######## block 1 ########
==> block_1/floorplan.png <==
(4 px per um) Pins as bars on the die edge. Tap cells in grey.
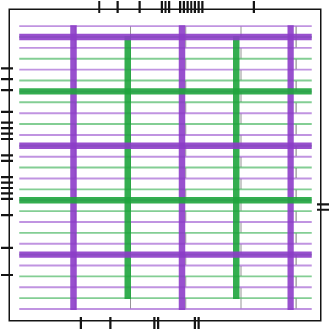

### config.mk
export PLATFORM = sky130hd
export DESIGN_NAME = uart_cmd_seq
export DESIGN_NICKNAME = d
export VERILOG_FILES = /design/src/rtl/uart_cmd_seq.sv
export SDC_FILE = /design/constraint.sdc
export NUM_CORES = 1
export LEC_CHECK = 0
export CAP_MARGIN = 20
export CORE_MARGIN = 2
export CORE_UTILIZATION = 54
export DETAILED_ROUTE_END_ITERATION = 8
export GPL_TIMING_DRIVEN = 0
export PLACE_DENSITY = 0.84
export RECOVER_POWER = 50
export SYNTH_ARGS = -nofsm -noshare
export SYNTH_HDL_FRONTEND = slang
export SYNTH_SLANG_ARGS = --single-unit
### constraint.sdc
create_clock -name clk12m -period 2.2 [get_ports clk12m]
set_input_delay 0.44 -clock clk12m [delete_from_list [all_inputs] [get_ports clk12m]]
set_output_delay 0.44 -clock clk12m [all_outputs]
set_load 0.05 [all_outputs]
### src/rtl/uart_cmd_seq.sv
// Command sequencer: parses l/L MMSS<CR> and 'a' from the UART receive stream,
// issues single-cycle load strobes with the BCD value and answers with one tx byte.
module uart_cmd_seq #(
    parameter int TIMEOUT_CYC = 1200000
) (
    input  logic        clk12m,
    input  logic        rst,
    input  logic [7:0]  rx_data,
    input  logic        rx_data_rdy,
    output logic        ld_time,
    output logic        ld_alarm,
    output logic [15:0] ld_value,
    output logic        alarm_en,
    output logic [7:0]  tx_data,
    output logic        tx_data_rdy,
    output logic        busy
);

    localparam int CNT_W = (TIMEOUT_CYC > 2) ? $clog2(TIMEOUT_CYC) : 1;
    localparam logic [CNT_W-1:0] CNT_LAST = CNT_W'(TIMEOUT_CYC - 1);

    localparam logic [7:0] CH_L_LO = 8'h6C;
    localparam logic [7:0] CH_L_UP = 8'h4C;
    localparam logic [7:0] CH_A_LO = 8'h61;
    localparam logic [7:0] CH_A_UP = 8'h41;
    localparam logic [7:0] CH_CR   = 8'h0D;
    localparam logic [7:0] CH_OK   = 8'h21;
    localparam logic [7:0] CH_ERR  = 8'h3F;

    typedef enum logic [2:0] {S_IDLE, S_D0, S_D1, S_D2, S_D3, S_WCR} state_t;

    state_t           r_state;
    logic [15:0]      r_shadow;
    logic             r_target;     // 0: time counter, 1: alarm register
    logic [CNT_W-1:0] r_cnt;
    logic             r_alarm_en;
    logic             r_ld_time;
    logic             r_ld_alarm;
    logic [15:0]      r_ld_value;
    logic [7:0]       r_tx_data;
    logic             r_tx_rdy;

    state_t           w_state_next;
    logic [15:0]      w_shadow_next;
    logic             w_target_next;
    logic [CNT_W-1:0] w_cnt_next;
    logic             w_alarm_next;
    logic             w_ld_time;
    logic             w_ld_alarm;
    logic             w_tx_fire;
    logic [7:0]       w_tx_byte;
    logic             w_abort;
    logic [7:0]       w_dig;
    logic             w_dig05;
    logic             w_dig09;

    assign w_dig   = rx_data - 8'h30;
    assign w_dig05 = (rx_data >= 8'h30) && (rx_data <= 8'h35);
    assign w_dig09 = (rx_data >= 8'h30) && (rx_data <= 8'h39);

    always_comb begin
        w_state_next  = r_state;
        w_shadow_next = r_shadow;
        w_target_next = r_target;
        w_cnt_next    = r_cnt;
        w_alarm_next  = r_alarm_en;
        w_ld_time     = 1'b0;
        w_ld_alarm    = 1'b0;
        w_tx_fire     = 1'b0;
        w_tx_byte     = r_tx_data;
        w_abort       = 1'b0;

        // A byte always takes precedence over the idle timeout.
        if (rx_data_rdy) begin
            w_cnt_next = '0;
            case (r_state)
                S_IDLE: begin
                    if (rx_data == CH_L_LO || rx_data == CH_L_UP) begin
                        w_state_next  = S_D0;
                        w_target_next = (rx_data == CH_L_UP);
                        w_shadow_next = 16'h0000;
                    end else if (rx_data == CH_A_LO) begin
                        w_alarm_next = ~r_alarm_en;
                        w_tx_fire    = 1'b1;
                        w_tx_byte    = r_alarm_en ? CH_A_LO : CH_A_UP;
                    end
                end
                S_D0: if (w_dig05) begin
                    w_shadow_next[15:12] = w_dig[3:0];
                    w_state_next = S_D1;
                end else w_abort = 1'b1;
                S_D1: if (w_dig09) begin
                    w_shadow_next[11:8] = w_dig[3:0];
                    w_state_next = S_D2;
                end else w_abort = 1'b1;
                S_D2: if (w_dig05) begin
                    w_shadow_next[7:4] = w_dig[3:0];
                    w_state_next = S_D3;
                end else w_abort = 1'b1;
                S_D3: if (w_dig09) begin
                    w_shadow_next[3:0] = w_dig[3:0];
                    w_state_next = S_WCR;
                end else w_abort = 1'b1;
                S_WCR: if (rx_data == CH_CR) begin
                    w_ld_time    = ~r_target;
                    w_ld_alarm   = r_target;
                    w_tx_fire    = 1'b1;
                    w_tx_byte    = CH_OK;
                    w_state_next = S_IDLE;
                end else w_abort = 1'b1;
                default: w_state_next = S_IDLE;
            endcase
        end else if (r_state != S_IDLE) begin
            if (r_cnt == CNT_LAST) w_abort = 1'b1;
            else                   w_cnt_next = r_cnt + CNT_W'(1);
        end

        if (w_abort) begin
            w_state_next  = S_IDLE;
            w_shadow_next = 16'h0000;
            w_cnt_next    = '0;
            w_tx_fire     = 1'b1;
            w_tx_byte     = CH_ERR;
        end
    end

    always_ff @(posedge clk12m) begin
        if (rst) begin
            r_state    <= S_IDLE;
            r_shadow   <= 16'h0000;
            r_target   <= 1'b0;
            r_cnt      <= '0;
            r_alarm_en <= 1'b0;
            r_ld_time  <= 1'b0;
            r_ld_alarm <= 1'b0;
            r_ld_value <= 16'h0000;
            r_tx_data  <= 8'h00;
            r_tx_rdy   <= 1'b0;
        end else begin
            r_state    <= w_state_next;
            r_shadow   <= w_shadow_next;
            r_target   <= w_target_next;
            r_cnt      <= w_cnt_next;
            r_alarm_en <= w_alarm_next;
            r_ld_time  <= w_ld_time;
            r_ld_alarm <= w_ld_alarm;
            r_tx_rdy   <= w_tx_fire;
            if (w_ld_time || w_ld_alarm) r_ld_value <= r_shadow;
            if (w_tx_fire)               r_tx_data  <= w_tx_byte;
        end
    end

    assign ld_time     = r_ld_time;
    assign ld_alarm    = r_ld_alarm;
    assign ld_value    = r_ld_value;
    assign alarm_en    = r_alarm_en;
    assign tx_data     = r_tx_data;
    assign tx_data_rdy = r_tx_rdy;
    assign busy        = (r_state != S_IDLE);

endmodule

######## block 2 ########
<file path="src/rtl/la_ppv_recv_pkg.sv">
// Shared widths, constants and helpers for the lookahead PPV link receiver.
// Port-vector layout: bit i = output port i, bit 4 = local eject.
package la_ppv_recv_pkg;

  localparam int NUM_PORT       = 5;
  localparam int PC_INDEX_WIDTH = 3;
  localparam int DST_WIDTH      = 4;
  localparam int DST_LIST_WIDTH = 16;
  localparam int BUNDLE_W       = NUM_PORT * 4;
  localparam int CNT_W          = 16;

  localparam logic [PC_INDEX_WIDTH-1:0] LOCAL_DIR = 3'd4;
  localparam logic [NUM_PORT-1:0]       PPV_EJECT = 5'b10000;

  typedef struct packed {
    logic [DST_WIDTH-1:0]      dst;
    logic [DST_LIST_WIDTH-1:0] dst_list;
    logic                      mc;
    logic [PC_INDEX_WIDTH-1:0] src_indir;
    logic [BUNDLE_W-1:0]       next_ppv;
  } flit_hdr_t;

  function automatic logic [2:0] ppv_popcount(input logic [NUM_PORT-1:0] ppv);
    logic [2:0] n;
    n = 3'd0;
    for (int i = 0; i < NUM_PORT; i++) n = n + {2'b00, ppv[i]};
    return n;
  endfunction

endpackage

</file>
<file path="src/rtl/la_ppv_recv_ppv_slice_sel.sv">
// Picks the PPV slice that applies at this router out of the upstream bundle
// and flags malformed bundles. Purely combinational.
module ppv_slice_sel
  import la_ppv_recv_pkg::*;
#(
  parameter int LINK_OUT_DIR = 0
) (
  input  logic [BUNDLE_W-1:0]       bundle,
  input  logic [PC_INDEX_WIDTH-1:0] src_indir,
  output logic [NUM_PORT-1:0]       ppv,
  output logic [2:0]                prod_cnt,
  output logic                      v_bad_src,
  output logic                      v_uturn,
  output logic                      v_zero
);

  localparam logic [1:0] LOD = 2'(LINK_OUT_DIR);

  logic [1:0] sel;

  always_comb begin
    // Wraps mod 4 on purpose; slice 3 is the U-turn slot the upstream zeroes.
    if (src_indir == LOCAL_DIR) sel = LOD;
    else                        sel = LOD - src_indir[1:0] - 2'd1;

    ppv = '0;
    unique case (sel)
      2'd0: ppv = bundle[4*NUM_PORT-1:3*NUM_PORT];
      2'd1: ppv = bundle[3*NUM_PORT-1:2*NUM_PORT];
      2'd2: ppv = bundle[2*NUM_PORT-1:NUM_PORT];
      2'd3: ppv = bundle[NUM_PORT-1:0];
      default: ppv = '0;
    endcase

    prod_cnt  = ppv_popcount(ppv);
    v_bad_src = src_indir > LOCAL_DIR;
    v_uturn   = (src_indir != LOCAL_DIR) && (sel == 2'd3);
    v_zero    = (ppv == '0);
  end

endmodule

</file>
<file path="src/rtl/la_ppv_recv.sv">
// Link-side receiver: registers the incoming flit, extracts this router's PPV
// from the lookahead bundle and tracks malformed-bundle errors.
module la_ppv_recv
  import la_ppv_recv_pkg::*;
#(
  parameter int LINK_OUT_DIR = 0,
  parameter int PAYLOAD_W    = 64
) (
  input  logic                      clk,
  input  logic                      reset,
  input  logic                      lnk_valid,
  input  logic [DST_WIDTH-1:0]      lnk_dst,
  input  logic [DST_LIST_WIDTH-1:0] lnk_dstList,
  input  logic                      lnk_mc,
  input  logic [PC_INDEX_WIDTH-1:0] lnk_srcIndir,
  input  logic [BUNDLE_W-1:0]       lnk_nextPPV,
  input  logic [PAYLOAD_W-1:0]      lnk_payload,
  input  logic                      err_clr,
  output logic                      out_valid,
  output logic [DST_WIDTH-1:0]      out_dst,
  output logic [DST_LIST_WIDTH-1:0] out_dstList,
  output logic                      out_mc,
  output logic [PAYLOAD_W-1:0]      out_payload,
  output logic [NUM_PORT-1:0]       out_ppv,
  output logic [2:0]                out_prodCnt,
  output logic                      out_eject,
  output logic                      err_sticky,
  output logic [CNT_W-1:0]          err_cnt
);

  function automatic logic [CNT_W-1:0] sat_inc(input logic [CNT_W-1:0] c);
    return (c == {CNT_W{1'b1}}) ? c : c + 1'b1;
  endfunction

  logic                 vld_p1;
  flit_hdr_t            hdr_p1;
  logic [PAYLOAD_W-1:0] payload_p1;

  // Stage 1: link capture; data holds across bubbles
  always_ff @(posedge clk or posedge reset) begin
    if (reset) begin
      vld_p1     <= 1'b0;
      hdr_p1     <= '0;
      payload_p1 <= '0;
    end else begin
      vld_p1 <= lnk_valid;
      if (lnk_valid) begin
        hdr_p1     <= '{dst: lnk_dst, dst_list: lnk_dstList, mc: lnk_mc,
                        src_indir: lnk_srcIndir, next_ppv: lnk_nextPPV};
        payload_p1 <= lnk_payload;
      end
    end
  end

  logic [NUM_PORT-1:0] sel_ppv;
  logic [2:0]          sel_cnt;
  logic                v_bad_src, v_uturn, v_zero;

  ppv_slice_sel #(.LINK_OUT_DIR(LINK_OUT_DIR)) u_sel (
    .bundle    (hdr_p1.next_ppv),
    .src_indir (hdr_p1.src_indir),
    .ppv       (sel_ppv),
    .prod_cnt  (sel_cnt),
    .v_bad_src (v_bad_src),
    .v_uturn   (v_uturn),
    .v_zero    (v_zero)
  );

  logic                viol_p1;
  logic [NUM_PORT-1:0] ppv_fix;
  logic [2:0]          cnt_fix;

  always_comb begin
    viol_p1 = vld_p1 & (v_bad_src | v_uturn | (v_zero & ~hdr_p1.mc));
    ppv_fix = viol_p1 ? PPV_EJECT : sel_ppv;
    cnt_fix = viol_p1 ? 3'd1 : sel_cnt;
  end

  // Stage 2: allocator-facing registers; held while no flit arrives
  always_ff @(posedge clk or posedge reset) begin
    if (reset) begin
      out_valid   <= 1'b0;
      out_dst     <= '0;
      out_dstList <= '0;
      out_mc      <= 1'b0;
      out_payload <= '0;
      out_ppv     <= '0;
      out_prodCnt <= '0;
      out_eject   <= 1'b0;
    end else begin
      out_valid <= vld_p1;
      if (vld_p1) begin
        out_dst     <= hdr_p1.dst;
        out_dstList <= hdr_p1.dst_list;
        out_mc      <= hdr_p1.mc;
        out_payload <= payload_p1;
        out_ppv     <= ppv_fix;
        out_prodCnt <= cnt_fix;
        out_eject   <= ppv_fix[NUM_PORT-1];
      end
    end
  end

  // A violation landing on the clearing cycle is kept, not lost.
  always_ff @(posedge clk or posedge reset) begin
    if (reset) begin
      err_sticky <= 1'b0;
      err_cnt    <= '0;
    end else if (err_clr) begin
      err_sticky <= viol_p1;
      err_cnt    <= viol_p1 ? CNT_W'(1) : '0;
    end else if (viol_p1) begin
      err_sticky <= 1'b1;
      err_cnt    <= sat_inc(err_cnt);
    end
  end

endmodule
</file>
<file path="config.mk">
export PLATFORM = sky130hd
export DESIGN_NAME = la_ppv_recv
export DESIGN_NICKNAME = d
export VERILOG_FILES = /design/src/rtl/la_ppv_recv_pkg.sv /design/src/rtl/la_ppv_recv_ppv_slice_sel.sv /design/src/rtl/la_ppv_recv.sv
export SDC_FILE = /design/constraint.sdc
export NUM_CORES = 1
export LEC_CHECK = 0
export CORE_UTILIZATION = 49
export CTS_CLUSTER_DIAMETER = 50
export DETAILED_ROUTE_END_ITERATION = 12
export PLACE_DENSITY = 0.84
export SLEW_MARGIN = 5
export SYNTH_ARGS = -nofsm -noshare
export SYNTH_HDL_FRONTEND = slang
export SYNTH_SLANG_ARGS = --single-unit
</file>
<file path="constraint.sdc">
create_clock -name clk -period 9.45 [get_ports clk]
set_input_delay 2.3625 -clock clk [delete_from_list [all_inputs] [get_ports clk]]
set_output_delay 2.3625 -clock clk [all_outputs]
set_load 0.01 [all_outputs]
</file>
######## block 3 ########
[src/rtl/hwag_ign_channel.sv]
// Ignition coil channel: dwells between an on-angle and an off-angle of the crank cycle.
// Optional dwell-time limit enabled by defining HWAG_IGN_DWELL_LIMIT_EN.
module hwag_ign_channel #(
    parameter int unsigned ANGLE_TOP = 3839,
    parameter int unsigned AW        = 24
) (
    input  logic          clk,
    input  logic          rst,
    input  logic          hwag_start,
    input  logic [AW-1:0] acnt,
    input  logic          ena,
    input  logic [AW-1:0] on_angle,
    input  logic [AW-1:0] off_angle,
    input  logic          cfg_wr,
    input  logic [23:0]   max_dwell,
    output logic          coil,
    output logic          spark,
    output logic          dwell_fault,
    output logic          cfg_err
);

    localparam int unsigned   DW  = 24;
    localparam logic [AW-1:0] TOP = AW'(ANGLE_TOP);

    typedef enum logic [1:0] {
        IDLE,
        WAIT_ON,
        DWELL
    } state_e;

    state_e        state_q;
    logic [AW-1:0] sh_on_q, sh_off_q;
    logic [AW-1:0] act_on_q, act_off_q;
    logic [AW-1:0] act_on_d, act_off_d;
    logic          prev_zero_q;
    logic          coil_q, spark_q, dwell_fault_q, cfg_err_q;
    logic          run_c, wrap_c, on_hit_c, off_hit_c, limit_hit_c;

    // Angle compares; out-of-range angles can never match, on==off never arms.
    always_comb begin
        run_c     = hwag_start && ena;
        wrap_c    = (acnt == '0) && !prev_zero_q;
        on_hit_c  = (acnt == act_on_q) && (act_on_q != act_off_q) && (act_on_q <= TOP);
        off_hit_c = (acnt == act_off_q) && (act_off_q <= TOP);
    end

    // Shadow-to-active copy at channel start, or on a crank wrap while waiting.
    always_comb begin
        act_on_d  = act_on_q;
        act_off_d = act_off_q;
        if (run_c && ((state_q == IDLE) || ((state_q == WAIT_ON) && wrap_c))) begin
            act_on_d  = sh_on_q;
            act_off_d = sh_off_q;
        end
    end

`ifdef HWAG_IGN_DWELL_LIMIT_EN
    logic [DW-1:0] dcnt_q;

    // Held at zero outside DWELL so each dwell starts counting from 0.
    always_ff @(posedge clk or negedge rst) begin
        if (!rst) begin
            dcnt_q <= '0;
        end else if (state_q != DWELL) begin
            dcnt_q <= '0;
        end else begin
            dcnt_q <= dcnt_q + DW'(1);
        end
    end

    assign limit_hit_c = (max_dwell != '0) && (dcnt_q == (max_dwell - DW'(1)));
`else
    logic unused_max_dwell;
    assign unused_max_dwell = ^max_dwell;
    assign limit_hit_c      = 1'b0;
`endif

    always_ff @(posedge clk or negedge rst) begin
        if (!rst) begin
            state_q       <= IDLE;
            sh_on_q       <= '0;
            sh_off_q      <= '0;
            act_on_q      <= '0;
            act_off_q     <= '0;
            prev_zero_q   <= 1'b1;
            coil_q        <= 1'b0;
            spark_q       <= 1'b0;
            dwell_fault_q <= 1'b0;
            cfg_err_q     <= 1'b0;
        end else begin
            prev_zero_q   <= (acnt == '0);
            act_on_q      <= act_on_d;
            act_off_q     <= act_off_d;
            cfg_err_q     <= (act_on_d > TOP) || (act_off_d > TOP);
            spark_q       <= 1'b0;
            dwell_fault_q <= 1'b0;
            if (cfg_wr) begin
                sh_on_q  <= on_angle;
                sh_off_q <= off_angle;
            end
            case (state_q)
                IDLE: begin
                    coil_q <= 1'b0;
                    if (run_c) state_q <= WAIT_ON;
                end
                WAIT_ON: begin
                    if (!run_c) begin
                        state_q <= IDLE;
                    end else if (on_hit_c) begin
                        state_q <= DWELL;
                        coil_q  <= 1'b1;
                    end
                end
                DWELL: begin
                    if (!run_c) begin
                        state_q <= IDLE;
                        coil_q  <= 1'b0;
                    end else if (off_hit_c) begin
                        state_q <= WAIT_ON;
                        coil_q  <= 1'b0;
                        spark_q <= 1'b1;
                    end else if (limit_hit_c) begin
                        state_q       <= WAIT_ON;
                        coil_q        <= 1'b0;
                        dwell_fault_q <= 1'b1;
                    end
                end
                default: begin
                    state_q <= IDLE;
                    coil_q  <= 1'b0;
                end
            endcase
        end
    end

    assign coil        = coil_q;
    assign spark       = spark_q;
    assign dwell_fault = dwell_fault_q;
    assign cfg_err     = cfg_err_q;

endmodule
[config.mk]
export PLATFORM = sky130hd
export DESIGN_NAME = hwag_ign_channel
export DESIGN_NICKNAME = d
export VERILOG_FILES = /design/src/rtl/hwag_ign_channel.sv
export SDC_FILE = /design/constraint.sdc
export NUM_CORES = 1
export LEC_CHECK = 0
export CORE_MARGIN = 5
export CORE_UTILIZATION = 35
export DETAILED_ROUTE_END_ITERATION = 8
export MAX_ROUTING_LAYER = met4
export PLACE_DENSITY = 0.7
export RECOVER_POWER = 50
export SYNTH_ARGS = -nofsm -noshare
export SYNTH_HDL_FRONTEND = slang
export SYNTH_SLANG_ARGS = --single-unit
export TNS_END_PERCENT = 5
[constraint.sdc]
create_clock -name clk -period 3.4 [get_ports clk]
set_clock_uncertainty 0.2 [all_clocks]
set_input_delay 0.51 -clock clk [delete_from_list [all_inputs] [get_ports clk]]
set_output_delay 0.51 -clock clk [all_outputs]
set_load 0.005 [all_outputs]
######## block 4 ########
--- src/rtl/pwm_gen_multi_if.sv ---
// Control/status bundle for pwm_gen_multi: run enable, shadow-register load port,
// and the registered gate outputs.
interface pwm_gen_multi_if #(
    parameter int N_CH  = 2,
    parameter int CNT_W = 16,
    parameter int DT_W  = 8
);
    localparam int CH_W = (N_CH > 1) ? $clog2(N_CH) : 1;

    logic             en;
    logic [CNT_W-1:0] period;
    logic             ld;
    logic [CH_W-1:0]  ld_ch;
    logic [CNT_W-1:0] ld_duty;
    logic [CNT_W-1:0] ld_phase;
    logic [DT_W-1:0]  dead_time;
    logic [N_CH-1:0]  pwm_hi;
    logic [N_CH-1:0]  pwm_lo;
    logic             cyc_start;

    modport master (
        output en, period, ld, ld_ch, ld_duty, ld_phase, dead_time,
        input  pwm_hi, pwm_lo, cyc_start
    );

    modport slave (
        input  en, period, ld, ld_ch, ld_duty, ld_phase, dead_time,
        output pwm_hi, pwm_lo, cyc_start
    );
endinterface

--- src/rtl/pwm_gen_multi.sv ---
// N-channel PWM generator: shared period, per-channel duty/phase, double-buffered updates.
// Define PWM_DEADTIME_EN to insert per-channel dead-time between pwm_hi and pwm_lo.
module pwm_gen_multi #(
    parameter int N_CH  = 2,
    parameter int CNT_W = 16,
    parameter int DT_W  = 8
) (
    input  logic           clk,
    input  logic           rst_n,
    pwm_gen_multi_if.slave bus
);
    localparam int CH_W = (N_CH > 1) ? $clog2(N_CH) : 1;

    logic             en_q;
    logic [CNT_W-1:0] cnt_q, cnt_d;
    logic [CNT_W-1:0] per_q, per_e;
    logic [CNT_W-1:0] duty_q    [N_CH];
    logic [CNT_W-1:0] phase_q   [N_CH];
    logic [CNT_W-1:0] duty_s_q  [N_CH];
    logic [CNT_W-1:0] phase_s_q [N_CH];
    logic             rise, wrap, copy;
    logic [N_CH-1:0]  raw, hi_d, lo_d, hi_q, lo_q;
    logic             cyc_q;

    // On the enable edge the shadow set is used directly, so the first cycle is already fresh
    assign rise  = bus.en && !en_q;
    assign per_e = rise ? bus.period : per_q;
    assign wrap  = bus.en && (cnt_q == per_e);
    assign copy  = wrap || rise;

    always_comb begin
        cnt_d = cnt_q + CNT_W'(1);
        if (!bus.en || (cnt_q == per_e)) cnt_d = '0;
    end

    for (genvar i = 0; i < N_CH; i++) begin : g_ch
        logic [CNT_W-1:0] duty_e, phase_e;
        logic [CNT_W:0]   per_x, ph, sum, loc;

        assign duty_e  = rise ? duty_s_q[i]  : duty_q[i];
        assign phase_e = rise ? phase_s_q[i] : phase_q[i];
        assign per_x   = {1'b0, per_e};
        assign ph      = (phase_e > per_e) ? '0 : {1'b0, phase_e};
        assign sum     = {1'b0, cnt_q} + ph;
        assign loc     = (sum > per_x) ? (sum - per_x - (CNT_W+1)'(1)) : sum;
        assign raw[i]  = bus.en && (loc < {1'b0, duty_e});
    end

`ifdef PWM_DEADTIME_EN
    logic [DT_W-1:0] dt_q [N_CH];
    logic [DT_W-1:0] dt_d [N_CH];
    logic [N_CH-1:0] raw_q;

    // The timer is judged on its next value so a freshly loaded edge blanks this very cycle
    always_comb begin
        for (int i = 0; i < N_CH; i++) begin
            dt_d[i] = dt_q[i];
            if (raw[i] != raw_q[i])  dt_d[i] = bus.dead_time;
            else if (dt_q[i] != '0)  dt_d[i] = dt_q[i] - DT_W'(1);
            hi_d[i] = raw[i] && (dt_d[i] == '0);
            lo_d[i] = bus.en && !raw[i] && (dt_d[i] == '0);
        end
    end

    always_ff @(posedge clk or negedge rst_n) begin
        if (!rst_n) begin
            raw_q <= '0;
            for (int i = 0; i < N_CH; i++) dt_q[i] <= '0;
        end else begin
            raw_q <= raw;
            for (int i = 0; i < N_CH; i++) dt_q[i] <= dt_d[i];
        end
    end
`else
    assign hi_d = raw;
    assign lo_d = {N_CH{bus.en}} & ~raw;
`endif

    always_ff @(posedge clk or negedge rst_n) begin
        if (!rst_n) begin
            en_q  <= 1'b0;
            cnt_q <= '0;
            per_q <= '0;
            cyc_q <= 1'b0;
            hi_q  <= '0;
            lo_q  <= '0;
            for (int i = 0; i < N_CH; i++) begin
                duty_q[i]    <= '0;
                phase_q[i]   <= '0;
                duty_s_q[i]  <= '0;
                phase_s_q[i] <= '0;
            end
        end else begin
            en_q  <= bus.en;
            cnt_q <= cnt_d;
            cyc_q <= bus.en && (cnt_q == '0);
            hi_q  <= hi_d;
            lo_q  <= lo_d;
            if (copy) per_q <= bus.period;
            // Copy reads the pre-write shadow; a coincident ld lands at the following wrap
            for (int i = 0; i < N_CH; i++) begin
                if (copy) begin
                    duty_q[i]  <= duty_s_q[i];
                    phase_q[i] <= phase_s_q[i];
                end
                if (bus.ld && (bus.ld_ch == CH_W'(i))) begin
                    duty_s_q[i]  <= bus.ld_duty;
                    phase_s_q[i] <= bus.ld_phase;
                end
            end
        end
    end

    assign bus.pwm_hi    = hi_q;
    assign bus.pwm_lo    = lo_q;
    assign bus.cyc_start = cyc_q;
endmodule
--- src/flat_wrapper.sv ---
// flat-port wrapper written by rule: the top's interface ports become plain ports
module pwm_gen_multi_flat 
#(
    parameter int N_CH  = 2,
    parameter int CNT_W = 16,
    parameter int DT_W  = 8
)
  (clk, rst_n, bus_en, bus_period, bus_ld, bus_ld_ch, bus_ld_duty, bus_ld_phase, bus_dead_time, bus_pwm_hi, bus_pwm_lo, bus_cyc_start);
  pwm_gen_multi_if #(.N_CH(N_CH), .CNT_W(CNT_W), .DT_W(DT_W)) bus_i ();
  input  logic clk;
  input  logic rst_n;
  input wire logic [$bits(bus_i.en)-1:0] bus_en;
  input wire logic [$bits(bus_i.period)-1:0] bus_period;
  input wire logic [$bits(bus_i.ld)-1:0] bus_ld;
  input wire logic [$bits(bus_i.ld_ch)-1:0] bus_ld_ch;
  input wire logic [$bits(bus_i.ld_duty)-1:0] bus_ld_duty;
  input wire logic [$bits(bus_i.ld_phase)-1:0] bus_ld_phase;
  input wire logic [$bits(bus_i.dead_time)-1:0] bus_dead_time;
  output wire logic [$bits(bus_i.pwm_hi)-1:0] bus_pwm_hi;
  output wire logic [$bits(bus_i.pwm_lo)-1:0] bus_pwm_lo;
  output wire logic [$bits(bus_i.cyc_start)-1:0] bus_cyc_start;
  assign bus_i.en = bus_en;
  assign bus_i.period = bus_period;
  assign bus_i.ld = bus_ld;
  assign bus_i.ld_ch = bus_ld_ch;
  assign bus_i.ld_duty = bus_ld_duty;
  assign bus_i.ld_phase = bus_ld_phase;
  assign bus_i.dead_time = bus_dead_time;
  assign bus_pwm_hi = bus_i.pwm_hi;
  assign bus_pwm_lo = bus_i.pwm_lo;
  assign bus_cyc_start = bus_i.cyc_start;
  pwm_gen_multi #(.N_CH(N_CH), .CNT_W(CNT_W), .DT_W(DT_W)) u_core (.clk(clk), .rst_n(rst_n), .bus(bus_i));
endmodule
--- config.mk ---
export PLATFORM = sky130hd
export DESIGN_NAME = pwm_gen_multi_flat
export DESIGN_NICKNAME = d
export VERILOG_FILES = /design/src/rtl/pwm_gen_multi_if.sv /design/src/rtl/pwm_gen_multi.sv /design/src/flat_wrapper.sv
export SDC_FILE = /design/constraint.sdc
export NUM_CORES = 1
export LEC_CHECK = 0
export CELL_PAD_IN_SITES_DETAIL_PLACEMENT = 0
export CELL_PAD_IN_SITES_GLOBAL_PLACEMENT = 1
export CORE_UTILIZATION = 49
export CTS_CLUSTER_DIAMETER = 60
export DETAILED_ROUTE_END_ITERATION = 12
export GPL_TIMING_DRIVEN = 0
export PLACE_DENSITY = 0.9
export SYNTH_ARGS = -nofsm -noshare
export SYNTH_HDL_FRONTEND = slang
export SYNTH_SLANG_ARGS = --single-unit
--- constraint.sdc ---
create_clock -name clk -period 11.5 [get_ports clk]
set_clock_uncertainty 0.1 [all_clocks]
set_input_delay 1.15 -clock clk [delete_from_list [all_inputs] [get_ports clk]]
set_output_delay 1.15 -clock clk [all_outputs]
set_load 0.02 [all_outputs]

## Gallery

Clock wiring as the flow saved it.
(a)
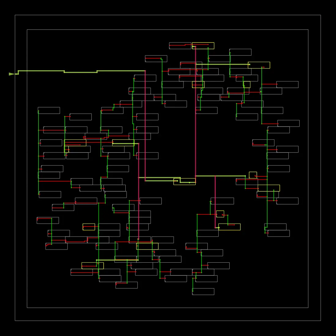
(b)
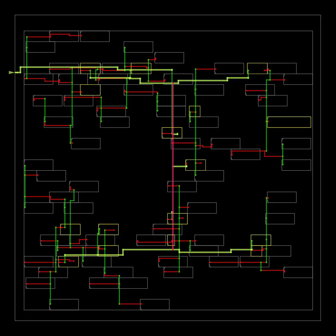
(c)
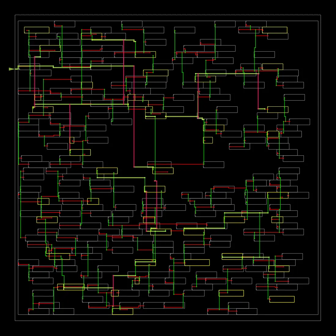
(d)
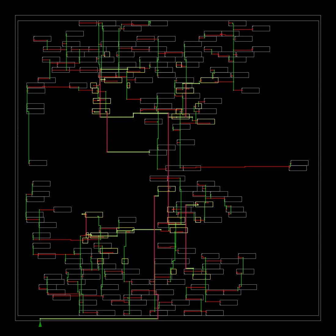
(b) comes from block 1.
(d) comes from block 4.
(c) comes from block 2.
(a) comes from block 3.
Of these, most clock buffers: (c)

==> block_3/m2.png <==
(2 px per um)
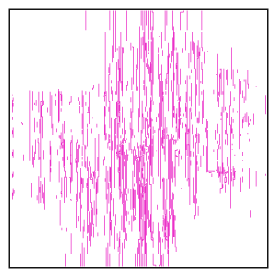
The wires run mostly vertical. 451 nets have wire on it. The layer carries 5690 um of wire. The layer holds 49% of the routed length.

==> CHANGELOG.md, block 3 <==
## Implementation

* Seq area share at 41.43%
* Crit path launch type: input port
* Routability cong. at 0.8596
* Stages on worst setup path at 6
* Layout cells sized above 1 at 27.56%
* Result of the run: finished, final reports clean
* Relative area change from synthesis to final layout at 25.34%
* Met1 Wirelength at 5.120 mm
* TritonCTS Buffers at 9
* Layout multi-input combinational cell count at 235
* Count of non-CTS inverters in the layout at 4
* Layer with the highest usage: met2
* Vias in the first global route at 3438
* Cell internal power dissipation at 2.397 mW
* DRT iter0 DRCs at 115
* Start point of the worst min-delay path: state_q[1]$_DFFE_PN0P_
* Gate Count Post-Synth at 352
* Number of port buffers at 79
* Cell with the largest stage delay on the worst path: sky130_fd_sc_hd__or4_4
* Non-clock buffer total of the final layout at 83
* Net switching power of the design at 0.9260 mW
* Placed cells at 603
* Proportion of final cell area spent on non-clock buffers at 13.20%
* Post-Route Setup TNS at 0 ps
* CP max FO at 36
-- block 3: sequential cells by signal, summed over array words and instances, names as in the netlist --
name / cells
coil: 1
act_on_q: 24
act_off_q: 24
sh_on_q: 24
sh_off_q: 24
spark: 1
prev_zero_q: 1
cfg_err: 1
state_q: 2
-- block 3: cell families after synthesis --
family | count (synthesis) | synth area share [%]
flip-flops | 102 | 51.93
multiplexers | 96 | 25.65
AND/OR/NAND/NOR | 69 | 8.422
XOR/XNOR | 62 | 11.04
buffers and inverters | 15 | 1.985
AND-OR/OR-AND | 7 | 0.8907
other | 1 | 0.07626
-- block 3: timing repair --
action	CTS	global route
resized	0	0
hold endpoints to repair	40	0
buffers inserted	0	0
hold buffers	1	0
-- block 3: through the flow --
stage | worst slack (ps) | util (%)
detailed placement | 336.8 | 42.57
global route | 467.2 | 44.58
floorplan | 1132 | -
global placement | 362.3 | 42.57
CTS | 712.4 | 44.68
finish | 699.3 | 44.58
-- block 3: cells in the mapped netlist (all sizes together), types with 2 or more instances --
cell    instances
a21oi           3
buf             8
clkbuf          3
dfrtp         101
inv             4
mux2           96
nand2           3
nand3           9
nand4          17
nor2            6
nor3            4
nor4           25
o21ai           2
or4             2
xnor2          39
xor2           23
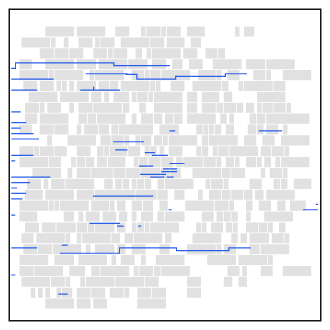
(block_1/m3.png)
(4 px per um)
The wires run mostly horizontal. The layer holds 4.5% of the routed length.
Detailed Route WL: 6.584 mm
met3 Use GR: 7.791%

## Picture notes: block_1/floorplan.png
Purple shows VSS. Green shows VDD.
5 straps on met5. 40 signal pins sit on the boundary. 27 met1 rails follow the rows. 5 straps on met4. The core has 26 rows.

==> CHANGELOG.md, block 1 <==
## Implementation

* Number of standard cells in the final layout excluding fillers at 447
* Via Count at 2487
* Clock Pin Slew Worst Setup and Hold Paths at 70 ps
* EDFF count, synth at 0
* Result of the run: finished, final reports clean
* Width of the die at 77.48 um
* Critical Path Start: rx_data[0]
* DIE AREA at 6002 um2
* Finished Core Util at 70.97%
* Number of antenna violations at the first check in global routing at 0
* Required time of the critical path at 2480 ps
* Max-cap check violation count at 0
* Total placed instance area at 3383 um2
* Top delay family on crit path: simple AND/OR/NAND/NOR gates
* Max-slew violation count at 0
* Setup repair bufs after CTS at 0
* Transition time at the pin with the least slew margin at 876.9 ps
* Kind of end point of the critical path: flip-flop
* Total gr overflow at 0
* Crit path launch type: input port
* Overall global routing resource usage at 23.08%
* Number of logged tool warnings at 27
* Routed wirelength normalized by instance count at 14.73 um
* TritonCTS Buffers at 9
* Hold Fails Final Rpt at 0
==> block 1: cell type report <==
cell class	instances	area [um2]
clock buffer	12	165.2
tap	70	87.58
buffer	18	105.1
multi-input combinational	233	1546
fill	408	1501
clock inverter	4	50.05
inverter	7	26.28
timing repair buffer	38	389.1
sequential	65	1301
==> block 1: sequential cells by signal (all words and copies together), names as in the netlist <==
register / count
alarm_en: 1
ld_alarm: 1
ld_time: 1
ld_value: 16
r_cnt: 21
r_shadow: 16
r_state: 3
r_target: 1
tx_data: 4
tx_data_rdy: 1
==> block 1: worst paths after layout <==
path                                                   to  slack (ps)  cells after the start
worst min register to register  r_shadow[15]$_SDFFE_PP0P_         440                      2
worst max-delay path             r_shadow[1]$_SDFFE_PP0P_         110                      8
worst max register to register   r_shadow[1]$_SDFFE_PP0P_         140                      7
worst min-delay path            r_shadow[15]$_SDFFE_PP0P_         440                      2
==> block 1: power groups by stage <==
stage	clock, mW	combinational [mW]	sequential [mW]
floorplan	0	0.0745	1.23
global placement	0	0.150	1.21
detailed placement	0	0.151	1.21
CTS	1.08	0.152	1.18
global route	1.14	0.165	1.19
finish	1.06	0.155	1.18
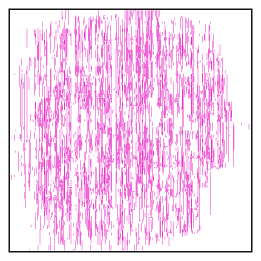
(block_4/m2.png)
(1.5 px per um)
The wires run mostly vertical. 1314 nets have wire on it. The layer carries 15800 um of wire. The longest straight run is 57.8 um. The layer holds 47% of the routed length.
Via Count: 9698
met2 demand-to-capacity share in global routing: 44.18%

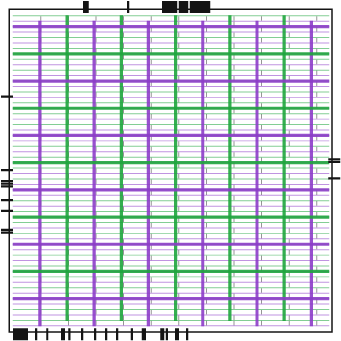
(block_4/floorplan.png)
(2 px per um) Pins as bars on the die edge. Tap cells in grey.
Green shows VDD. Purple shows VSS.
11 straps on met4. 11 straps on met5.

==> CHANGELOG.md, block 4 <==
## Implementation

* Result of the run: finished, violations left
* Failing checks: capacitance limit
* Total power divided by cell area at 188.1 nW/um2
* Shortest period the worst path allows at 10850 ps
* Minimum setup slack after placement at -1344 ps
* Relative area change from synthesis to final layout at 12.74%
* Largest cell class by area: combinational gates
* Htree depth at 4
* Nets at 1502
* Primary FF master, synth: sky130_fd_sc_hd__dfrtp_1
* Setup repair bufs after CTS at 0
* Met3 Use GR at 5.191%
* Layer with the highest usage: met2
* CP max FO at 10
* Most frequent logic cells in the routed design: sky130_fd_sc_hd__dfrtp_1, sky130_fd_sc_hd__nand2_1, sky130_fd_sc_hd__ha_1
* Transition time at the pin with the least slew margin at 1454 ps
* Tightest slew margin relative to the limit at 0.3197%
* Top power consumer group: combinational logic
* Comb area at 7893 um2
* Net Sw Frac at 40.47%
* Post-synthesis sequential area ratio at 33.69%
* Max-cap check violation count at 1
* XOR Share, Synth at 5.966%
* Number of standard cells in the final layout excluding fillers at 1647
* Flops & latches, synth at 166
==> block 4: worst paths after layout <==
kind | from | to | depth (start not counted)
worst max-delay path | bus_en | u_core.bus.pwm_hi[0]$_DFF_PN0_ | 37
worst min-delay path | u_core.duty_q[9]$_DFFE_PN0P_ | u_core.duty_q[9]$_DFFE_PN0P_ | 1
worst max register to register | u_core.en_q$_DFF_PN0_ | u_core.bus.pwm_hi[0]$_DFF_PN0_ | 36
worst min register to register | u_core.duty_q[9]$_DFFE_PN0P_ | u_core.duty_q[9]$_DFFE_PN0P_ | 1
max in group asynchronous | rst_n | u_core.duty_s_q[2]$_DFFE_PN0P_ | 2
min in group asynchronous | rst_n | u_core.phase_s_q[30]$_DFFE_PN0P_ | 1
==> block 4: sequential cells by signal, indices dropped and copies added, names as in the netlist <==
name,cells
u_core.phase_q,32
u_core.per_q,16
u_core.bus.pwm_hi,2
u_core.bus.cyc_start,1
u_core.phase_s_q,32
u_core.bus.pwm_lo,2
u_core.duty_s_q,32
u_core.cnt_q,16
u_core.en_q,1
u_core.duty_q,32
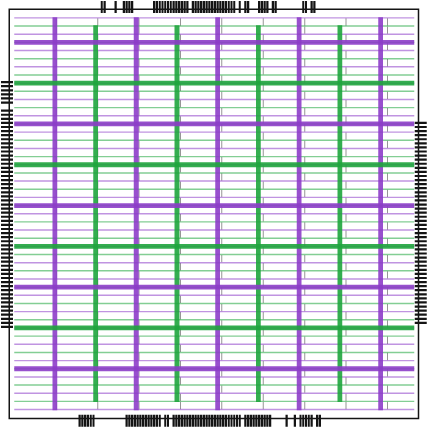
(block_2/floorplan.png)
(3 px per um) Pins as bars on the die edge. Tap cells in grey.
Green shows VDD. Purple shows VSS.
The core has 48 rows. 9 straps on met5. 224 signal pins sit on the boundary.

==> CHANGELOG.md, block 2 <==
## Implementation

* Minimum setup slack after placement at 4661 ps
* Most frequent logic cells in the routed design: sky130_fd_sc_hd__clkdlybuf4s50_1, sky130_fd_sc_hd__dfrtp_1, sky130_fd_sc_hd__mux2_2
* DIE AREA at 18470 um2
* Synth cell count leaders: sky130_fd_sc_hd__dfrtp_1, sky130_fd_sc_hd__mux2_2, sky130_fd_sc_hd__clkbuf_1, sky130_fd_sc_hd__inv_1, sky130_fd_sc_hd__nand2_1
* Share of async-settable or async-resettable flops after synthesis at 100.0%
* Max-slew violation count at 0
* HPWL after detailed placement at 13.10 mm
* Number of antenna violations at the first check in global routing at 0
* Routed wirelength normalized by instance count at 18.40 um
* Setup clock skew after layout at 9.313 ps
* Layout cells sized above 1 at 30.95%
* Yosys-reported design area after synthesis at 8786 um2
* Number of logged tool warnings at 29
* Number of sequential cells in the layout at 220
* Placed cells at 1003
* Max-cap check violation count at 0
* Number of buffers on the longest clock path at 3
* FF/Latch Area at 5509 um2
* XOR Share, Synth at 0.1994%
* And-or/or-and share of the synthesized area at 3.318%
* Final cycle utilization of the critical path at 46.06%
* Mean instance size in the synthesized netlist at 15.02 um2
* Most numerous cell in the Yosys netlist: sky130_fd_sc_hd__dfrtp_1
* Setup repair after global routing missed its margin: no
* Result of the run: finished, final reports clean
* Number of standard cells reported by yosys at 585
* Iteration count of the initial detailed-routing pass at 4
* List of cells traversed by the critical path: clkdlybuf4s50_1 > nor2b_1 > nand4_1 > nand2_1 > or4_1 > a21oi_1
* Wire length of the first global-routing pass at 31.12 mm
* Chip Height at 135.9 um
==> block 2: how the worst max path moves through the flow <==
| stage | slack, ps | end | depth (start not counted) | from |
|---|---|---|---|---|
| 2_1_floorplan | 1070 | err_cnt[0]$_DFFE_PP0P_ | 1 | reset |
| 3_3_place_gp | 4810 | err_cnt[11]$_DFFE_PP0P_ | 6 | err_clr |
| 3_5_place_dp | 4660 | err_cnt[11]$_DFFE_PP0P_ | 6 | err_clr |
| 4_1_cts | 5190 | err_cnt[11]$_DFFE_PP0P_ | 6 | err_clr |
| 5_1_grt | 4970 | err_cnt[5]$_DFFE_PP0P_ | 6 | err_clr |
| 6_report | 5100 | err_cnt[5]$_DFFE_PP0P_ | 6 | err_clr |
==> block 2: power by group <==
part	switching, mW	internal (mW)	total [mW]	leakage (nW)
registers	0.0701	1.06	1.13	2.62
logic	0.170	0.267	0.436	1.98
clock network	0.384	0.700	1.08	0.465
==> block 2: layer usage <==
layer | wire (um) | global-route usage (%) | vias up
met3 | 1613 | 7.271 | 30
met4 | 364 | 6.667 | 0
li1 | - | - | 2538
met1 | 7429 | 25.12 | 2853
met2 | 9892 | 37.24 | 186
met5 | 0 | 0 | -

######## block 5 ########
==> block_5/clock_nets.png <==
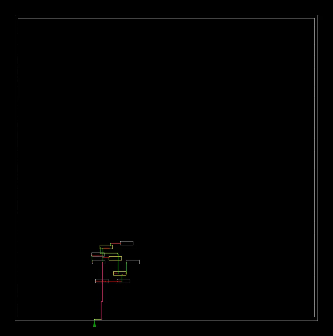

`config.mk`:
```
export PLATFORM = sky130hd
export DESIGN_NAME = core_bus_arbiter_flat
export DESIGN_NICKNAME = d
export VERILOG_FILES = /design/src/rtl/core_bus_arbiter_if.sv /design/src/rtl/core_bus_arbiter.sv /design/src/flat_wrapper.sv
export SDC_FILE = /design/constraint.sdc
export NUM_CORES = 1
export LEC_CHECK = 0
export CAP_MARGIN = 20
export CORE_AREA = 2 2 216 218
export DETAILED_ROUTE_END_ITERATION = 10
export DIE_AREA = 0 0 218 220
export GPL_TIMING_DRIVEN = 0
export PLACE_DENSITY_LB_ADDON = 0.2
export SLEW_MARGIN = 5
export SYNTH_ARGS = -nofsm -noshare
export SYNTH_HDL_FRONTEND = slang
export SYNTH_SLANG_ARGS = --single-unit
export TNS_END_PERCENT = 10
```
`constraint.sdc`:
```
create_clock -name clk -period 1.85 [get_ports clk]
set_input_delay 0.37 -clock clk [delete_from_list [all_inputs] [get_ports clk]]
set_output_delay 0.37 -clock clk [all_outputs]
set_load 0.02 [all_outputs]
```
`src/rtl/core_bus_arbiter_if.sv`:
```
// rtl/core_bus_arbiter_if.sv - fetch, data and memory port signals shared by the core bus arbiter
interface core_bus_arbiter_if #(
   parameter int ADDR_W = 64,
   parameter int DATA_W = 64
);
   logic              i_valid;
   logic [ADDR_W-1:0] i_addr;
   logic              i_addr_ok;
   logic              i_data_ok;
   logic [DATA_W-1:0] i_rdata;

   logic                d_valid;
   logic [ADDR_W-1:0]   d_addr;
   logic [2:0]          d_size;
   logic [DATA_W/8-1:0] d_strobe;
   logic [DATA_W-1:0]   d_wdata;
   logic                d_addr_ok;
   logic                d_data_ok;
   logic [DATA_W-1:0]   d_rdata;

   logic                m_valid;
   logic [ADDR_W-1:0]   m_addr;
   logic [2:0]          m_size;
   logic [DATA_W/8-1:0] m_strobe;
   logic [DATA_W-1:0]   m_wdata;
   logic                m_addr_ok;
   logic                m_data_ok;
   logic [DATA_W-1:0]   m_rdata;

   // arbiter side
   modport slave (
      input  i_valid, i_addr, d_valid, d_addr, d_size, d_strobe, d_wdata,
      input  m_addr_ok, m_data_ok, m_rdata,
      output i_addr_ok, i_data_ok, i_rdata, d_addr_ok, d_data_ok, d_rdata,
      output m_valid, m_addr, m_size, m_strobe, m_wdata
   );

   // requesters and memory side
   modport master (
      output i_valid, i_addr, d_valid, d_addr, d_size, d_strobe, d_wdata,
      output m_addr_ok, m_data_ok, m_rdata,
      input  i_addr_ok, i_data_ok, i_rdata, d_addr_ok, d_data_ok, d_rdata,
      input  m_valid, m_addr, m_size, m_strobe, m_wdata
   );
endinterface

```
`src/rtl/core_bus_arbiter.sv`:
```
// rtl/core_bus_arbiter.sv - fetch/data arbiter for one memory port, D priority with I starvation guard
module core_bus_arbiter #(
   parameter int ADDR_W       = 64,
   parameter int DATA_W       = 64,
   parameter int STARVE_LIMIT = 4
) (
   input  logic              clk,
   input  logic              reset,
   core_bus_arbiter_if.slave bus,
   output logic              grant_d,
   output logic              busy
);
   localparam int              CNT_W   = $clog2(STARVE_LIMIT + 1);
   localparam logic [CNT_W-1:0] CNT_MAX = CNT_W'(STARVE_LIMIT);

   typedef enum logic [1:0] {IDLE, GRANT_I, GRANT_D} state_t;

   state_t           state;
   logic [CNT_W-1:0] starve_cnt;
   logic             i_starved;

   assign i_starved = bus.i_valid && (starve_cnt == CNT_MAX);

   always_ff @(posedge clk or negedge reset) begin
      if (!reset) begin
         state      <= IDLE;
         starve_cnt <= '0;
         busy       <= 1'b0;
         grant_d    <= 1'b0;
      end else begin
         case (state)
            IDLE: begin
               if (bus.d_valid && !i_starved) begin
                  state   <= GRANT_D;
                  busy    <= 1'b1;
                  grant_d <= 1'b1;
                  if (!bus.i_valid)
                     starve_cnt <= '0;
                  else if (starve_cnt != CNT_MAX)
                     starve_cnt <= starve_cnt + CNT_W'(1);
               end else if (bus.i_valid) begin
                  state      <= GRANT_I;
                  busy       <= 1'b1;
                  grant_d    <= 1'b0;
                  starve_cnt <= '0;
               end else begin
                  starve_cnt <= '0;
               end
            end
            GRANT_I, GRANT_D: begin
               // completion is data_ok alone; the IDLE cycle after it is the mandatory bubble
               if (bus.m_data_ok) begin
                  state   <= IDLE;
                  busy    <= 1'b0;
                  grant_d <= 1'b0;
               end
            end
            default: begin
               state   <= IDLE;
               busy    <= 1'b0;
               grant_d <= 1'b0;
            end
         endcase
      end
   end

   // m_valid comes straight from a flop, so m_data_ok never reaches it combinationally
   assign bus.m_valid = busy;

   always_comb begin
      bus.m_addr    = {ADDR_W{1'b0}};
      bus.m_size    = 3'd0;
      bus.m_strobe  = {(DATA_W/8){1'b0}};
      bus.m_wdata   = {DATA_W{1'b0}};
      bus.i_addr_ok = 1'b0;
      bus.i_data_ok = 1'b0;
      bus.i_rdata   = {DATA_W{1'b0}};
      bus.d_addr_ok = 1'b0;
      bus.d_data_ok = 1'b0;
      bus.d_rdata   = {DATA_W{1'b0}};
      case (state)
         GRANT_I: begin
            bus.m_addr    = bus.i_addr;
            bus.m_size    = 3'd3;
            bus.i_addr_ok = bus.m_addr_ok;
            bus.i_data_ok = bus.m_data_ok;
            bus.i_rdata   = bus.m_rdata;
         end
         GRANT_D: begin
            bus.m_addr    = bus.d_addr;
            bus.m_size    = bus.d_size;
            bus.m_strobe  = bus.d_strobe;
            bus.m_wdata   = bus.d_wdata;
            bus.d_addr_ok = bus.m_addr_ok;
            bus.d_data_ok = bus.m_data_ok;
            bus.d_rdata   = bus.m_rdata;
         end
         default: ;
      endcase
   end
endmodule

```
`src/flat_wrapper.sv`:
```
// flat-port wrapper written by rule: the top's interface ports become plain ports
module core_bus_arbiter_flat 
#(
   parameter int ADDR_W       = 64,
   parameter int DATA_W       = 64,
   parameter int STARVE_LIMIT = 4
)
  (clk, reset, grant_d, busy, bus_i_valid, bus_i_addr, bus_d_valid, bus_d_addr, bus_d_size, bus_d_strobe, bus_d_wdata, bus_m_addr_ok, bus_m_data_ok, bus_m_rdata, bus_i_addr_ok, bus_i_data_ok, bus_i_rdata, bus_d_addr_ok, bus_d_data_ok, bus_d_rdata, bus_m_valid, bus_m_addr, bus_m_size, bus_m_strobe, bus_m_wdata);
  core_bus_arbiter_if #(.ADDR_W(ADDR_W), .DATA_W(DATA_W)) bus_i ();
  input  logic clk;
  input  logic reset;
  output logic grant_d;
  output logic busy;
  input wire logic [$bits(bus_i.i_valid)-1:0] bus_i_valid;
  input wire logic [$bits(bus_i.i_addr)-1:0] bus_i_addr;
  input wire logic [$bits(bus_i.d_valid)-1:0] bus_d_valid;
  input wire logic [$bits(bus_i.d_addr)-1:0] bus_d_addr;
  input wire logic [$bits(bus_i.d_size)-1:0] bus_d_size;
  input wire logic [$bits(bus_i.d_strobe)-1:0] bus_d_strobe;
  input wire logic [$bits(bus_i.d_wdata)-1:0] bus_d_wdata;
  input wire logic [$bits(bus_i.m_addr_ok)-1:0] bus_m_addr_ok;
  input wire logic [$bits(bus_i.m_data_ok)-1:0] bus_m_data_ok;
  input wire logic [$bits(bus_i.m_rdata)-1:0] bus_m_rdata;
  output wire logic [$bits(bus_i.i_addr_ok)-1:0] bus_i_addr_ok;
  output wire logic [$bits(bus_i.i_data_ok)-1:0] bus_i_data_ok;
  output wire logic [$bits(bus_i.i_rdata)-1:0] bus_i_rdata;
  output wire logic [$bits(bus_i.d_addr_ok)-1:0] bus_d_addr_ok;
  output wire logic [$bits(bus_i.d_data_ok)-1:0] bus_d_data_ok;
  output wire logic [$bits(bus_i.d_rdata)-1:0] bus_d_rdata;
  output wire logic [$bits(bus_i.m_valid)-1:0] bus_m_valid;
  output wire logic [$bits(bus_i.m_addr)-1:0] bus_m_addr;
  output wire logic [$bits(bus_i.m_size)-1:0] bus_m_size;
  output wire logic [$bits(bus_i.m_strobe)-1:0] bus_m_strobe;
  output wire logic [$bits(bus_i.m_wdata)-1:0] bus_m_wdata;
  assign bus_i.i_valid = bus_i_valid;
  assign bus_i.i_addr = bus_i_addr;
  assign bus_i.d_valid = bus_d_valid;
  assign bus_i.d_addr = bus_d_addr;
  assign bus_i.d_size = bus_d_size;
  assign bus_i.d_strobe = bus_d_strobe;
  assign bus_i.d_wdata = bus_d_wdata;
  assign bus_i.m_addr_ok = bus_m_addr_ok;
  assign bus_i.m_data_ok = bus_m_data_ok;
  assign bus_i.m_rdata = bus_m_rdata;
  assign bus_i_addr_ok = bus_i.i_addr_ok;
  assign bus_i_data_ok = bus_i.i_data_ok;
  assign bus_i_rdata = bus_i.i_rdata;
  assign bus_d_addr_ok = bus_i.d_addr_ok;
  assign bus_d_data_ok = bus_i.d_data_ok;
  assign bus_d_rdata = bus_i.d_rdata;
  assign bus_m_valid = bus_i.m_valid;
  assign bus_m_addr = bus_i.m_addr;
  assign bus_m_size = bus_i.m_size;
  assign bus_m_strobe = bus_i.m_strobe;
  assign bus_m_wdata = bus_i.m_wdata;
  core_bus_arbiter #(.ADDR_W(ADDR_W), .DATA_W(DATA_W), .STARVE_LIMIT(STARVE_LIMIT)) u_core (.clk(clk), .reset(reset), .bus(bus_i), .grant_d(grant_d), .busy(busy));
endmodule
```
######## block 6 ########
`src/rtl/gcd_pkg.sv`:
```
// Shared types and defaults for the handshaked subtractive GCD engine.
package gcd_pkg;

  localparam int unsigned GCD_WIDTH_DEF = 8;

  typedef enum logic [1:0] {
    IDLE = 2'd0,
    CALC = 2'd1,
    DONE = 2'd2
  } gcd_state_t;

endpackage

```
`src/rtl/gcd_step.sv`:
```
// One subtractive GCD iteration: either finishes with a result or shrinks the larger operand.
module gcd_step
  import gcd_pkg::*;
#(
  parameter int unsigned WIDTH = GCD_WIDTH_DEF
) (
  input  logic [WIDTH-1:0] u,
  input  logic [WIDTH-1:0] v,
  output logic [WIDTH-1:0] next_u,
  output logic [WIDTH-1:0] next_v,
  output logic             done,
  output logic [WIDTH-1:0] result,
  output logic             zero
);

  logic u_zero;
  logic v_zero;

  assign u_zero = (u == '0);
  assign v_zero = (v == '0);

  always_comb begin
    next_u = u;
    next_v = v;
    done   = 1'b0;
    result = '0;
    zero   = 1'b0;
    if (u_zero && v_zero) begin
      done = 1'b1;
      zero = 1'b1;
    end else if (u_zero) begin
      done   = 1'b1;
      result = v;
    end else if (v_zero || (u == v)) begin
      done   = 1'b1;
      result = u;
    end else if (u > v) begin
      // Larger operand is always the minuend, so no wrap-around.
      next_u = u - v;
    end else begin
      next_v = v - u;
    end
  end

endmodule

```
`src/rtl/gcd_seq.sv`:
```
// Handshaked subtractive GCD engine, one transaction in flight.
// Optional iteration counter output enabled by GCD_SEQ_ITER_CNT_EN.
module gcd_seq
  import gcd_pkg::*;
#(
  parameter int unsigned WIDTH = GCD_WIDTH_DEF
) (
  input  logic             clk,
  input  logic             rst,
  input  logic             in_valid,
  output logic             in_ready,
  input  logic [WIDTH-1:0] in_a,
  input  logic [WIDTH-1:0] in_b,
  output logic             out_valid,
  input  logic             out_ready,
  output logic [WIDTH-1:0] out_gcd,
`ifdef GCD_SEQ_ITER_CNT_EN
  output logic [WIDTH-1:0] out_iter,
`endif
  output logic             out_zero,
  output logic             out_coprime
);

  gcd_state_t       state;
  logic [WIDTH-1:0] u;
  logic [WIDTH-1:0] v;
  logic [WIDTH-1:0] next_u;
  logic [WIDTH-1:0] next_v;
  logic             step_done;
  logic [WIDTH-1:0] step_result;
  logic             step_zero;

  gcd_step #(.WIDTH(WIDTH)) u_step (
    .u      (u),
    .v      (v),
    .next_u (next_u),
    .next_v (next_v),
    .done   (step_done),
    .result (step_result),
    .zero   (step_zero)
  );

  always_ff @(posedge clk) begin
    if (rst) begin
      state       <= IDLE;
      in_ready    <= 1'b1;
      out_valid   <= 1'b0;
      out_gcd     <= '0;
      out_zero    <= 1'b0;
      out_coprime <= 1'b0;
      u           <= '0;
      v           <= '0;
    end else begin
      case (state)
        IDLE: begin
          if (in_valid) begin
            u        <= in_a;
            v        <= in_b;
            in_ready <= 1'b0;
            state    <= CALC;
          end
        end
        CALC: begin
          if (step_done) begin
            out_gcd     <= step_result;
            out_zero    <= step_zero;
            out_coprime <= (step_result == WIDTH'(1));
            out_valid   <= 1'b1;
            state       <= DONE;
          end else begin
            u <= next_u;
            v <= next_v;
          end
        end
        DONE: begin
          // Result fields are left untouched so they persist after the handshake.
          if (out_ready) begin
            out_valid <= 1'b0;
            in_ready  <= 1'b1;
            state     <= IDLE;
          end
        end
        default: begin
          state     <= IDLE;
          in_ready  <= 1'b1;
          out_valid <= 1'b0;
        end
      endcase
    end
  end

`ifdef GCD_SEQ_ITER_CNT_EN
  // Counts CALC cycles of the current transaction; bounded by 2^WIDTH-1 so it never wraps.
  always_ff @(posedge clk) begin
    if (rst) begin
      out_iter <= '0;
    end else if ((state == IDLE) && in_valid) begin
      out_iter <= '0;
    end else if (state == CALC) begin
      out_iter <= out_iter + WIDTH'(1);
    end
  end
`endif

endmodule
```
`config.mk`:
```
export PLATFORM = sky130hd
export DESIGN_NAME = gcd_seq
export DESIGN_NICKNAME = d
export VERILOG_FILES = /design/src/rtl/gcd_pkg.sv /design/src/rtl/gcd_step.sv /design/src/rtl/gcd_seq.sv
export SDC_FILE = /design/constraint.sdc
export NUM_CORES = 1
export LEC_CHECK = 0
export CORE_ASPECT_RATIO = 1.5
export CORE_MARGIN = 2
export CORE_UTILIZATION = 50
export DETAILED_ROUTE_END_ITERATION = 8
export GPL_TIMING_DRIVEN = 0
export PLACE_DENSITY = 0.77
export SETUP_SLACK_MARGIN = 0.2
export SYNTH_ARGS = -nofsm -noshare
export SYNTH_HDL_FRONTEND = slang
export SYNTH_HIERARCHICAL = 1
export SYNTH_SLANG_ARGS = --single-unit
```
`constraint.sdc`:
```
create_clock -name clk -period 2.4 [get_ports clk]
set_input_delay 0.48 -clock clk [delete_from_list [all_inputs] [get_ports clk]]
set_output_delay 0.48 -clock clk [all_outputs]
set_load 0.03 [all_outputs]
```
######## block 7 ########
**config.mk**
```make
export PLATFORM = sky130hd
export DESIGN_NAME = fwd_producer_pipe
export DESIGN_NICKNAME = d
export VERILOG_FILES = /design/src/rtl/fwd_producer_pipe.sv
export SDC_FILE = /design/constraint.sdc
export NUM_CORES = 1
export LEC_CHECK = 0
export ABC_AREA = 0
export CORE_ASPECT_RATIO = 1.5
export CORE_MARGIN = 2
export CORE_UTILIZATION = 35
export DETAILED_ROUTE_END_ITERATION = 10
export PLACE_DENSITY_LB_ADDON = 0.12
export REMOVE_ABC_BUFFERS = 1
export SLEW_MARGIN = 20
export SYNTH_ARGS = -nofsm -noshare
export SYNTH_HDL_FRONTEND = slang
export SYNTH_SLANG_ARGS = --single-unit
```
**constraint.sdc**
```tcl
create_clock -name clk -period 1.8 [get_ports clk]
set_clock_uncertainty 0.05 [all_clocks]
set_input_delay 0.36 -clock clk [delete_from_list [all_inputs] [get_ports clk]]
set_output_delay 0.36 -clock clk [all_outputs]
set_load 0.1 [all_outputs]
```
**src/rtl/fwd_producer_pipe.sv**
```systemverilog
// EX/MEM and MEM/WB pipeline registers that feed the ID-stage branch forwarding bus,
// plus the stall request for branch operands the forwarding paths cannot yet supply.
module fwd_producer_pipe #(
    parameter int DW = 32,
    parameter int AW = 5
) (
    input  logic          clk,
    input  logic          reset,
    input  logic [DW-1:0] ALUResultE,
    input  logic [DW-1:0] PC8E,
    input  logic          LinkE,
    input  logic [AW-1:0] RdE,
    input  logic          RegWriteE,
    input  logic          MemtoRegE,
    input  logic          FlushE,
    input  logic [DW-1:0] MemRDataM,
    input  logic          BranchD,
    input  logic          UsesRtD,
    input  logic [AW-1:0] RsD,
    input  logic [AW-1:0] RtD,
    output logic [AW-1:0] RdM,
    output logic [DW-1:0] ALUResultM,
    output logic          RegWriteM,
    output logic          MemtoRegM,
    output logic [AW-1:0] RdW,
    output logic [DW-1:0] WData,
    output logic          RegWriteW,
    output logic          BranchStallD
);

    logic writesE;
    logic rsLive;
    logic rtLive;
    logic hitE;
    logic hitM;

    // A write to $0 is dropped here so nothing downstream ever forwards from it.
    assign writesE = RegWriteE && (RdE != '0);

    always_ff @(posedge clk) begin
        if (reset) begin
            RdM        <= '0;
            ALUResultM <= '0;
            RegWriteM  <= 1'b0;
            MemtoRegM  <= 1'b0;
            RdW        <= '0;
            WData      <= '0;
            RegWriteW  <= 1'b0;
        end else begin
            if (FlushE) begin
                RdM        <= '0;
                ALUResultM <= '0;
                RegWriteM  <= 1'b0;
                MemtoRegM  <= 1'b0;
            end else begin
                RdM        <= RdE;
                ALUResultM <= LinkE ? PC8E : ALUResultE;
                RegWriteM  <= writesE;
                MemtoRegM  <= MemtoRegE && writesE;
            end
            RdW       <= RdM;
            RegWriteW <= RegWriteM;
            WData     <= MemtoRegM ? MemRDataM : ALUResultM;
        end
    end

    // Only MEM non-load results and WB data are forwardable; EX results and MEM loads are not.
    always_comb begin
        rsLive       = (RsD != '0);
        rtLive       = UsesRtD && (RtD != '0);
        hitE         = RegWriteE && ((rsLive && (RdE == RsD)) || (rtLive && (RdE == RtD)));
        hitM         = RegWriteM && MemtoRegM &&
                       ((rsLive && (RdM == RsD)) || (rtLive && (RdM == RtD)));
        BranchStallD = BranchD && (hitE || hitM);
    end

endmodule

```
==> block_7/floorplan.png <==
(3 px per um) Pins as bars on the die edge. Tap cells in grey.
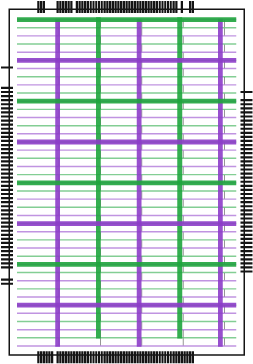
Green shows VDD. Purple shows VSS.
5 straps on met4. 197 signal pins sit on the boundary. 8 straps on met5. 41 met1 rails follow the rows.
width of the die: 77.81 um
Chip Height: 114.7 um
standard cell core area: 7958 um2

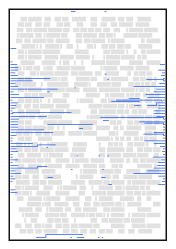
(block_7/m3.png)
(2 px per um)
The longest straight run is 31.5 um. The layer holds 6.8% of the routed length. The layer carries 654 um of wire.

==> CHANGELOG.md, block 7 <==
## Implementation

* Comb area at 1330 um2
* Top area cell types: sky130_fd_sc_hd__dfxtp_1, sky130_fd_sc_hd__mux2i_1, sky130_fd_sc_hd__nor2_1
* Result of the run: finished, violations left
* Peak Freq at 0.4718 GHz
* Finished Core Util at 78.36%
* Final setup vio count at 1
* Met3 routed WL at 653 um
* CP Capture Point: BranchStallD
* Number of placement rows at 40
* Final worst setup slack at -319.6 ps
* Post-route antenna net violation count at 0
* Yosys-reported design area after synthesis at 2860 um2
* Summed instance area of the synthesized netlist at 2860 um2
* Failing checks: setup timing
* Most frequent standard cell in the layout excluding fill and tap cells: sky130_fd_sc_hd__clkdlybuf4s50_1
[block 7: cell usage after synthesis]
cell                       number
sky130_fd_sc_hd__or2_2          1
sky130_fd_sc_hd__clkbuf_1       9
sky130_fd_sc_hd__mux2i_1       64
sky130_fd_sc_hd__a21oi_1        2
sky130_fd_sc_hd__nor2_1        66
sky130_fd_sc_hd__or3_1          1
sky130_fd_sc_hd__or4_1          2
sky130_fd_sc_hd__o21a_1         1
sky130_fd_sc_hd__nand3_1        5
sky130_fd_sc_hd__xor2_1         8
sky130_fd_sc_hd__buf_2          6
sky130_fd_sc_hd__and2_1         6
sky130_fd_sc_hd__nor3_1         2
sky130_fd_sc_hd__o22ai_1        1
sky130_fd_sc_hd__nor4_1         2
sky130_fd_sc_hd__dfxtp_1       77
sky130_fd_sc_hd__xnor2_1       12
sky130_fd_sc_hd__nand2_1        1
sky130_fd_sc_hd__buf_1          1
sky130_fd_sc_hd__o311a_1        1
sky130_fd_sc_hd__nor2b_1        6
[block 7: what timing repair did]
| item | 4_1_cts | 5_1_grt |
|---|---|---|
| pin swaps | 12 | 0 |
| setup endpoints to repair | 1 | 1 |
| resized | 73 | 1 |
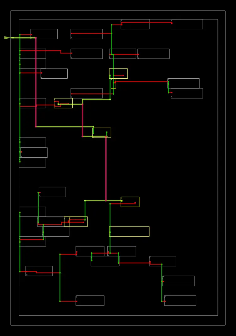
(block_6/clock_nets.png)
clk ins delay skew pair: 280 ps
setup clock skew after layout: 6.393 ps

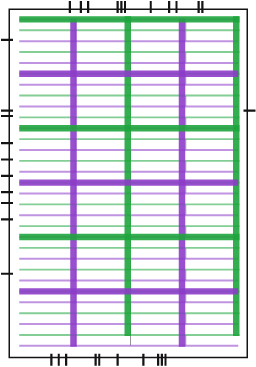
(block_6/floorplan.png)
(4 px per um) Pins as bars on the die edge. Tap cells in grey.
Green shows VDD. Purple shows VSS.
6 straps on met5. 4 straps on met4. 31 met1 rails follow the rows.

==> CHANGELOG.md, block 6 <==
## Implementation

* Htree depth at 2
* Finished Core Util at 75.66%
* Number of standard cells in the final layout excluding fillers at 387
* Vias in the first global route at 2195
* Mean instance size in the synthesized netlist at 8.196 um2
* CP Capture Point: v[7]$_SDFFE_PP0P_
* Top delay family on crit path: simple AND/OR/NAND/NOR gates
* Worst flop-to-flop path endpoint: v[7]$_SDFFE_PP0P_
* Number of logged tool warnings at 36
* Top cell type by total area after synthesis: sky130_fd_sc_hd__dfxtp_1
* Post-DR vias/cell at 6.111
* Transition time at the pin with the least slew margin at 615.1 ps
* Fillers at 313
* Top area contributor share at 26.36%
* Final setup vio count at 12
* Result of the run: finished, violations left
* Diodes inserted at 0
* Final worst setup slack at -143.2 ps
* Type of the worst min-delay path: reg2reg
* Failing checks: setup timing
* Highest routed layer: met4
* Initial standard-cell utilization of the core at 51.01%
* HPWL after detailed placement at 4.509 mm
* Post-Route Setup TNS at -821.8 ps
* Top area cell types: sky130_fd_sc_hd__dfxtp_1, sky130_fd_sc_hd__ha_1, sky130_fd_sc_hd__a211oi_1
==> block 6: layout make-up <==
type	instances	share of cell area (%)
Inverter	34	3.776
Buffer	15	4.591
Tap cell	48	1.777
Clock inverter	1	0.8886
Timing Repair Buffer	53	14.96
Clock buffer	7	2.258
Multi-Input combinational cell	199	52.80
Sequential cell	30	18.96
==> block 6: repair_timing <==
action / 4_1_cts / 5_1_grt
resized: 28 / 55
gates cloned: 0 / 2
endpoints found under the setup margin: 28 / 29
hold endpoints to repair: 0 / 0
pin swaps: 8 / 28
setup buffers: 9 / 12
==> block 6: per-layer routing <==
| layer | vias up | GRT usage [%] |
|---|---|---|
| met4 | 0 | 12.81 |
| met3 | 29 | 4.179 |
| met2 | 85 | 48.99 |
| met1 | 1132 | 30.98 |
| met5 | - | 0 |
| li1 | 1119 | - |
==> block 6: cells by family (layout without fill, tap and decap cells) <==
logic type | Yosys count | after routing | share of synthesized area, %
AND-OR/OR-AND | 91 | 91 | 29.27
buffers and inverters | 49 | 110 | 10.21
AND/OR/NAND/NOR | 71 | 71 | 15.43
adder cells (fa/ha/maj) | 17 | 17 | 9.995
XOR/XNOR | 8 | 8 | 3.075
multiplexers | 12 | 12 | 5.656
flip-flops | 30 | 30 | 26.36
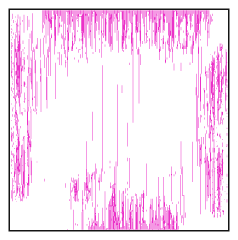
(block_5/m2.png)
(1 px per um)
The layer holds 53% of the routed length. The longest straight run is 106 um.
Via Count: 5124
Detailed Route WL: 25.73 mm
met2 demand-to-capacity share in global routing: 18.22%

## Picture notes: block_5/clock_nets.png
clock tree sinks: 6
setup clock skew after layout: 0.2540 ps
TritonCTS Buffers: 3
number of clock buffers in the layout: 3

==> CHANGELOG.md, block 5 <==
## Implementation

* Result of the run: finished, violations left
* Failing checks: setup timing
* Final worst setup slack at -337.7 ps
* Crit path launch type: flip-flop
* Kind of end point of the critical path: primary output
* Layout cells sized above 1 at 44.00%
* Final setup vio count at 271
* R2R Path Start: u_core.state[1]$_DFFE_PN0P_
* Initial standard-cell utilization of the core at 6.318%
* Layer with the highest usage: met2
* CP Capture Point: bus_m_addr[22]
* Placed cells at 1577
* Type of the worst min-delay path: in2async
* Met2 wire length at 13.66 mm
* Width of the die at 218 um
* Standard cell core area at 45860 um2
* Gate Count Post-Synth at 424
* Number of cells on the worst reg-to-reg path at 5
* Wire length of the first global-routing pass at 33.83 mm
* Total number of tap cells at 607
* Number of logged tool warnings at 33
* Largest cell class by area: buffers
* DRT iter0 DRCs at 80
* Ys Warns at 0
* Vias in the first global route at 5138
* Final cycle utilization of the critical path at 118.3%
==> block 5: cells by family after synthesis <==
logic type / count (synthesis) / share of synthesized area, %
AND/OR/NAND/NOR: 286 / 61.01
AND-OR/OR-AND: 74 / 20.60
buffers and inverters: 51 / 10.28
adder cells (fa/ha/maj): 6 / 2.591
flip-flops: 6 / 5.181
multiplexers: 1 / 0.3454
==> block 5: metrics by stage <==
stage,util [%],cell area (um2)
global placement,19.91,9133
floorplan,-,2908
global route,21.02,9641
CTS,20.53,9415
detailed placement,19.91,9133
finish,21.03,9643
==> block 5: what timing repair did <==
action,in CTS,in global routing
resized,1063,385
endpoints found under the setup margin,271,271
hold endpoints to repair,0,0
hold buffers,0,0
pin swaps,2,36
setup buffers,9,4
gates cloned,3,2

## Gallery

Wiring by layer.
shot_01.png
(1.5 px per um)
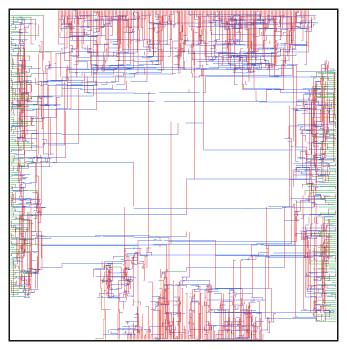
shot_02.png
(3 px per um)
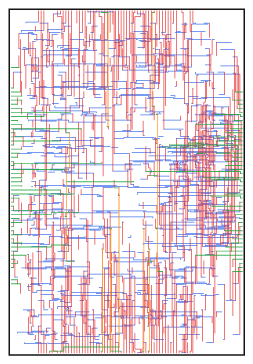
shot_03.png
(4 px per um)
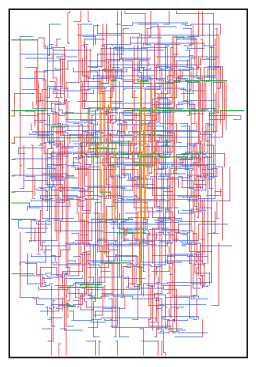
shot_03.png: block 6
shot_02.png: block 7
shot_01.png: block 5
- least wire: shot_03.png
- smallest die: shot_03.png


######## block 8 ########
==> block_8/floorplan.png <==
(6 px per um) Pins as bars on the die edge. Tap cells in grey.
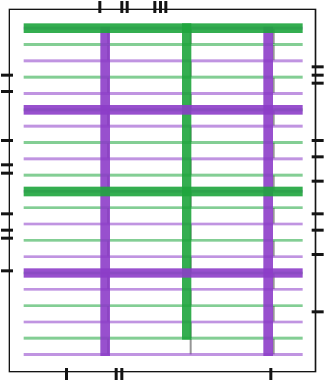

`config.mk`:
```
export PLATFORM = sky130hd
export DESIGN_NAME = serial_comparator
export DESIGN_NICKNAME = d
export VERILOG_FILES = /design/src/rtl/comparator_pkg.sv /design/src/rtl/digit_compare.sv /design/src/rtl/serial_comparator.sv
export SDC_FILE = /design/constraint.sdc
export NUM_CORES = 1
export LEC_CHECK = 0
export ABC_AREA = 1
export ABC_CLOCK_PERIOD_IN_PS = 2200
export CAP_MARGIN = 20
export CORE_ASPECT_RATIO = 1.2
export CORE_MARGIN = 2
export CORE_UTILIZATION = 50
export CTS_CLUSTER_SIZE = 12
export DETAILED_ROUTE_END_ITERATION = 12
export HOLD_SLACK_MARGIN = 0.15
export PLACE_DENSITY_LB_ADDON = 0.08
export SYNTH_ARGS = -nofsm -noshare
export SYNTH_HDL_FRONTEND = slang
export SYNTH_SLANG_ARGS = --single-unit
```
`constraint.sdc`:
```
create_clock -name clk -period 2.2 [get_ports clk]
set_input_delay 0.22 -clock clk [delete_from_list [all_inputs] [get_ports clk]]
set_output_delay 0.22 -clock clk [all_outputs]
set_load 0.01 [all_outputs]
```
`src/rtl/comparator_pkg.sv`:
```
// rtl/comparator_pkg.sv - FSM states and result encoding for the serial comparator
package comparator_pkg;

  typedef enum logic {
    ST_IDLE = 1'b0,
    ST_RUN  = 1'b1
  } state_t;

  // Result bits map directly onto {AgtB, AltB, AeqB}
  localparam logic [2:0] RES_NONE = 3'b000;
  localparam logic [2:0] RES_GT   = 3'b100;
  localparam logic [2:0] RES_LT   = 3'b010;
  localparam logic [2:0] RES_EQ   = 3'b001;

endpackage

```
`src/rtl/digit_compare.sv`:
```
// rtl/digit_compare.sv - combinational unsigned compare of one DIGIT-bit slice
module digit_compare #(
  parameter int DIGIT = 1
) (
  input  logic [DIGIT-1:0] a,
  input  logic [DIGIT-1:0] b,
  output logic             gt,
  output logic             lt
);

  assign gt = (a > b);
  assign lt = (a < b);

endmodule

```
`src/rtl/serial_comparator.sv`:
```
// rtl/serial_comparator.sv - MSB-first digit-serial magnitude comparator with early exit
module serial_comparator
  import comparator_pkg::*;
#(
  parameter int WIDTH = 8,
  parameter int DIGIT = 1
) (
  input  logic                              clk,
  input  logic                              rst,
  input  logic                              start,
  input  logic                              is_signed,
  input  logic [WIDTH-1:0]                  A,
  input  logic [WIDTH-1:0]                  B,
  output logic                              busy,
  output logic                              done,
  output logic                              AgtB,
  output logic                              AltB,
  output logic                              AeqB,
  output logic [$clog2(WIDTH/DIGIT+1)-1:0]  cycles
);

  localparam int N  = WIDTH / DIGIT;
  localparam int CW = $clog2(N + 1);

  if (WIDTH < 2 || WIDTH > 64 || DIGIT < 1 || (WIDTH % DIGIT) != 0) begin : g_bad_param
    $error("serial_comparator: WIDTH must be 2..64 and a multiple of DIGIT");
  end

  state_t           state_q, state_d;
  logic [WIDTH-1:0] a_q, a_d;
  logic [WIDTH-1:0] b_q, b_d;
  logic [CW-1:0]    cnt_q, cnt_d;
  logic [CW-1:0]    cycles_q, cycles_d;
  logic [2:0]       res_q, res_d;
  logic             done_q, done_d;
  logic             dig_gt, dig_lt;
  logic [WIDTH-1:0] sign_mask;

  // Flipping both sign bits once at load turns a signed compare into an unsigned one
  assign sign_mask = {is_signed, {(WIDTH-1){1'b0}}};

  digit_compare #(.DIGIT(DIGIT)) u_digit_compare (
    .a  (a_q[WIDTH-1 -: DIGIT]),
    .b  (b_q[WIDTH-1 -: DIGIT]),
    .gt (dig_gt),
    .lt (dig_lt)
  );

  always_comb begin
    state_d  = state_q;
    a_d      = a_q;
    b_d      = b_q;
    cnt_d    = cnt_q;
    cycles_d = cycles_q;
    res_d    = res_q;
    done_d   = 1'b0;
    case (state_q)
      ST_IDLE: begin
        if (start) begin
          a_d     = A ^ sign_mask;
          b_d     = B ^ sign_mask;
          cnt_d   = '0;
          state_d = ST_RUN;
        end
      end
      ST_RUN: begin
        a_d   = a_q << DIGIT;
        b_d   = b_q << DIGIT;
        cnt_d = cnt_q + 1'b1;
        if (dig_gt || dig_lt) begin
          res_d    = dig_gt ? RES_GT : RES_LT;
          cycles_d = cnt_q + 1'b1;
          done_d   = 1'b1;
          state_d  = ST_IDLE;
        end else if (cnt_q == CW'(N - 1)) begin
          res_d    = RES_EQ;
          cycles_d = cnt_q + 1'b1;
          done_d   = 1'b1;
          state_d  = ST_IDLE;
        end
      end
      default: state_d = ST_IDLE;
    endcase
  end

  always_ff @(posedge clk or posedge rst) begin
    if (rst) begin
      state_q  <= ST_IDLE;
      a_q      <= '0;
      b_q      <= '0;
      cnt_q    <= '0;
      cycles_q <= '0;
      res_q    <= RES_NONE;
      done_q   <= 1'b0;
    end else begin
      state_q  <= state_d;
      a_q      <= a_d;
      b_q      <= b_d;
      cnt_q    <= cnt_d;
      cycles_q <= cycles_d;
      res_q    <= res_d;
      done_q   <= done_d;
    end
  end

  assign busy               = (state_q == ST_RUN);
  assign done               = done_q;
  assign {AgtB, AltB, AeqB} = res_q;
  assign cycles             = cycles_q;

endmodule

```
######## block 9 ########
**config.mk**
```make
export PLATFORM = sky130hd
export DESIGN_NAME = ffd_arbiter
export DESIGN_NICKNAME = d
export VERILOG_FILES = /design/src/rtl/ffd_arbiter.sv
export SDC_FILE = /design/constraint.sdc
export NUM_CORES = 1
export LEC_CHECK = 0
export CAP_MARGIN = 20
export CORE_UTILIZATION = 42
export DETAILED_ROUTE_END_ITERATION = 10
export GPL_ROUTABILITY_DRIVEN = 0
export PLACE_DENSITY = 0.81
export SLEW_MARGIN = 40
export SYNTH_ARGS = -nofsm -noshare
export SYNTH_HDL_FRONTEND = slang
export SYNTH_SLANG_ARGS = --single-unit
```
**constraint.sdc**
```tcl
create_clock -name clk -period 1.9 [get_ports clk]
set_input_delay 0.285 -clock clk [delete_from_list [all_inputs] [get_ports clk]]
set_output_delay 0.285 -clock clk [all_outputs]
set_load 0.005 [all_outputs]
```
**src/rtl/ffd_arbiter.sv**
```systemverilog
// ffd_arbiter
//   Round-robin arbiter and sequencer for a shared WIDTH-bit D-register made of
//   falling-edge flip-flops. Up to four requesters compete. Each grant lasts at
//   most HOLD cycles. The winner's data slice is loaded into the register on the
//   grant edge.
//
// Ports
//   clk    : clock; all state changes on the falling edge
//   rst    : async active-low reset
//   req    : [3:0] request lines, held high while a requester wants the register
//   din    : [4*WIDTH-1:0] data slices, requester i drives din[i*WIDTH +: WIDTH]
//   clr    : sync clear of q; overrides a simultaneous grant load
//   gnt    : [3:0] one-hot grant (registered)
//   owner  : [1:0] current or most recent grantee (registered)
//   busy   : high while in GRANT
//   q      : shared register contents
//   nq     : ~q (combinational)

// One bit of the shared register: falling-edge D flip-flop with load enable.
module ffd_cell (
  input  logic clk,
  input  logic rst,
  input  logic en,
  input  logic d,
  output logic q
);
  always_ff @(negedge clk or negedge rst) begin
    if (!rst)    q <= 1'b0;
    else if (en) q <= d;
  end
endmodule

module ffd_arbiter #(
  parameter int WIDTH = 8,
  parameter int HOLD  = 2   // 1..16
) (
  input  logic                 clk,
  input  logic                 rst,
  input  logic [3:0]           req,
  input  logic [4*WIDTH-1:0]   din,
  input  logic                 clr,
  output logic [3:0]           gnt,
  output logic [1:0]           owner,
  output logic                 busy,
  output logic [WIDTH-1:0]     q,
  output logic [WIDTH-1:0]     nq
);

  localparam logic [3:0] CNT_INIT = 4'(HOLD - 1);

  typedef enum logic {IDLE = 1'b0, GRANT = 1'b1} state_t;

  state_t     state;
  logic [1:0] ptr;
  logic [3:0] cnt;

  // Unpack the data bus into per-requester slices.
  logic [WIDTH-1:0] slice [4];
  for (genvar i = 0; i < 4; i++) begin : g_slice
    assign slice[i] = din[i*WIDTH +: WIDTH];
  end

  // Winner search: ptr+1, ptr+2, ptr+3, ptr. ptr resets to 3 so requester 0
  // leads after reset; afterwards the last owner drops to lowest priority.
  logic [1:0] win;
  logic [1:0] idx;
  logic       found;
  always_comb begin
    win   = '0;
    idx   = '0;
    found = 1'b0;
    for (int k = 1; k <= 4; k++) begin
      idx = ptr + 2'(k);
      if (!found && req[idx]) begin
        win   = idx;
        found = 1'b1;
      end
    end
  end

  // Release when the owner lets go or the hold budget is spent.
  logic release_now;
  assign release_now = !req[owner] || (cnt == 4'd0);

  always_ff @(negedge clk or negedge rst) begin
    if (!rst) begin
      state <= IDLE;
      ptr   <= 2'd3;
      cnt   <= 4'd0;
      gnt   <= 4'b0000;
      owner <= 2'd0;
      busy  <= 1'b0;
    end else begin
      case (state)
        IDLE: begin
          if (found) begin
            gnt   <= 4'b0001 << win;
            owner <= win;
            cnt   <= CNT_INIT;
            busy  <= 1'b1;
            state <= GRANT;
          end
        end
        GRANT: begin
          // Always returning through IDLE gives the one-cycle fairness gap,
          // even when the same requester would win again.
          if (release_now) begin
            gnt   <= 4'b0000;
            busy  <= 1'b0;
            ptr   <= owner;
            state <= IDLE;
          end else begin
            cnt <= cnt - 4'd1;
          end
        end
        default: state <= IDLE;
      endcase
    end
  end

  // Register loads only on the grant edge; clr wins over that load.
  logic             load;
  logic             q_en;
  logic [WIDTH-1:0] q_d;
  assign load = (state == IDLE) && found;
  assign q_en = load | clr;
  assign q_d  = clr ? '0 : slice[win];

  for (genvar b = 0; b < WIDTH; b++) begin : g_bit
    ffd_cell u_cell (
      .clk (clk),
      .rst (rst),
      .en  (q_en),
      .d   (q_d[b]),
      .q   (q[b])
    );
  end

  assign nq = ~q;

endmodule

```
==> block_9/m2.png <==
(4 px per um)
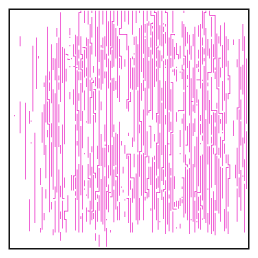
The layer holds 48% of the routed length. 288 nets have wire on it. The wires run mostly vertical. The layer carries 3410 um of wire. The longest straight run is 41.1 um.

==> CHANGELOG.md, block 9 <==
## Implementation

* Post_cts resized at 155
* Total placed instance area at 2180 um2
* Number of logged tool warnings at 32
* Largest stage delay, worst path at 310 ps
* DRT iter0 DRCs at 189
* Cell area after layout at 2616 um2
* Post-synthesis net count at 192
* Final worst setup slack at -562.6 ps
* Chip Height at 59.48 um
* Netlist cell types at 35
* Standard cell core area at 3103 um2
* Result of the run: finished, violations left
* Type of the worst min-delay path: reg2reg
* Met2 wire length at 3.414 mm
* Number of port buffers at 61
* Failing checks: setup timing
* R2R Path Start: ptr[0]$_DFFE_NN1P_
* Detailed Route WL at 7.078 mm
* Final setup vio count at 45
* List of cells traversed by the critical path: buf_8 > buf_4 > nor2b_1 > o21ai_2 > buf_4 > nand3_2 > nand2_1 > a32o_1
* Top area contributor share at 36.07%
* Hold-fix buffers, CTS at 0
-- block 9: state kept, by name, summed over array words and instances (netlist names) --
register        count
g_bit.u_cell.q      8
cnt                 4
state               1
owner               2
ptr                 2
busy                1
gnt                 4
-- block 9: stage by stage --
stage                     utilization (%)  power (mW)  setup TNS (ps)
after detailed placement            70.24       2.736          -28690
final                               84.31       4.082          -13170
after floorplan                         -       1.871           -9020
after global placement              70.24       2.653          -27060
after CTS                           79.48       3.571          -11990
after global routing                84.31       4.219          -14210
-- block 9: worst max-delay path: cells and delay by family --
kind | cells | cell delay [ps]
and+or+nand+nor | 3 | 610
AOI/OAI and AO/OA | 2 | 430
buffers and inverters | 3 | 350
-- block 9: kinds of logic (layout without fill, tap and decap cells) --
family,after synthesis,after routing,synth area share [%]
AOI/OAI and AO/OA,24,24,13.08
xor gates and xnor gates,1,1,0.6313
adders and majority gates,2,2,1.803
buffers and inverters,26,135,11.00
DFF,22,22,39.86
muxes,19,19,15.06
and+or+nand+nor,57,57,18.58
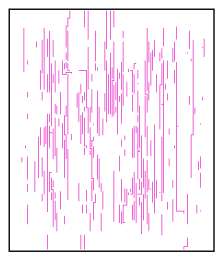
(block_8/m2.png)
(4 px per um)
The layer holds 54% of the routed length. The wires run mostly vertical. The longest straight run is 37.2 um.

About block_8/floorplan.png:
Purple shows VSS. Green shows VDD.
21 met1 rails follow the rows. 29 signal pins sit on the boundary.
standard cell core area: 2527 um2
maximum vdd ir drop: 0.7920 mV
Chip Height: 60.15 um
width of the die: 50.80 um

==> CHANGELOG.md, block 8 <==
## Implementation

* XOR Share, Synth at 2.000%
* Tightest slew margin relative to the limit at 69.81%
* Number of placement rows at 20
* DRT iter0 DRCs at 17
* Cell internal power dissipation at 1.267 mW
* Top delay family on crit path: buffers and inverters
* Clock Pin Slew Worst Setup and Hold Paths at 90 ps
* ClkCell Share at 3.108%
* Registers with the most flip-flops: a_q (8), b_q (8)
* Count of buffer and inverter cells on the critical path at 1
* Synth cell count leaders: sky130_fd_sc_hd__nand2_1, sky130_fd_sc_hd__dfrtp_1, sky130_fd_sc_hd__nand3_1, sky130_fd_sc_hd__inv_1
* Transition time at the pin with the least slew margin at 451.8 ps
* Htree depth at 2
* Layout cells sized above 1 at 9.770%
* Type of the worst min-delay path: in2async
* Setup clock skew after layout at 8.809 ps
* Post-synthesis sequential area ratio at 55.24%
* Detailed Route WL at 2.375 mm
* Top area cell types: sky130_fd_sc_hd__dfrtp_1, sky130_fd_sc_hd__nand2_1, sky130_fd_sc_hd__nand3_1
* Post_cts resized at 0
* R2R Path Start: busy$_DFF_PP0_
* Max-cap check violation count at 0
* Power of the sequential group at 0.893 mW
* Gate Count Post-Synth at 142
* Netlist cell types at 23
* TritonCTS clock tree: yes
* Diodes inserted at 0
* Result of the run: finished, final reports clean
==> block 8: metrics by stage <==
stage | cells | cell area (um2) | hold slack, ps | total power [mW] | utilization, %
final | 207 | 1650 | 263.8 | 2.075 | 65.30
after global placement | 199 | 1599 | 453.0 | 1.766 | 63.27
after floorplan | 142 | 1314 | 298.1 | 1.536 | -
after detailed placement | 199 | 1599 | 457.5 | 1.798 | 63.27
after CTS | 207 | 1650 | 281.0 | 2.100 | 65.30
after global routing | 207 | 1650 | 304.7 | 2.259 | 65.30
==> block 8: worst min-delay path: stages <==
cell and delay [ps]:
sky130_fd_sc_hd__clkdlybuf4s50_1 400, sky130_fd_sc_hd__inv_1 50, sky130_fd_sc_hd__buf_4 330
==> block 8: how the worst min path moves through the flow <==
stage / depth (start not counted) / end / slack (ps)
finish: 3 / cycles[0]$_DFFE_PP0P_ / 260
global route: 3 / cnt_q[1]$_DFFE_PP0P_ / 300
CTS: 3 / cycles[0]$_DFFE_PP0P_ / 280
detailed placement: 2 / cycles[0]$_DFFE_PP0P_ / 460
global placement: 2 / res_q[0]$_DFFE_PP0P_ / 450
floorplan: 1 / a_q[0]$_DFFE_PP0P_ / 300

######## block 10 ########
==> block_10/m3.png <==
(3 px per um)
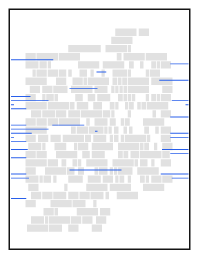

===== src/rtl/serial_bin_subtractor_pkg.sv =====
`default_nettype none
// ============================================================================
// Module      : serial_bin_subtractor_pkg
// Description : Shared state encoding and width helper for the bit-serial
//               subtractor.
// Revision    : 1.0 - initial release
// ============================================================================
package serial_bin_subtractor_pkg;

  // Controller state encoding; the 2-bit width leaves one spare code (3).
  localparam logic [1:0] c_IDLE  = 2'd0;
  localparam logic [1:0] c_SHIFT = 2'd1;
  localparam logic [1:0] c_DONE  = 2'd2;

  // Ceiling log2. For value >= 2 this is the number of bits needed to
  // count 0 .. value-1, which is exactly what the bit counter must reach.
  function automatic int clog2(input int value);
    int r;
    r = 0;
    for (int i = 0; i < 31; i++) begin
      if ((1 << i) < value) begin
        r = i + 1;
      end
    end
    return r;
  endfunction

endpackage : serial_bin_subtractor_pkg
`default_nettype wire


===== src/rtl/serial_bin_subtractor_full_subtractor.sv =====
`default_nettype none
// ============================================================================
// Module      : full_subtractor
// Description : 1-bit combinational full subtractor, d = a - b - bi with
//               borrow out bo.
// Revision    : 1.0 - initial release
// ============================================================================
module full_subtractor (
  input  logic a,
  input  logic b,
  input  logic bi,
  output logic d,
  output logic bo
);

  logic w_ab_diff;

  // Difference bit and borrow out of a single column.
  always_comb begin
    w_ab_diff = a ^ b;
    d         = w_ab_diff ^ bi;
    // Borrow when b exceeds a outright, or when they are equal and a
    // borrow is already propagating in from the column below.
    bo        = (~a & b) | (~w_ab_diff & bi);
  end

endmodule : full_subtractor
`default_nettype wire


===== src/rtl/serial_bin_subtractor.sv =====
`default_nettype none
// ============================================================================
// Module      : serial_bin_subtractor
// Description : Bit-serial n-bit subtractor, Diff = A - B - Bin, one bit per
//               clock LSB first, with start/busy/done handshake. Produces the
//               unsigned borrow (Bout) and signed overflow (Ovf).
// Revision    : 1.0 - initial release
// ============================================================================
module serial_bin_subtractor
  import serial_bin_subtractor_pkg::*;
#(
  parameter int n = 8
) (
  input  logic         clk,
  input  logic         rst,
  input  logic         start,
  input  logic [n-1:0] A,
  input  logic [n-1:0] B,
  input  logic         Bin,
  output logic         busy,
  output logic         done,
  output logic [n-1:0] Diff,
  output logic         Bout,
  output logic         Ovf
);

  localparam int c_CW = clog2(n);

  // Controller
  logic [1:0]      r_state;
  logic [c_CW-1:0] r_cnt;

  // Operand shift registers and running borrow
  logic [n-1:0]    r_sh_a;
  logic [n-1:0]    r_sh_b;
  logic            r_br;
  logic            r_br_prev;

  // Partial result: holds the n-1 bits produced so far; the final bit
  // comes straight from the full subtractor on the last SHIFT cycle.
  logic [n-2:0]    r_res;

  // Visible result registers
  logic [n-1:0]    r_diff;
  logic            r_bout;
  logic            r_ovf;

  // Datapath wires
  logic            w_d;
  logic            w_bo;
  logic [n-1:0]    w_res_next;
  logic            w_last;
  logic            w_msb_next;

  // Single column of the subtraction, fed from the operand LSBs.
  full_subtractor u_fs (
    .a  (r_sh_a[0]),
    .b  (r_sh_b[0]),
    .bi (r_br),
    .d  (w_d),
    .bo (w_bo)
  );

  // Result shift path and counter decodes.
  always_comb begin
    w_res_next = {w_d, r_res};
    w_last     = (r_cnt == c_CW'(n - 1));
    // Borrow produced at bit n-2 is the borrow into the MSB column.
    w_msb_next = (r_cnt == c_CW'(n - 2));
  end

  // Controller, serial datapath and result registers.
  always_ff @(posedge clk) begin
    if (rst) begin
      r_state   <= c_IDLE;
      r_cnt     <= '0;
      r_sh_a    <= '0;
      r_sh_b    <= '0;
      r_br      <= 1'b0;
      r_br_prev <= 1'b0;
      r_res     <= '0;
      r_diff    <= '0;
      r_bout    <= 1'b0;
      r_ovf     <= 1'b0;
    end else begin
      case (r_state)
        c_IDLE: begin
          if (start) begin
            r_sh_a  <= A;
            r_sh_b  <= B;
            r_br    <= Bin;
            r_cnt   <= '0;
            r_state <= c_SHIFT;
          end
        end

        c_SHIFT: begin
          r_sh_a <= r_sh_a >> 1;
          r_sh_b <= r_sh_b >> 1;
          r_br   <= w_bo;
          r_res  <= w_res_next[n-1:1];
          r_cnt  <= r_cnt + c_CW'(1);
          if (w_msb_next) begin
            r_br_prev <= w_bo;
          end
          if (w_last) begin
            // All three results change together on entry to DONE;
            // overflow is borrow-in to the MSB xor borrow-out of it.
            r_diff  <= w_res_next;
            r_bout  <= w_bo;
            r_ovf   <= r_br_prev ^ w_bo;
            r_state <= c_DONE;
          end
        end

        c_DONE: begin
          r_state <= c_IDLE;
        end

        default: begin
          r_state <= c_IDLE;
        end
      endcase
    end
  end

  // Handshake outputs decode straight from the registered state.
  always_comb begin
    busy = (r_state == c_SHIFT);
    done = (r_state == c_DONE);
    Diff = r_diff;
    Bout = r_bout;
    Ovf  = r_ovf;
  end

endmodule : serial_bin_subtractor
`default_nettype wire


===== config.mk =====
export PLATFORM = sky130hd
export DESIGN_NAME = serial_bin_subtractor
export DESIGN_NICKNAME = d
export VERILOG_FILES = /design/src/rtl/serial_bin_subtractor_pkg.sv /design/src/rtl/serial_bin_subtractor_full_subtractor.sv /design/src/rtl/serial_bin_subtractor.sv
export SDC_FILE = /design/constraint.sdc
export NUM_CORES = 1
export LEC_CHECK = 0
export ABC_CLOCK_PERIOD_IN_PS = 2600
export CAP_MARGIN = 20
export CORE_ASPECT_RATIO = 1.4
export CORE_MARGIN = 5
export CORE_UTILIZATION = 50
export CTS_CLUSTER_SIZE = 14
export DETAILED_ROUTE_END_ITERATION = 6
export PLACE_DENSITY = 0.86
export SYNTH_ARGS = -nofsm -noshare
export SYNTH_HDL_FRONTEND = slang
export SYNTH_SLANG_ARGS = --single-unit

===== constraint.sdc =====
create_clock -name clk -period 2.6 [get_ports clk]
set_input_delay 0.52 -clock clk [delete_from_list [all_inputs] [get_ports clk]]
set_output_delay 0.52 -clock clk [all_outputs]
set_load 0.01 [all_outputs]

######## block 11 ########
## src/rtl/alu_seq.sv

```systemverilog
// Multi-cycle EX-stage ALU with ready/valid handshakes; HAMD iterates CHUNK bits per cycle.
// Define ALU_MUL_EN to add the iterative shift-add multiplier on opcode 1011.
//   state | meaning
//   IDLE  | waiting for an op, in_ready high
//   ITER  | HAMD popcount, CHUNK bits per cycle
//   MUL   | shift-add multiply, one bit per cycle (ALU_MUL_EN only)
//   DONE  | s/z valid, waiting for out_ready
module alu_seq #(
  parameter int WIDTH = 32,
  parameter int CHUNK = 8
) (
  input  logic             clock,
  input  logic             resetn,
  input  logic             in_valid,
  output logic             in_ready,
  input  logic [WIDTH-1:0] a,
  input  logic [WIDTH-1:0] b,
  input  logic [3:0]       aluc,
  output logic             out_valid,
  input  logic             out_ready,
  output logic [WIDTH-1:0] s,
  output logic             z,
  output logic             busy
);

  localparam int SW   = $clog2(WIDTH);
  localparam int AW   = SW + 1;
  localparam int NCH  = WIDTH / CHUNK;
  localparam int HALF = WIDTH / 2;
  localparam logic [SW-1:0] LAST_CHUNK = SW'(NCH - 1);

  localparam logic [1:0] IDLE = 2'd0;
  localparam logic [1:0] ITER = 2'd1;
  localparam logic [1:0] DONE = 2'd3;
`ifdef ALU_MUL_EN
  localparam logic [1:0] MUL  = 2'd2;
  localparam logic [SW-1:0] LAST_BIT = SW'(WIDTH - 1);
`endif

  logic [1:0]       state_q, state_d;
  logic [WIDTH-1:0] s_q, s_d;
  logic             z_q, z_d;
  logic [WIDTH-1:0] shreg_q, shreg_d;
  logic [AW-1:0]    acc_q, acc_d;
  logic [SW-1:0]    cnt_q, cnt_d;
`ifdef ALU_MUL_EN
  logic [WIDTH-1:0] mcand_q, mcand_d;
  logic [WIDTH-1:0] mplier_q, mplier_d;
  logic [WIDTH-1:0] macc_q, macc_d;
  logic [WIDTH-1:0] prod;
`endif

  logic [SW-1:0]    shamt;
  logic [WIDTH-1:0] res;
  logic             is_hamd;
  logic             is_mul;
  logic [AW-1:0]    acc_sum;

  function automatic logic [AW-1:0] popcnt(input logic [CHUNK-1:0] v);
    logic [AW-1:0] c;
    c = '0;
    for (int i = 0; i < CHUNK; i++) c = c + AW'(v[i]);
    return c;
  endfunction

  assign shamt   = a[SW-1:0];
  assign acc_sum = acc_q + popcnt(shreg_q[CHUNK-1:0]);

  // Decode order matters: the x-patterns overlap only where the opcode table says so.
  always_comb begin
    res     = '0;
    is_hamd = 1'b0;
    is_mul  = 1'b0;
    casez (aluc)
      4'b?000: res = a + b;
      4'b?100: res = a - b;
      4'b0001: res = a & b;
      4'b?101: res = a | b;
      4'b?010: res = a ^ b;
      4'b?110: res = b << HALF;
      4'b1001: is_hamd = 1'b1;
      4'b0011: res = b << shamt;
      4'b0111: res = b >> shamt;
      4'b1111: res = $unsigned($signed(b) >>> shamt);
`ifdef ALU_MUL_EN
      4'b1011: is_mul = 1'b1;
`endif
      default: res = '0;
    endcase
  end

`ifdef ALU_MUL_EN
  assign prod = mplier_q[0] ? (macc_q + mcand_q) : macc_q;
`endif

  always_comb begin
    state_d = state_q;
    s_d     = s_q;
    z_d     = z_q;
    shreg_d = shreg_q;
    acc_d   = acc_q;
    cnt_d   = cnt_q;
`ifdef ALU_MUL_EN
    mcand_d  = mcand_q;
    mplier_d = mplier_q;
    macc_d   = macc_q;
`endif
    case (state_q)
      IDLE: begin
        if (in_valid) begin
          if (is_hamd) begin
            shreg_d = a ^ b;
            acc_d   = '0;
            cnt_d   = '0;
            state_d = ITER;
          end else if (is_mul) begin
`ifdef ALU_MUL_EN
            mcand_d  = a;
            mplier_d = b;
            macc_d   = '0;
            cnt_d    = '0;
            state_d  = MUL;
`endif
          end else begin
            s_d     = res;
            z_d     = (res == '0);
            state_d = DONE;
          end
        end
      end
      ITER: begin
        acc_d   = acc_sum;
        shreg_d = shreg_q >> CHUNK;
        cnt_d   = cnt_q + 1'b1;
        if (cnt_q == LAST_CHUNK) begin
          s_d     = WIDTH'(acc_sum);
          z_d     = (acc_sum == '0);
          state_d = DONE;
        end
      end
`ifdef ALU_MUL_EN
      MUL: begin
        macc_d   = prod;
        mcand_d  = mcand_q << 1;
        mplier_d = mplier_q >> 1;
        cnt_d    = cnt_q + 1'b1;
        if (cnt_q == LAST_BIT) begin
          s_d     = prod;
          z_d     = (prod == '0);
          state_d = DONE;
        end
      end
`endif
      DONE: begin
        if (out_ready) state_d = IDLE;
      end
      default: state_d = IDLE;
    endcase
  end

  always_ff @(posedge clock or negedge resetn) begin
    if (!resetn) begin
      state_q <= IDLE;
      s_q     <= '0;
      z_q     <= 1'b0;
      shreg_q <= '0;
      acc_q   <= '0;
      cnt_q   <= '0;
`ifdef ALU_MUL_EN
      mcand_q  <= '0;
      mplier_q <= '0;
      macc_q   <= '0;
`endif
    end else begin
      state_q <= state_d;
      s_q     <= s_d;
      z_q     <= z_d;
      shreg_q <= shreg_d;
      acc_q   <= acc_d;
      cnt_q   <= cnt_d;
`ifdef ALU_MUL_EN
      mcand_q  <= mcand_d;
      mplier_q <= mplier_d;
      macc_q   <= macc_d;
`endif
    end
  end

  assign in_ready  = (state_q == IDLE);
  assign out_valid = (state_q == DONE);
  assign s         = s_q;
  assign z         = z_q;
`ifdef ALU_MUL_EN
  assign busy = (state_q == ITER) || (state_q == MUL);
`else
  assign busy = (state_q == ITER);
`endif

endmodule

```

## config.mk

```make
export PLATFORM = sky130hd
export DESIGN_NAME = alu_seq
export DESIGN_NICKNAME = d
export VERILOG_FILES = /design/src/rtl/alu_seq.sv
export SDC_FILE = /design/constraint.sdc
export NUM_CORES = 1
export LEC_CHECK = 0
export ABC_CLOCK_PERIOD_IN_PS = 3700
export CAP_MARGIN = 40
export CORE_ASPECT_RATIO = 1.25
export CORE_MARGIN = 2
export CORE_UTILIZATION = 35
export DETAILED_ROUTE_END_ITERATION = 10
export SYNTH_ARGS = -nofsm -noshare
export SYNTH_HDL_FRONTEND = slang
export SYNTH_SLANG_ARGS = --single-unit
```

## constraint.sdc

```tcl
create_clock -name clock -period 3.7 [get_ports clock]
set_input_delay 0.555 -clock clock [delete_from_list [all_inputs] [get_ports clock]]
set_output_delay 0.555 -clock clock [all_outputs]
set_load 0.01 [all_outputs]
```

######## block 12 ########
--- src/rtl/interrupt_sequencer_pkg.sv ---
// Shared types and constants for the interrupt sequencer slice.
package intseq_pkg;

    localparam int unsigned VECTOR_WIDTH = 16;
    localparam int unsigned MAX_INPUTS   = 16;
    localparam int unsigned IDX_WIDTH    = 4;

    // Legacy state encodings; the enum below is bound to these values.
    localparam logic [1:0] ST_IDLE    = 2'd0;
    localparam logic [1:0] ST_PENDING = 2'd1;
    localparam logic [1:0] ST_CLEAR   = 2'd2;
    localparam logic [1:0] ST_SERVICE = 2'd3;

    typedef enum logic [1:0] {
        IDLE    = ST_IDLE,
        PENDING = ST_PENDING,
        CLEAR   = ST_CLEAR,
        SERVICE = ST_SERVICE
    } state_t;

    // Vector address of a source; wraps modulo 2^VECTOR_WIDTH.
    function automatic logic [VECTOR_WIDTH-1:0] calc_vector(
        input logic [VECTOR_WIDTH-1:0] base,
        input logic [IDX_WIDTH-1:0]    idx,
        input int unsigned             shift
    );
        logic [VECTOR_WIDTH-1:0] offset;
        offset = VECTOR_WIDTH'(idx) << shift;
        return base + offset;
    endfunction

endpackage

--- src/rtl/interrupt_sequencer_if.sv ---
// Controller-side and CPU-side signals of the interrupt sequencer.
interface interrupt_sequencer_if #(
    parameter int unsigned NUM_INPUTS = 16
) ();
    import intseq_pkg::*;

    logic                    int_in;
    logic [NUM_INPUTS-1:0]   active_in;
    logic [NUM_INPUTS-1:0]   active_wdata;
    logic                    active_write;
    logic                    cpu_int_enable;
    logic                    irq_out;
    logic                    cpu_ack;
    logic                    cpu_eoi;
    logic [VECTOR_WIDTH-1:0] vector_out;
    logic                    in_service;
    logic [IDX_WIDTH-1:0]    service_idx;

    // Sequencer side.
    modport slave (
        input  int_in, active_in, cpu_int_enable, cpu_ack, cpu_eoi,
        output active_wdata, active_write, irq_out, vector_out, in_service, service_idx
    );

    // Controller/CPU side.
    modport master (
        output int_in, active_in, cpu_int_enable, cpu_ack, cpu_eoi,
        input  active_wdata, active_write, irq_out, vector_out, in_service, service_idx
    );

endinterface

--- src/rtl/interrupt_sequencer_priority_encoder.sv ---
// Lowest-set-bit priority encoder: bit 0 has the highest priority.
module priority_encoder
    import intseq_pkg::*;
#(
    parameter int unsigned NUM_INPUTS = 16
) (
    input  logic [NUM_INPUTS-1:0] req,
    output logic [IDX_WIDTH-1:0]  idx,
    output logic                  valid
);

    // Scan from the top so the lowest set bit is the last one to win.
    always_comb begin
        idx   = '0;
        valid = 1'b0;
        for (int unsigned i = NUM_INPUTS; i > 0; i--) begin
            if (req[i-1]) begin
                idx   = IDX_WIDTH'(i - 1);
                valid = 1'b1;
            end
        end
    end

endmodule

--- src/rtl/interrupt_sequencer.sv ---
// Picks the highest-priority active source, requests the CPU, clears the
// serviced bit in the controller on acknowledge and waits for end-of-interrupt.
module interrupt_sequencer
    import intseq_pkg::*;
#(
    parameter int unsigned             NUM_INPUTS   = 16,
    parameter logic [VECTOR_WIDTH-1:0] VECTOR_BASE  = 16'h0000,
    parameter int unsigned             VECTOR_SHIFT = 2
) (
    input  logic                  clk,
    input  logic                  reset,
    interrupt_sequencer_if.slave  bus
);

    state_t                  state, state_nxt;
    logic [IDX_WIDTH-1:0]    idx_q, idx_nxt;
    logic [VECTOR_WIDTH-1:0] vec_q, vec_nxt;
    logic [IDX_WIDTH-1:0]    enc_idx;
    logic                    enc_valid;
    logic [NUM_INPUTS-1:0]   clr_mask;

    priority_encoder #(
        .NUM_INPUTS (NUM_INPUTS)
    ) u_prio (
        .req   (bus.active_in),
        .idx   (enc_idx),
        .valid (enc_valid)
    );

    // Next-state, index and vector selection.
    always_comb begin
        state_nxt = state;
        idx_nxt   = idx_q;
        vec_nxt   = vec_q;
        case (state)
            IDLE: begin
                if (bus.int_in && bus.cpu_int_enable && enc_valid) begin
                    state_nxt = PENDING;
                    idx_nxt   = enc_idx;
                    vec_nxt   = calc_vector(VECTOR_BASE, enc_idx, VECTOR_SHIFT);
                end
            end
            PENDING: begin
                // Ack freezes the selection; otherwise track the current winner.
                if (bus.cpu_ack) begin
                    state_nxt = CLEAR;
                end else if (!enc_valid || !bus.cpu_int_enable) begin
                    state_nxt = IDLE;
                end else begin
                    idx_nxt = enc_idx;
                    vec_nxt = calc_vector(VECTOR_BASE, enc_idx, VECTOR_SHIFT);
                end
            end
            CLEAR: begin
                state_nxt = SERVICE;
            end
            SERVICE: begin
                if (bus.cpu_eoi) begin
                    state_nxt = IDLE;
                end
            end
            default: begin
                state_nxt = IDLE;
            end
        endcase
    end

    // State, index and vector registers.
    always_ff @(posedge clk or negedge reset) begin
        if (!reset) begin
            state <= IDLE;
            idx_q <= '0;
            vec_q <= '0;
        end else begin
            state <= state_nxt;
            idx_q <= idx_nxt;
            vec_q <= vec_nxt;
        end
    end

    // Outputs decode from state; the clear value uses live active_in so
    // bits arriving during CLEAR are preserved.
    always_comb begin
        clr_mask          = NUM_INPUTS'(1) << idx_q;
        bus.irq_out       = (state == PENDING);
        bus.active_write  = (state == CLEAR);
        bus.active_wdata  = (state == CLEAR) ? (bus.active_in & ~clr_mask) : '0;
        bus.in_service    = (state == SERVICE);
        bus.service_idx   = idx_q;
        bus.vector_out    = vec_q;
    end

endmodule

--- src/flat_wrapper.sv ---
// flat-port wrapper written by rule: the top's interface ports become plain ports
module interrupt_sequencer_flat import intseq_pkg::*;
#(
    parameter int unsigned             NUM_INPUTS   = 16,
    parameter logic [VECTOR_WIDTH-1:0] VECTOR_BASE  = 16'h0000,
    parameter int unsigned             VECTOR_SHIFT = 2
)
  (clk, reset, bus_int_in, bus_active_in, bus_cpu_int_enable, bus_cpu_ack, bus_cpu_eoi, bus_active_wdata, bus_active_write, bus_irq_out, bus_vector_out, bus_in_service, bus_service_idx);
  interrupt_sequencer_if #(.NUM_INPUTS(NUM_INPUTS)) bus_i ();
  input  logic clk;
  input  logic reset;
  input wire logic [$bits(bus_i.int_in)-1:0] bus_int_in;
  input wire logic [$bits(bus_i.active_in)-1:0] bus_active_in;
  input wire logic [$bits(bus_i.cpu_int_enable)-1:0] bus_cpu_int_enable;
  input wire logic [$bits(bus_i.cpu_ack)-1:0] bus_cpu_ack;
  input wire logic [$bits(bus_i.cpu_eoi)-1:0] bus_cpu_eoi;
  output wire logic [$bits(bus_i.active_wdata)-1:0] bus_active_wdata;
  output wire logic [$bits(bus_i.active_write)-1:0] bus_active_write;
  output wire logic [$bits(bus_i.irq_out)-1:0] bus_irq_out;
  output wire logic [$bits(bus_i.vector_out)-1:0] bus_vector_out;
  output wire logic [$bits(bus_i.in_service)-1:0] bus_in_service;
  output wire logic [$bits(bus_i.service_idx)-1:0] bus_service_idx;
  assign bus_i.int_in = bus_int_in;
  assign bus_i.active_in = bus_active_in;
  assign bus_i.cpu_int_enable = bus_cpu_int_enable;
  assign bus_i.cpu_ack = bus_cpu_ack;
  assign bus_i.cpu_eoi = bus_cpu_eoi;
  assign bus_active_wdata = bus_i.active_wdata;
  assign bus_active_write = bus_i.active_write;
  assign bus_irq_out = bus_i.irq_out;
  assign bus_vector_out = bus_i.vector_out;
  assign bus_in_service = bus_i.in_service;
  assign bus_service_idx = bus_i.service_idx;
  interrupt_sequencer #(.NUM_INPUTS(NUM_INPUTS), .VECTOR_BASE(VECTOR_BASE), .VECTOR_SHIFT(VECTOR_SHIFT)) u_core (.clk(clk), .reset(reset), .bus(bus_i));
endmodule
--- config.mk ---
export PLATFORM = sky130hd
export DESIGN_NAME = interrupt_sequencer_flat
export DESIGN_NICKNAME = d
export VERILOG_FILES = /design/src/rtl/interrupt_sequencer_pkg.sv /design/src/rtl/interrupt_sequencer_if.sv /design/src/rtl/interrupt_sequencer_priority_encoder.sv /design/src/rtl/interrupt_sequencer.sv /design/src/flat_wrapper.sv
export SDC_FILE = /design/constraint.sdc
export NUM_CORES = 1
export LEC_CHECK = 0
export CORE_MARGIN = 5
export CORE_UTILIZATION = 37
export DETAILED_ROUTE_END_ITERATION = 6
export PLACE_DENSITY = 0.83
export REMOVE_ABC_BUFFERS = 1
export SLEW_MARGIN = 0
export SYNTH_ARGS = -nofsm -noshare
export SYNTH_HDL_FRONTEND = slang
export SYNTH_SLANG_ARGS = --single-unit
--- constraint.sdc ---
create_clock -name clk -period 2.65 [get_ports clk]
set_input_delay 0.3975 -clock clk [delete_from_list [all_inputs] [get_ports clk]]
set_output_delay 0.3975 -clock clk [all_outputs]
set_load 0.005 [all_outputs]

## Gallery

Clock wiring as the flow saved it.
picture 1
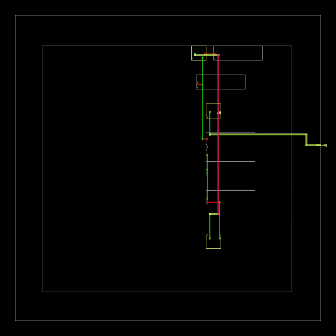
picture 2
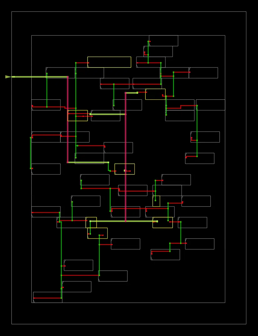
picture 3
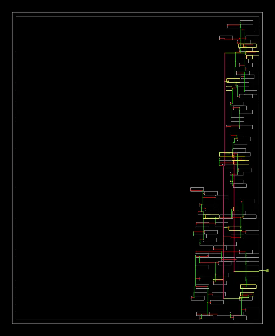
- most clock buffers: picture 3
- most sequential cells: picture 3
- block 10 = picture 2
- block 12 = picture 1
- block 11 = picture 3

==> block_10/m2.png <==
(3 px per um)
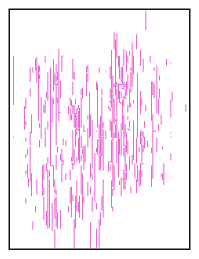
195 nets have wire on it. The layer carries 1600 um of wire. The layer holds 50% of the routed length. The longest straight run is 37.1 um.

About block_10/m3.png:
The longest straight run is 17.0 um. The wires run mostly horizontal. The layer holds 6.3% of the routed length. The layer carries 199 um of wire. 27 nets have wire on it.
met3 Use GR: 4.369%
Via Count: 1328
Detailed Route WL: 3.169 mm

==> CHANGELOG.md, block 10 <==
## Implementation

* Result of the run: finished, final reports clean
* Primary FF master, synth: sky130_fd_sc_hd__dfxtp_1
* XOR Share, Synth at 0.5076%
* Worst flop-to-flop path endpoint: Bout$_SDFFE_PP0P_
* Hold-fix buffers, CTS at 0
* Shortest period the worst path allows at 2245 ps
* Number of buffers on the longest clock path at 2
* Top cell type by total area after synthesis: sky130_fd_sc_hd__dfxtp_1
* Number of port buffers at 31
* Final Hold Slack at 452.9 ps
* TritonCTS Buffers at 5
* Required time of the critical path at 2080 ps
* Relative contribution of combinational cells to total power at 12.1%
* Leakage power at 0.7864 nW
* Residual DRC count at 0
* Number of standard cells in the final layout excluding fillers at 253
* Width of the die at 59.65 um
* DIE AREA at 4742 um2
* TritonCTS clock tree: yes
* Iteration count of the initial detailed-routing pass at 4
* Max-slew violation count at 0
* Net switching power of the design at 0.3095 mW
* EDFF count, synth at 0
* Simple-gate area share of the yosys netlist at 15.52%
* Total gr overflow at 0
## block 10: cell type report
cell class,count,area share (%)
Clock buffer,5,3.209
Multi-Input combinational cell,125,38.39
Timing Repair Buffer,35,15.87
Tap cell,40,2.334
Sequential cell,40,37.34
Clock inverter,3,1.984
Inverter,5,0.8751
## block 10: worst max-delay path, cell delays in order, from the launching register on
cell,delay (ps)
sky130_fd_sc_hd__dfxtp_1,380
sky130_fd_sc_hd__nand2b_1,170
sky130_fd_sc_hd__buf_4,170
sky130_fd_sc_hd__inv_2,160
sky130_fd_sc_hd__clkdlybuf4s50_1,560
## block 10: power by group through the flow
stage          Sequential [mW]  Combinational, mW  Clock [mW]
2_1_floorplan            0.666              0.116           0
3_3_place_gp             0.669              0.155           0
3_5_place_dp             0.671              0.159           0
4_1_cts                  0.656              0.161       0.508
5_1_grt                  0.659              0.174       0.538
6_report                 0.656              0.159       0.498
## block 10: registers in the layout, summed over array words and instances, names as in the netlist
| name | flops |
|---|---|
| Bout | 1 |
| r_br_prev | 1 |
| Diff | 8 |
| r_sh_a | 8 |
| r_res | 7 |
| r_cnt | 3 |
| Ovf | 1 |
| r_state | 2 |
| r_br | 1 |
| r_sh_b | 8 |
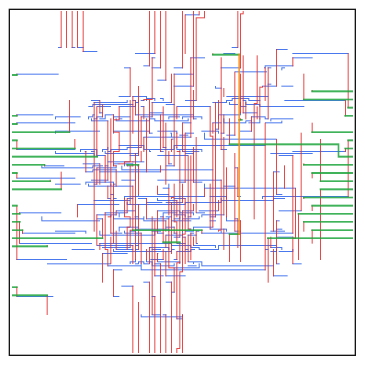
(block_12/layers.png)
(6 px per um)
Blue shows M1, wire length 998 um. Red shows M2, wire length 1230 um. Green shows M3, wire length 236 um. Orange shows M4, wire length 29.9 um.

==> CHANGELOG.md, block 12 <==
## Implementation

* Max-slew violation count at 0
* Power of the sequential group at 0.201 mW
* Shortest period the worst path allows at 2245 ps
* Finished Core Util at 59.00%
* Number of buffers on the longest clock path at 2
* Fraction of power consumed by sequential logic at 23.6%
* Setup repair after global routing missed its margin: no
* Wire length of the first global-routing pass at 4.015 mm
* DIE AREA at 3297 um2
* Gate Count Post-Synth at 101
* Crit path launch type: flip-flop
* Chip Height at 57.42 um
* Fillers at 206
* Leakage power at 0.5668 nW
* Post-Route Setup TNS at 0 ps
* Minimum setup slack after placement at 463.6 ps
* Relative contribution of combinational cells to total power at 66.6%
* Post-route antenna net violation count at 0
* Net Sw Frac at 36.84%
* Clock tree sinks at 6
* Top area cell types: sky130_fd_sc_hd__dfrtp_1, sky130_fd_sc_hd__buf_4, sky130_fd_sc_hd__o211a_1
* Hold Fails Final Rpt at 0
* Total placed instance area at 1257 um2
* Top cell type by total area after synthesis: sky130_fd_sc_hd__dfrtp_1
* Final setup vio count at 0
* Number of antenna violations at the first check in global routing at 0
* Final Hold Slack at 386.3 ps
* Clk ins delay skew pair at 250 ps
* Result of the run: finished, final reports clean
==> block 12: final cells by class <==
type                       count  area share [%]
multi-input combinational     82           44.48
timing repair buffer          49           38.12
tap                           28           2.737
clock buffer                   3           1.760
inverter                       4           1.173
sequential                     6           11.73
==> block 12: layer usage <==
layer,global-route usage [%],vias up
met5,0,-
met4,6.291,0
met3,4.299,3
met2,26.94,46
met1,17.62,405
li1,-,434
==> block 12: synthesized netlist by cell type (all sizes together) <==
cell type   n
nand2b      5
dfrtp       6
a21oi       4
buf        19
clkbuf      1
nor2       10
conb        1
o311a       7
a31oi       2
mux2i       1
nor4        4
nor2b       4
a2bb2oi     1
nor3        3
o211ai      1
inv         4
mux2        4
nand2       7
o211a       9
and2        1
nand3       1
o21ai       2
o22ai       1
o31ai       2
or3         1
==> block 12: logic make-up (layout without fill, tap and decap cells) <==
| kind of cell | count (synthesis) | count (layout) | share of synthesized area (%) |
|---|---|---|---|
| other | 1 | 12 | 0.4507 |
| AOI/OAI and AO/OA | 29 | 29 | 29.47 |
| DFF | 6 | 6 | 18.04 |
| and+or+nand+nor | 36 | 36 | 25.11 |
| buffers and inverters | 24 | 56 | 18.50 |
| muxes | 5 | 5 | 8.421 |
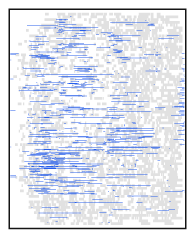
(block_11/m3.png)
(1 px per um)
The layer holds 7.1% of the routed length. The longest straight run is 75.7 um.
Detailed Route WL: 73.14 mm
met3 Use GR: 4.097%

==> CHANGELOG.md, block 11 <==
## Implementation

* Result of the run: finished, violations left
* Failing checks: setup timing
* Final setup vio count at 19
* Post-synthesis sequential area ratio at 15.27%
* Top cell type by total area after synthesis: sky130_fd_sc_hd__dfrtp_1
* Gate Count Post-Synth at 1640
* And-or/or-and share of the synthesized area at 25.51%
* Nets at 2345
* Post-route antenna net violation count at 0
* Overall global routing resource usage at 37.36%
* Proportion of final cell area spent on non-clock buffers at 28.18%
* Most frequent logic cells in the routed design: sky130_fd_sc_hd__buf_4, sky130_fd_sc_hd__nand2_1, sky130_fd_sc_hd__nor2_1
* Routability cong. at 1.063
* Htree depth at 3
* TritonCTS Buffers at 9
* Root buffer cell: sky130_fd_sc_hd__clkbuf_16
* Final worst setup slack at -748.9 ps
==> block 11: power by group through the flow <==
stage / Combinational, mW / Sequential (mW) / Clock [mW]
after global routing: 6.86 / 1.48 / 1.04
after global placement: 5.61 / 1.43 / 0
after CTS: 5.99 / 1.44 / 1.01
after floorplan: 2.90 / 1.45 / 0
after detailed placement: 5.70 / 1.45 / 0
final: 6.37 / 1.43 / 0.991
==> block 11: worst reg2reg max path, delay by kind of cell, from the launching register on <==
family / cells / cell delay, ps
XOR/XNOR: 1 / 170
AND/OR/NAND/NOR: 1 / 670
adder cells (fa/ha/maj): 5 / 2370
flip-flops: 1 / 400
AND-OR/OR-AND: 3 / 400
buffers and inverters: 2 / 100
==> block 11: flip-flops by register name (all words and copies together) (netlist names) <==
name     count
z            1
shreg_q     32
cnt_q        5
acc_q        6
s           32
state_q      2
==> block 11: kinds of logic after synthesis <==
logic type	Yosys count
buffers and inverters	239
xor gates and xnor gates	54
and+or+nand+nor	532
DFF	78
adders and majority gates	109
AOI/OAI and AO/OA	478
muxes	150
==> block 11: repair_timing <==
item                                    in CTS  in global routing
endpoints found under the setup margin      26                 25
pin swaps                                   54                 81
resized                                    128                115
buffers inserted                            33                 27
gates cloned                                 0                  0


==> screenshots <==
Power grid.
image #1
(6 px per um) Pins as bars on the die edge. Tap cells in grey.
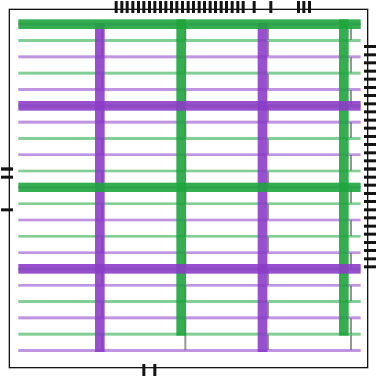
image #2
(1.5 px per um) Pins as bars on the die edge. Tap cells in grey.
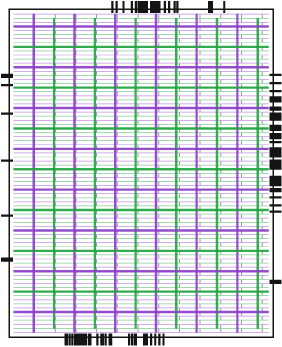
image #3
(1.5 px per um) Pins as bars on the die edge. Tap cells in grey.
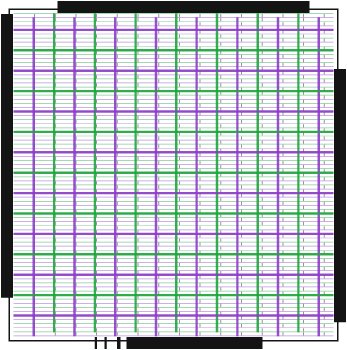
image #4
(6 px per um) Pins as bars on the die edge. Tap cells in grey.
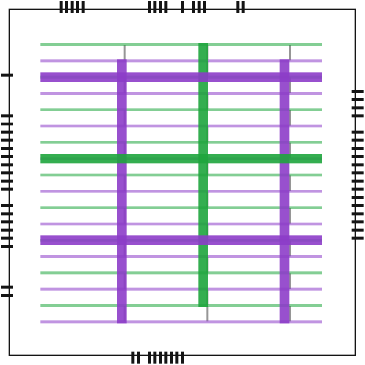
image #5
(4 px per um) Pins as bars on the die edge. Tap cells in grey.
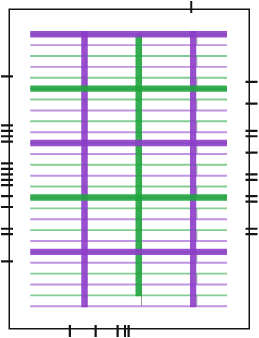
image #6
(3 px per um) Pins as bars on the die edge. Tap cells in grey.
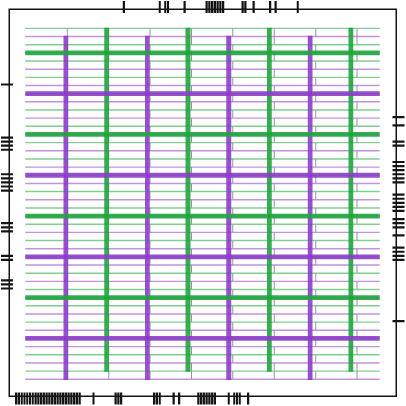
image #5 -> block 10
image #4 -> block 12
image #6 -> block 3
image #3 -> block 5
image #1 -> block 9
image #2 -> block 11
The one with the fewest pins is image #5.

Key to image #3:
Green shows VDD. Purple shows VSS.
The core has 79 rows. 15 straps on met5. 15 straps on met4. 547 signal pins sit on the boundary.


==> notes/layouts.md <==
Pictures saved along the way, in no particular order.

Clock wiring as the flow saved it.
Plate I
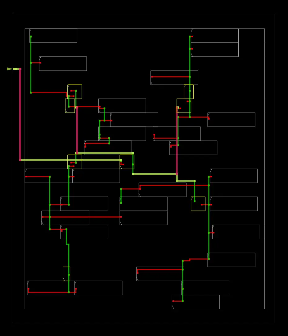
Plate II
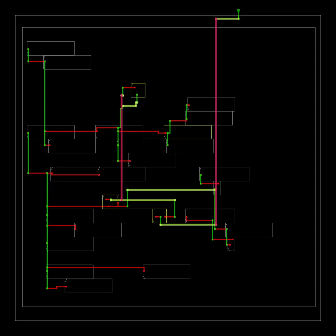
Plate III
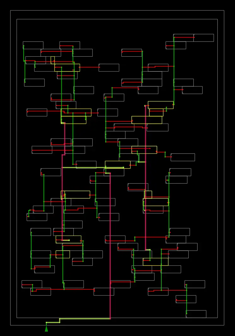
| picture | from |
|---|---|
| Plate III | block 7 |
| Plate I | block 8 |
| Plate II | block 9 |
The one with the fewest sequential cells is Plate II.

Power figures rest on the tool's default switching activity, not on a simulated workload.
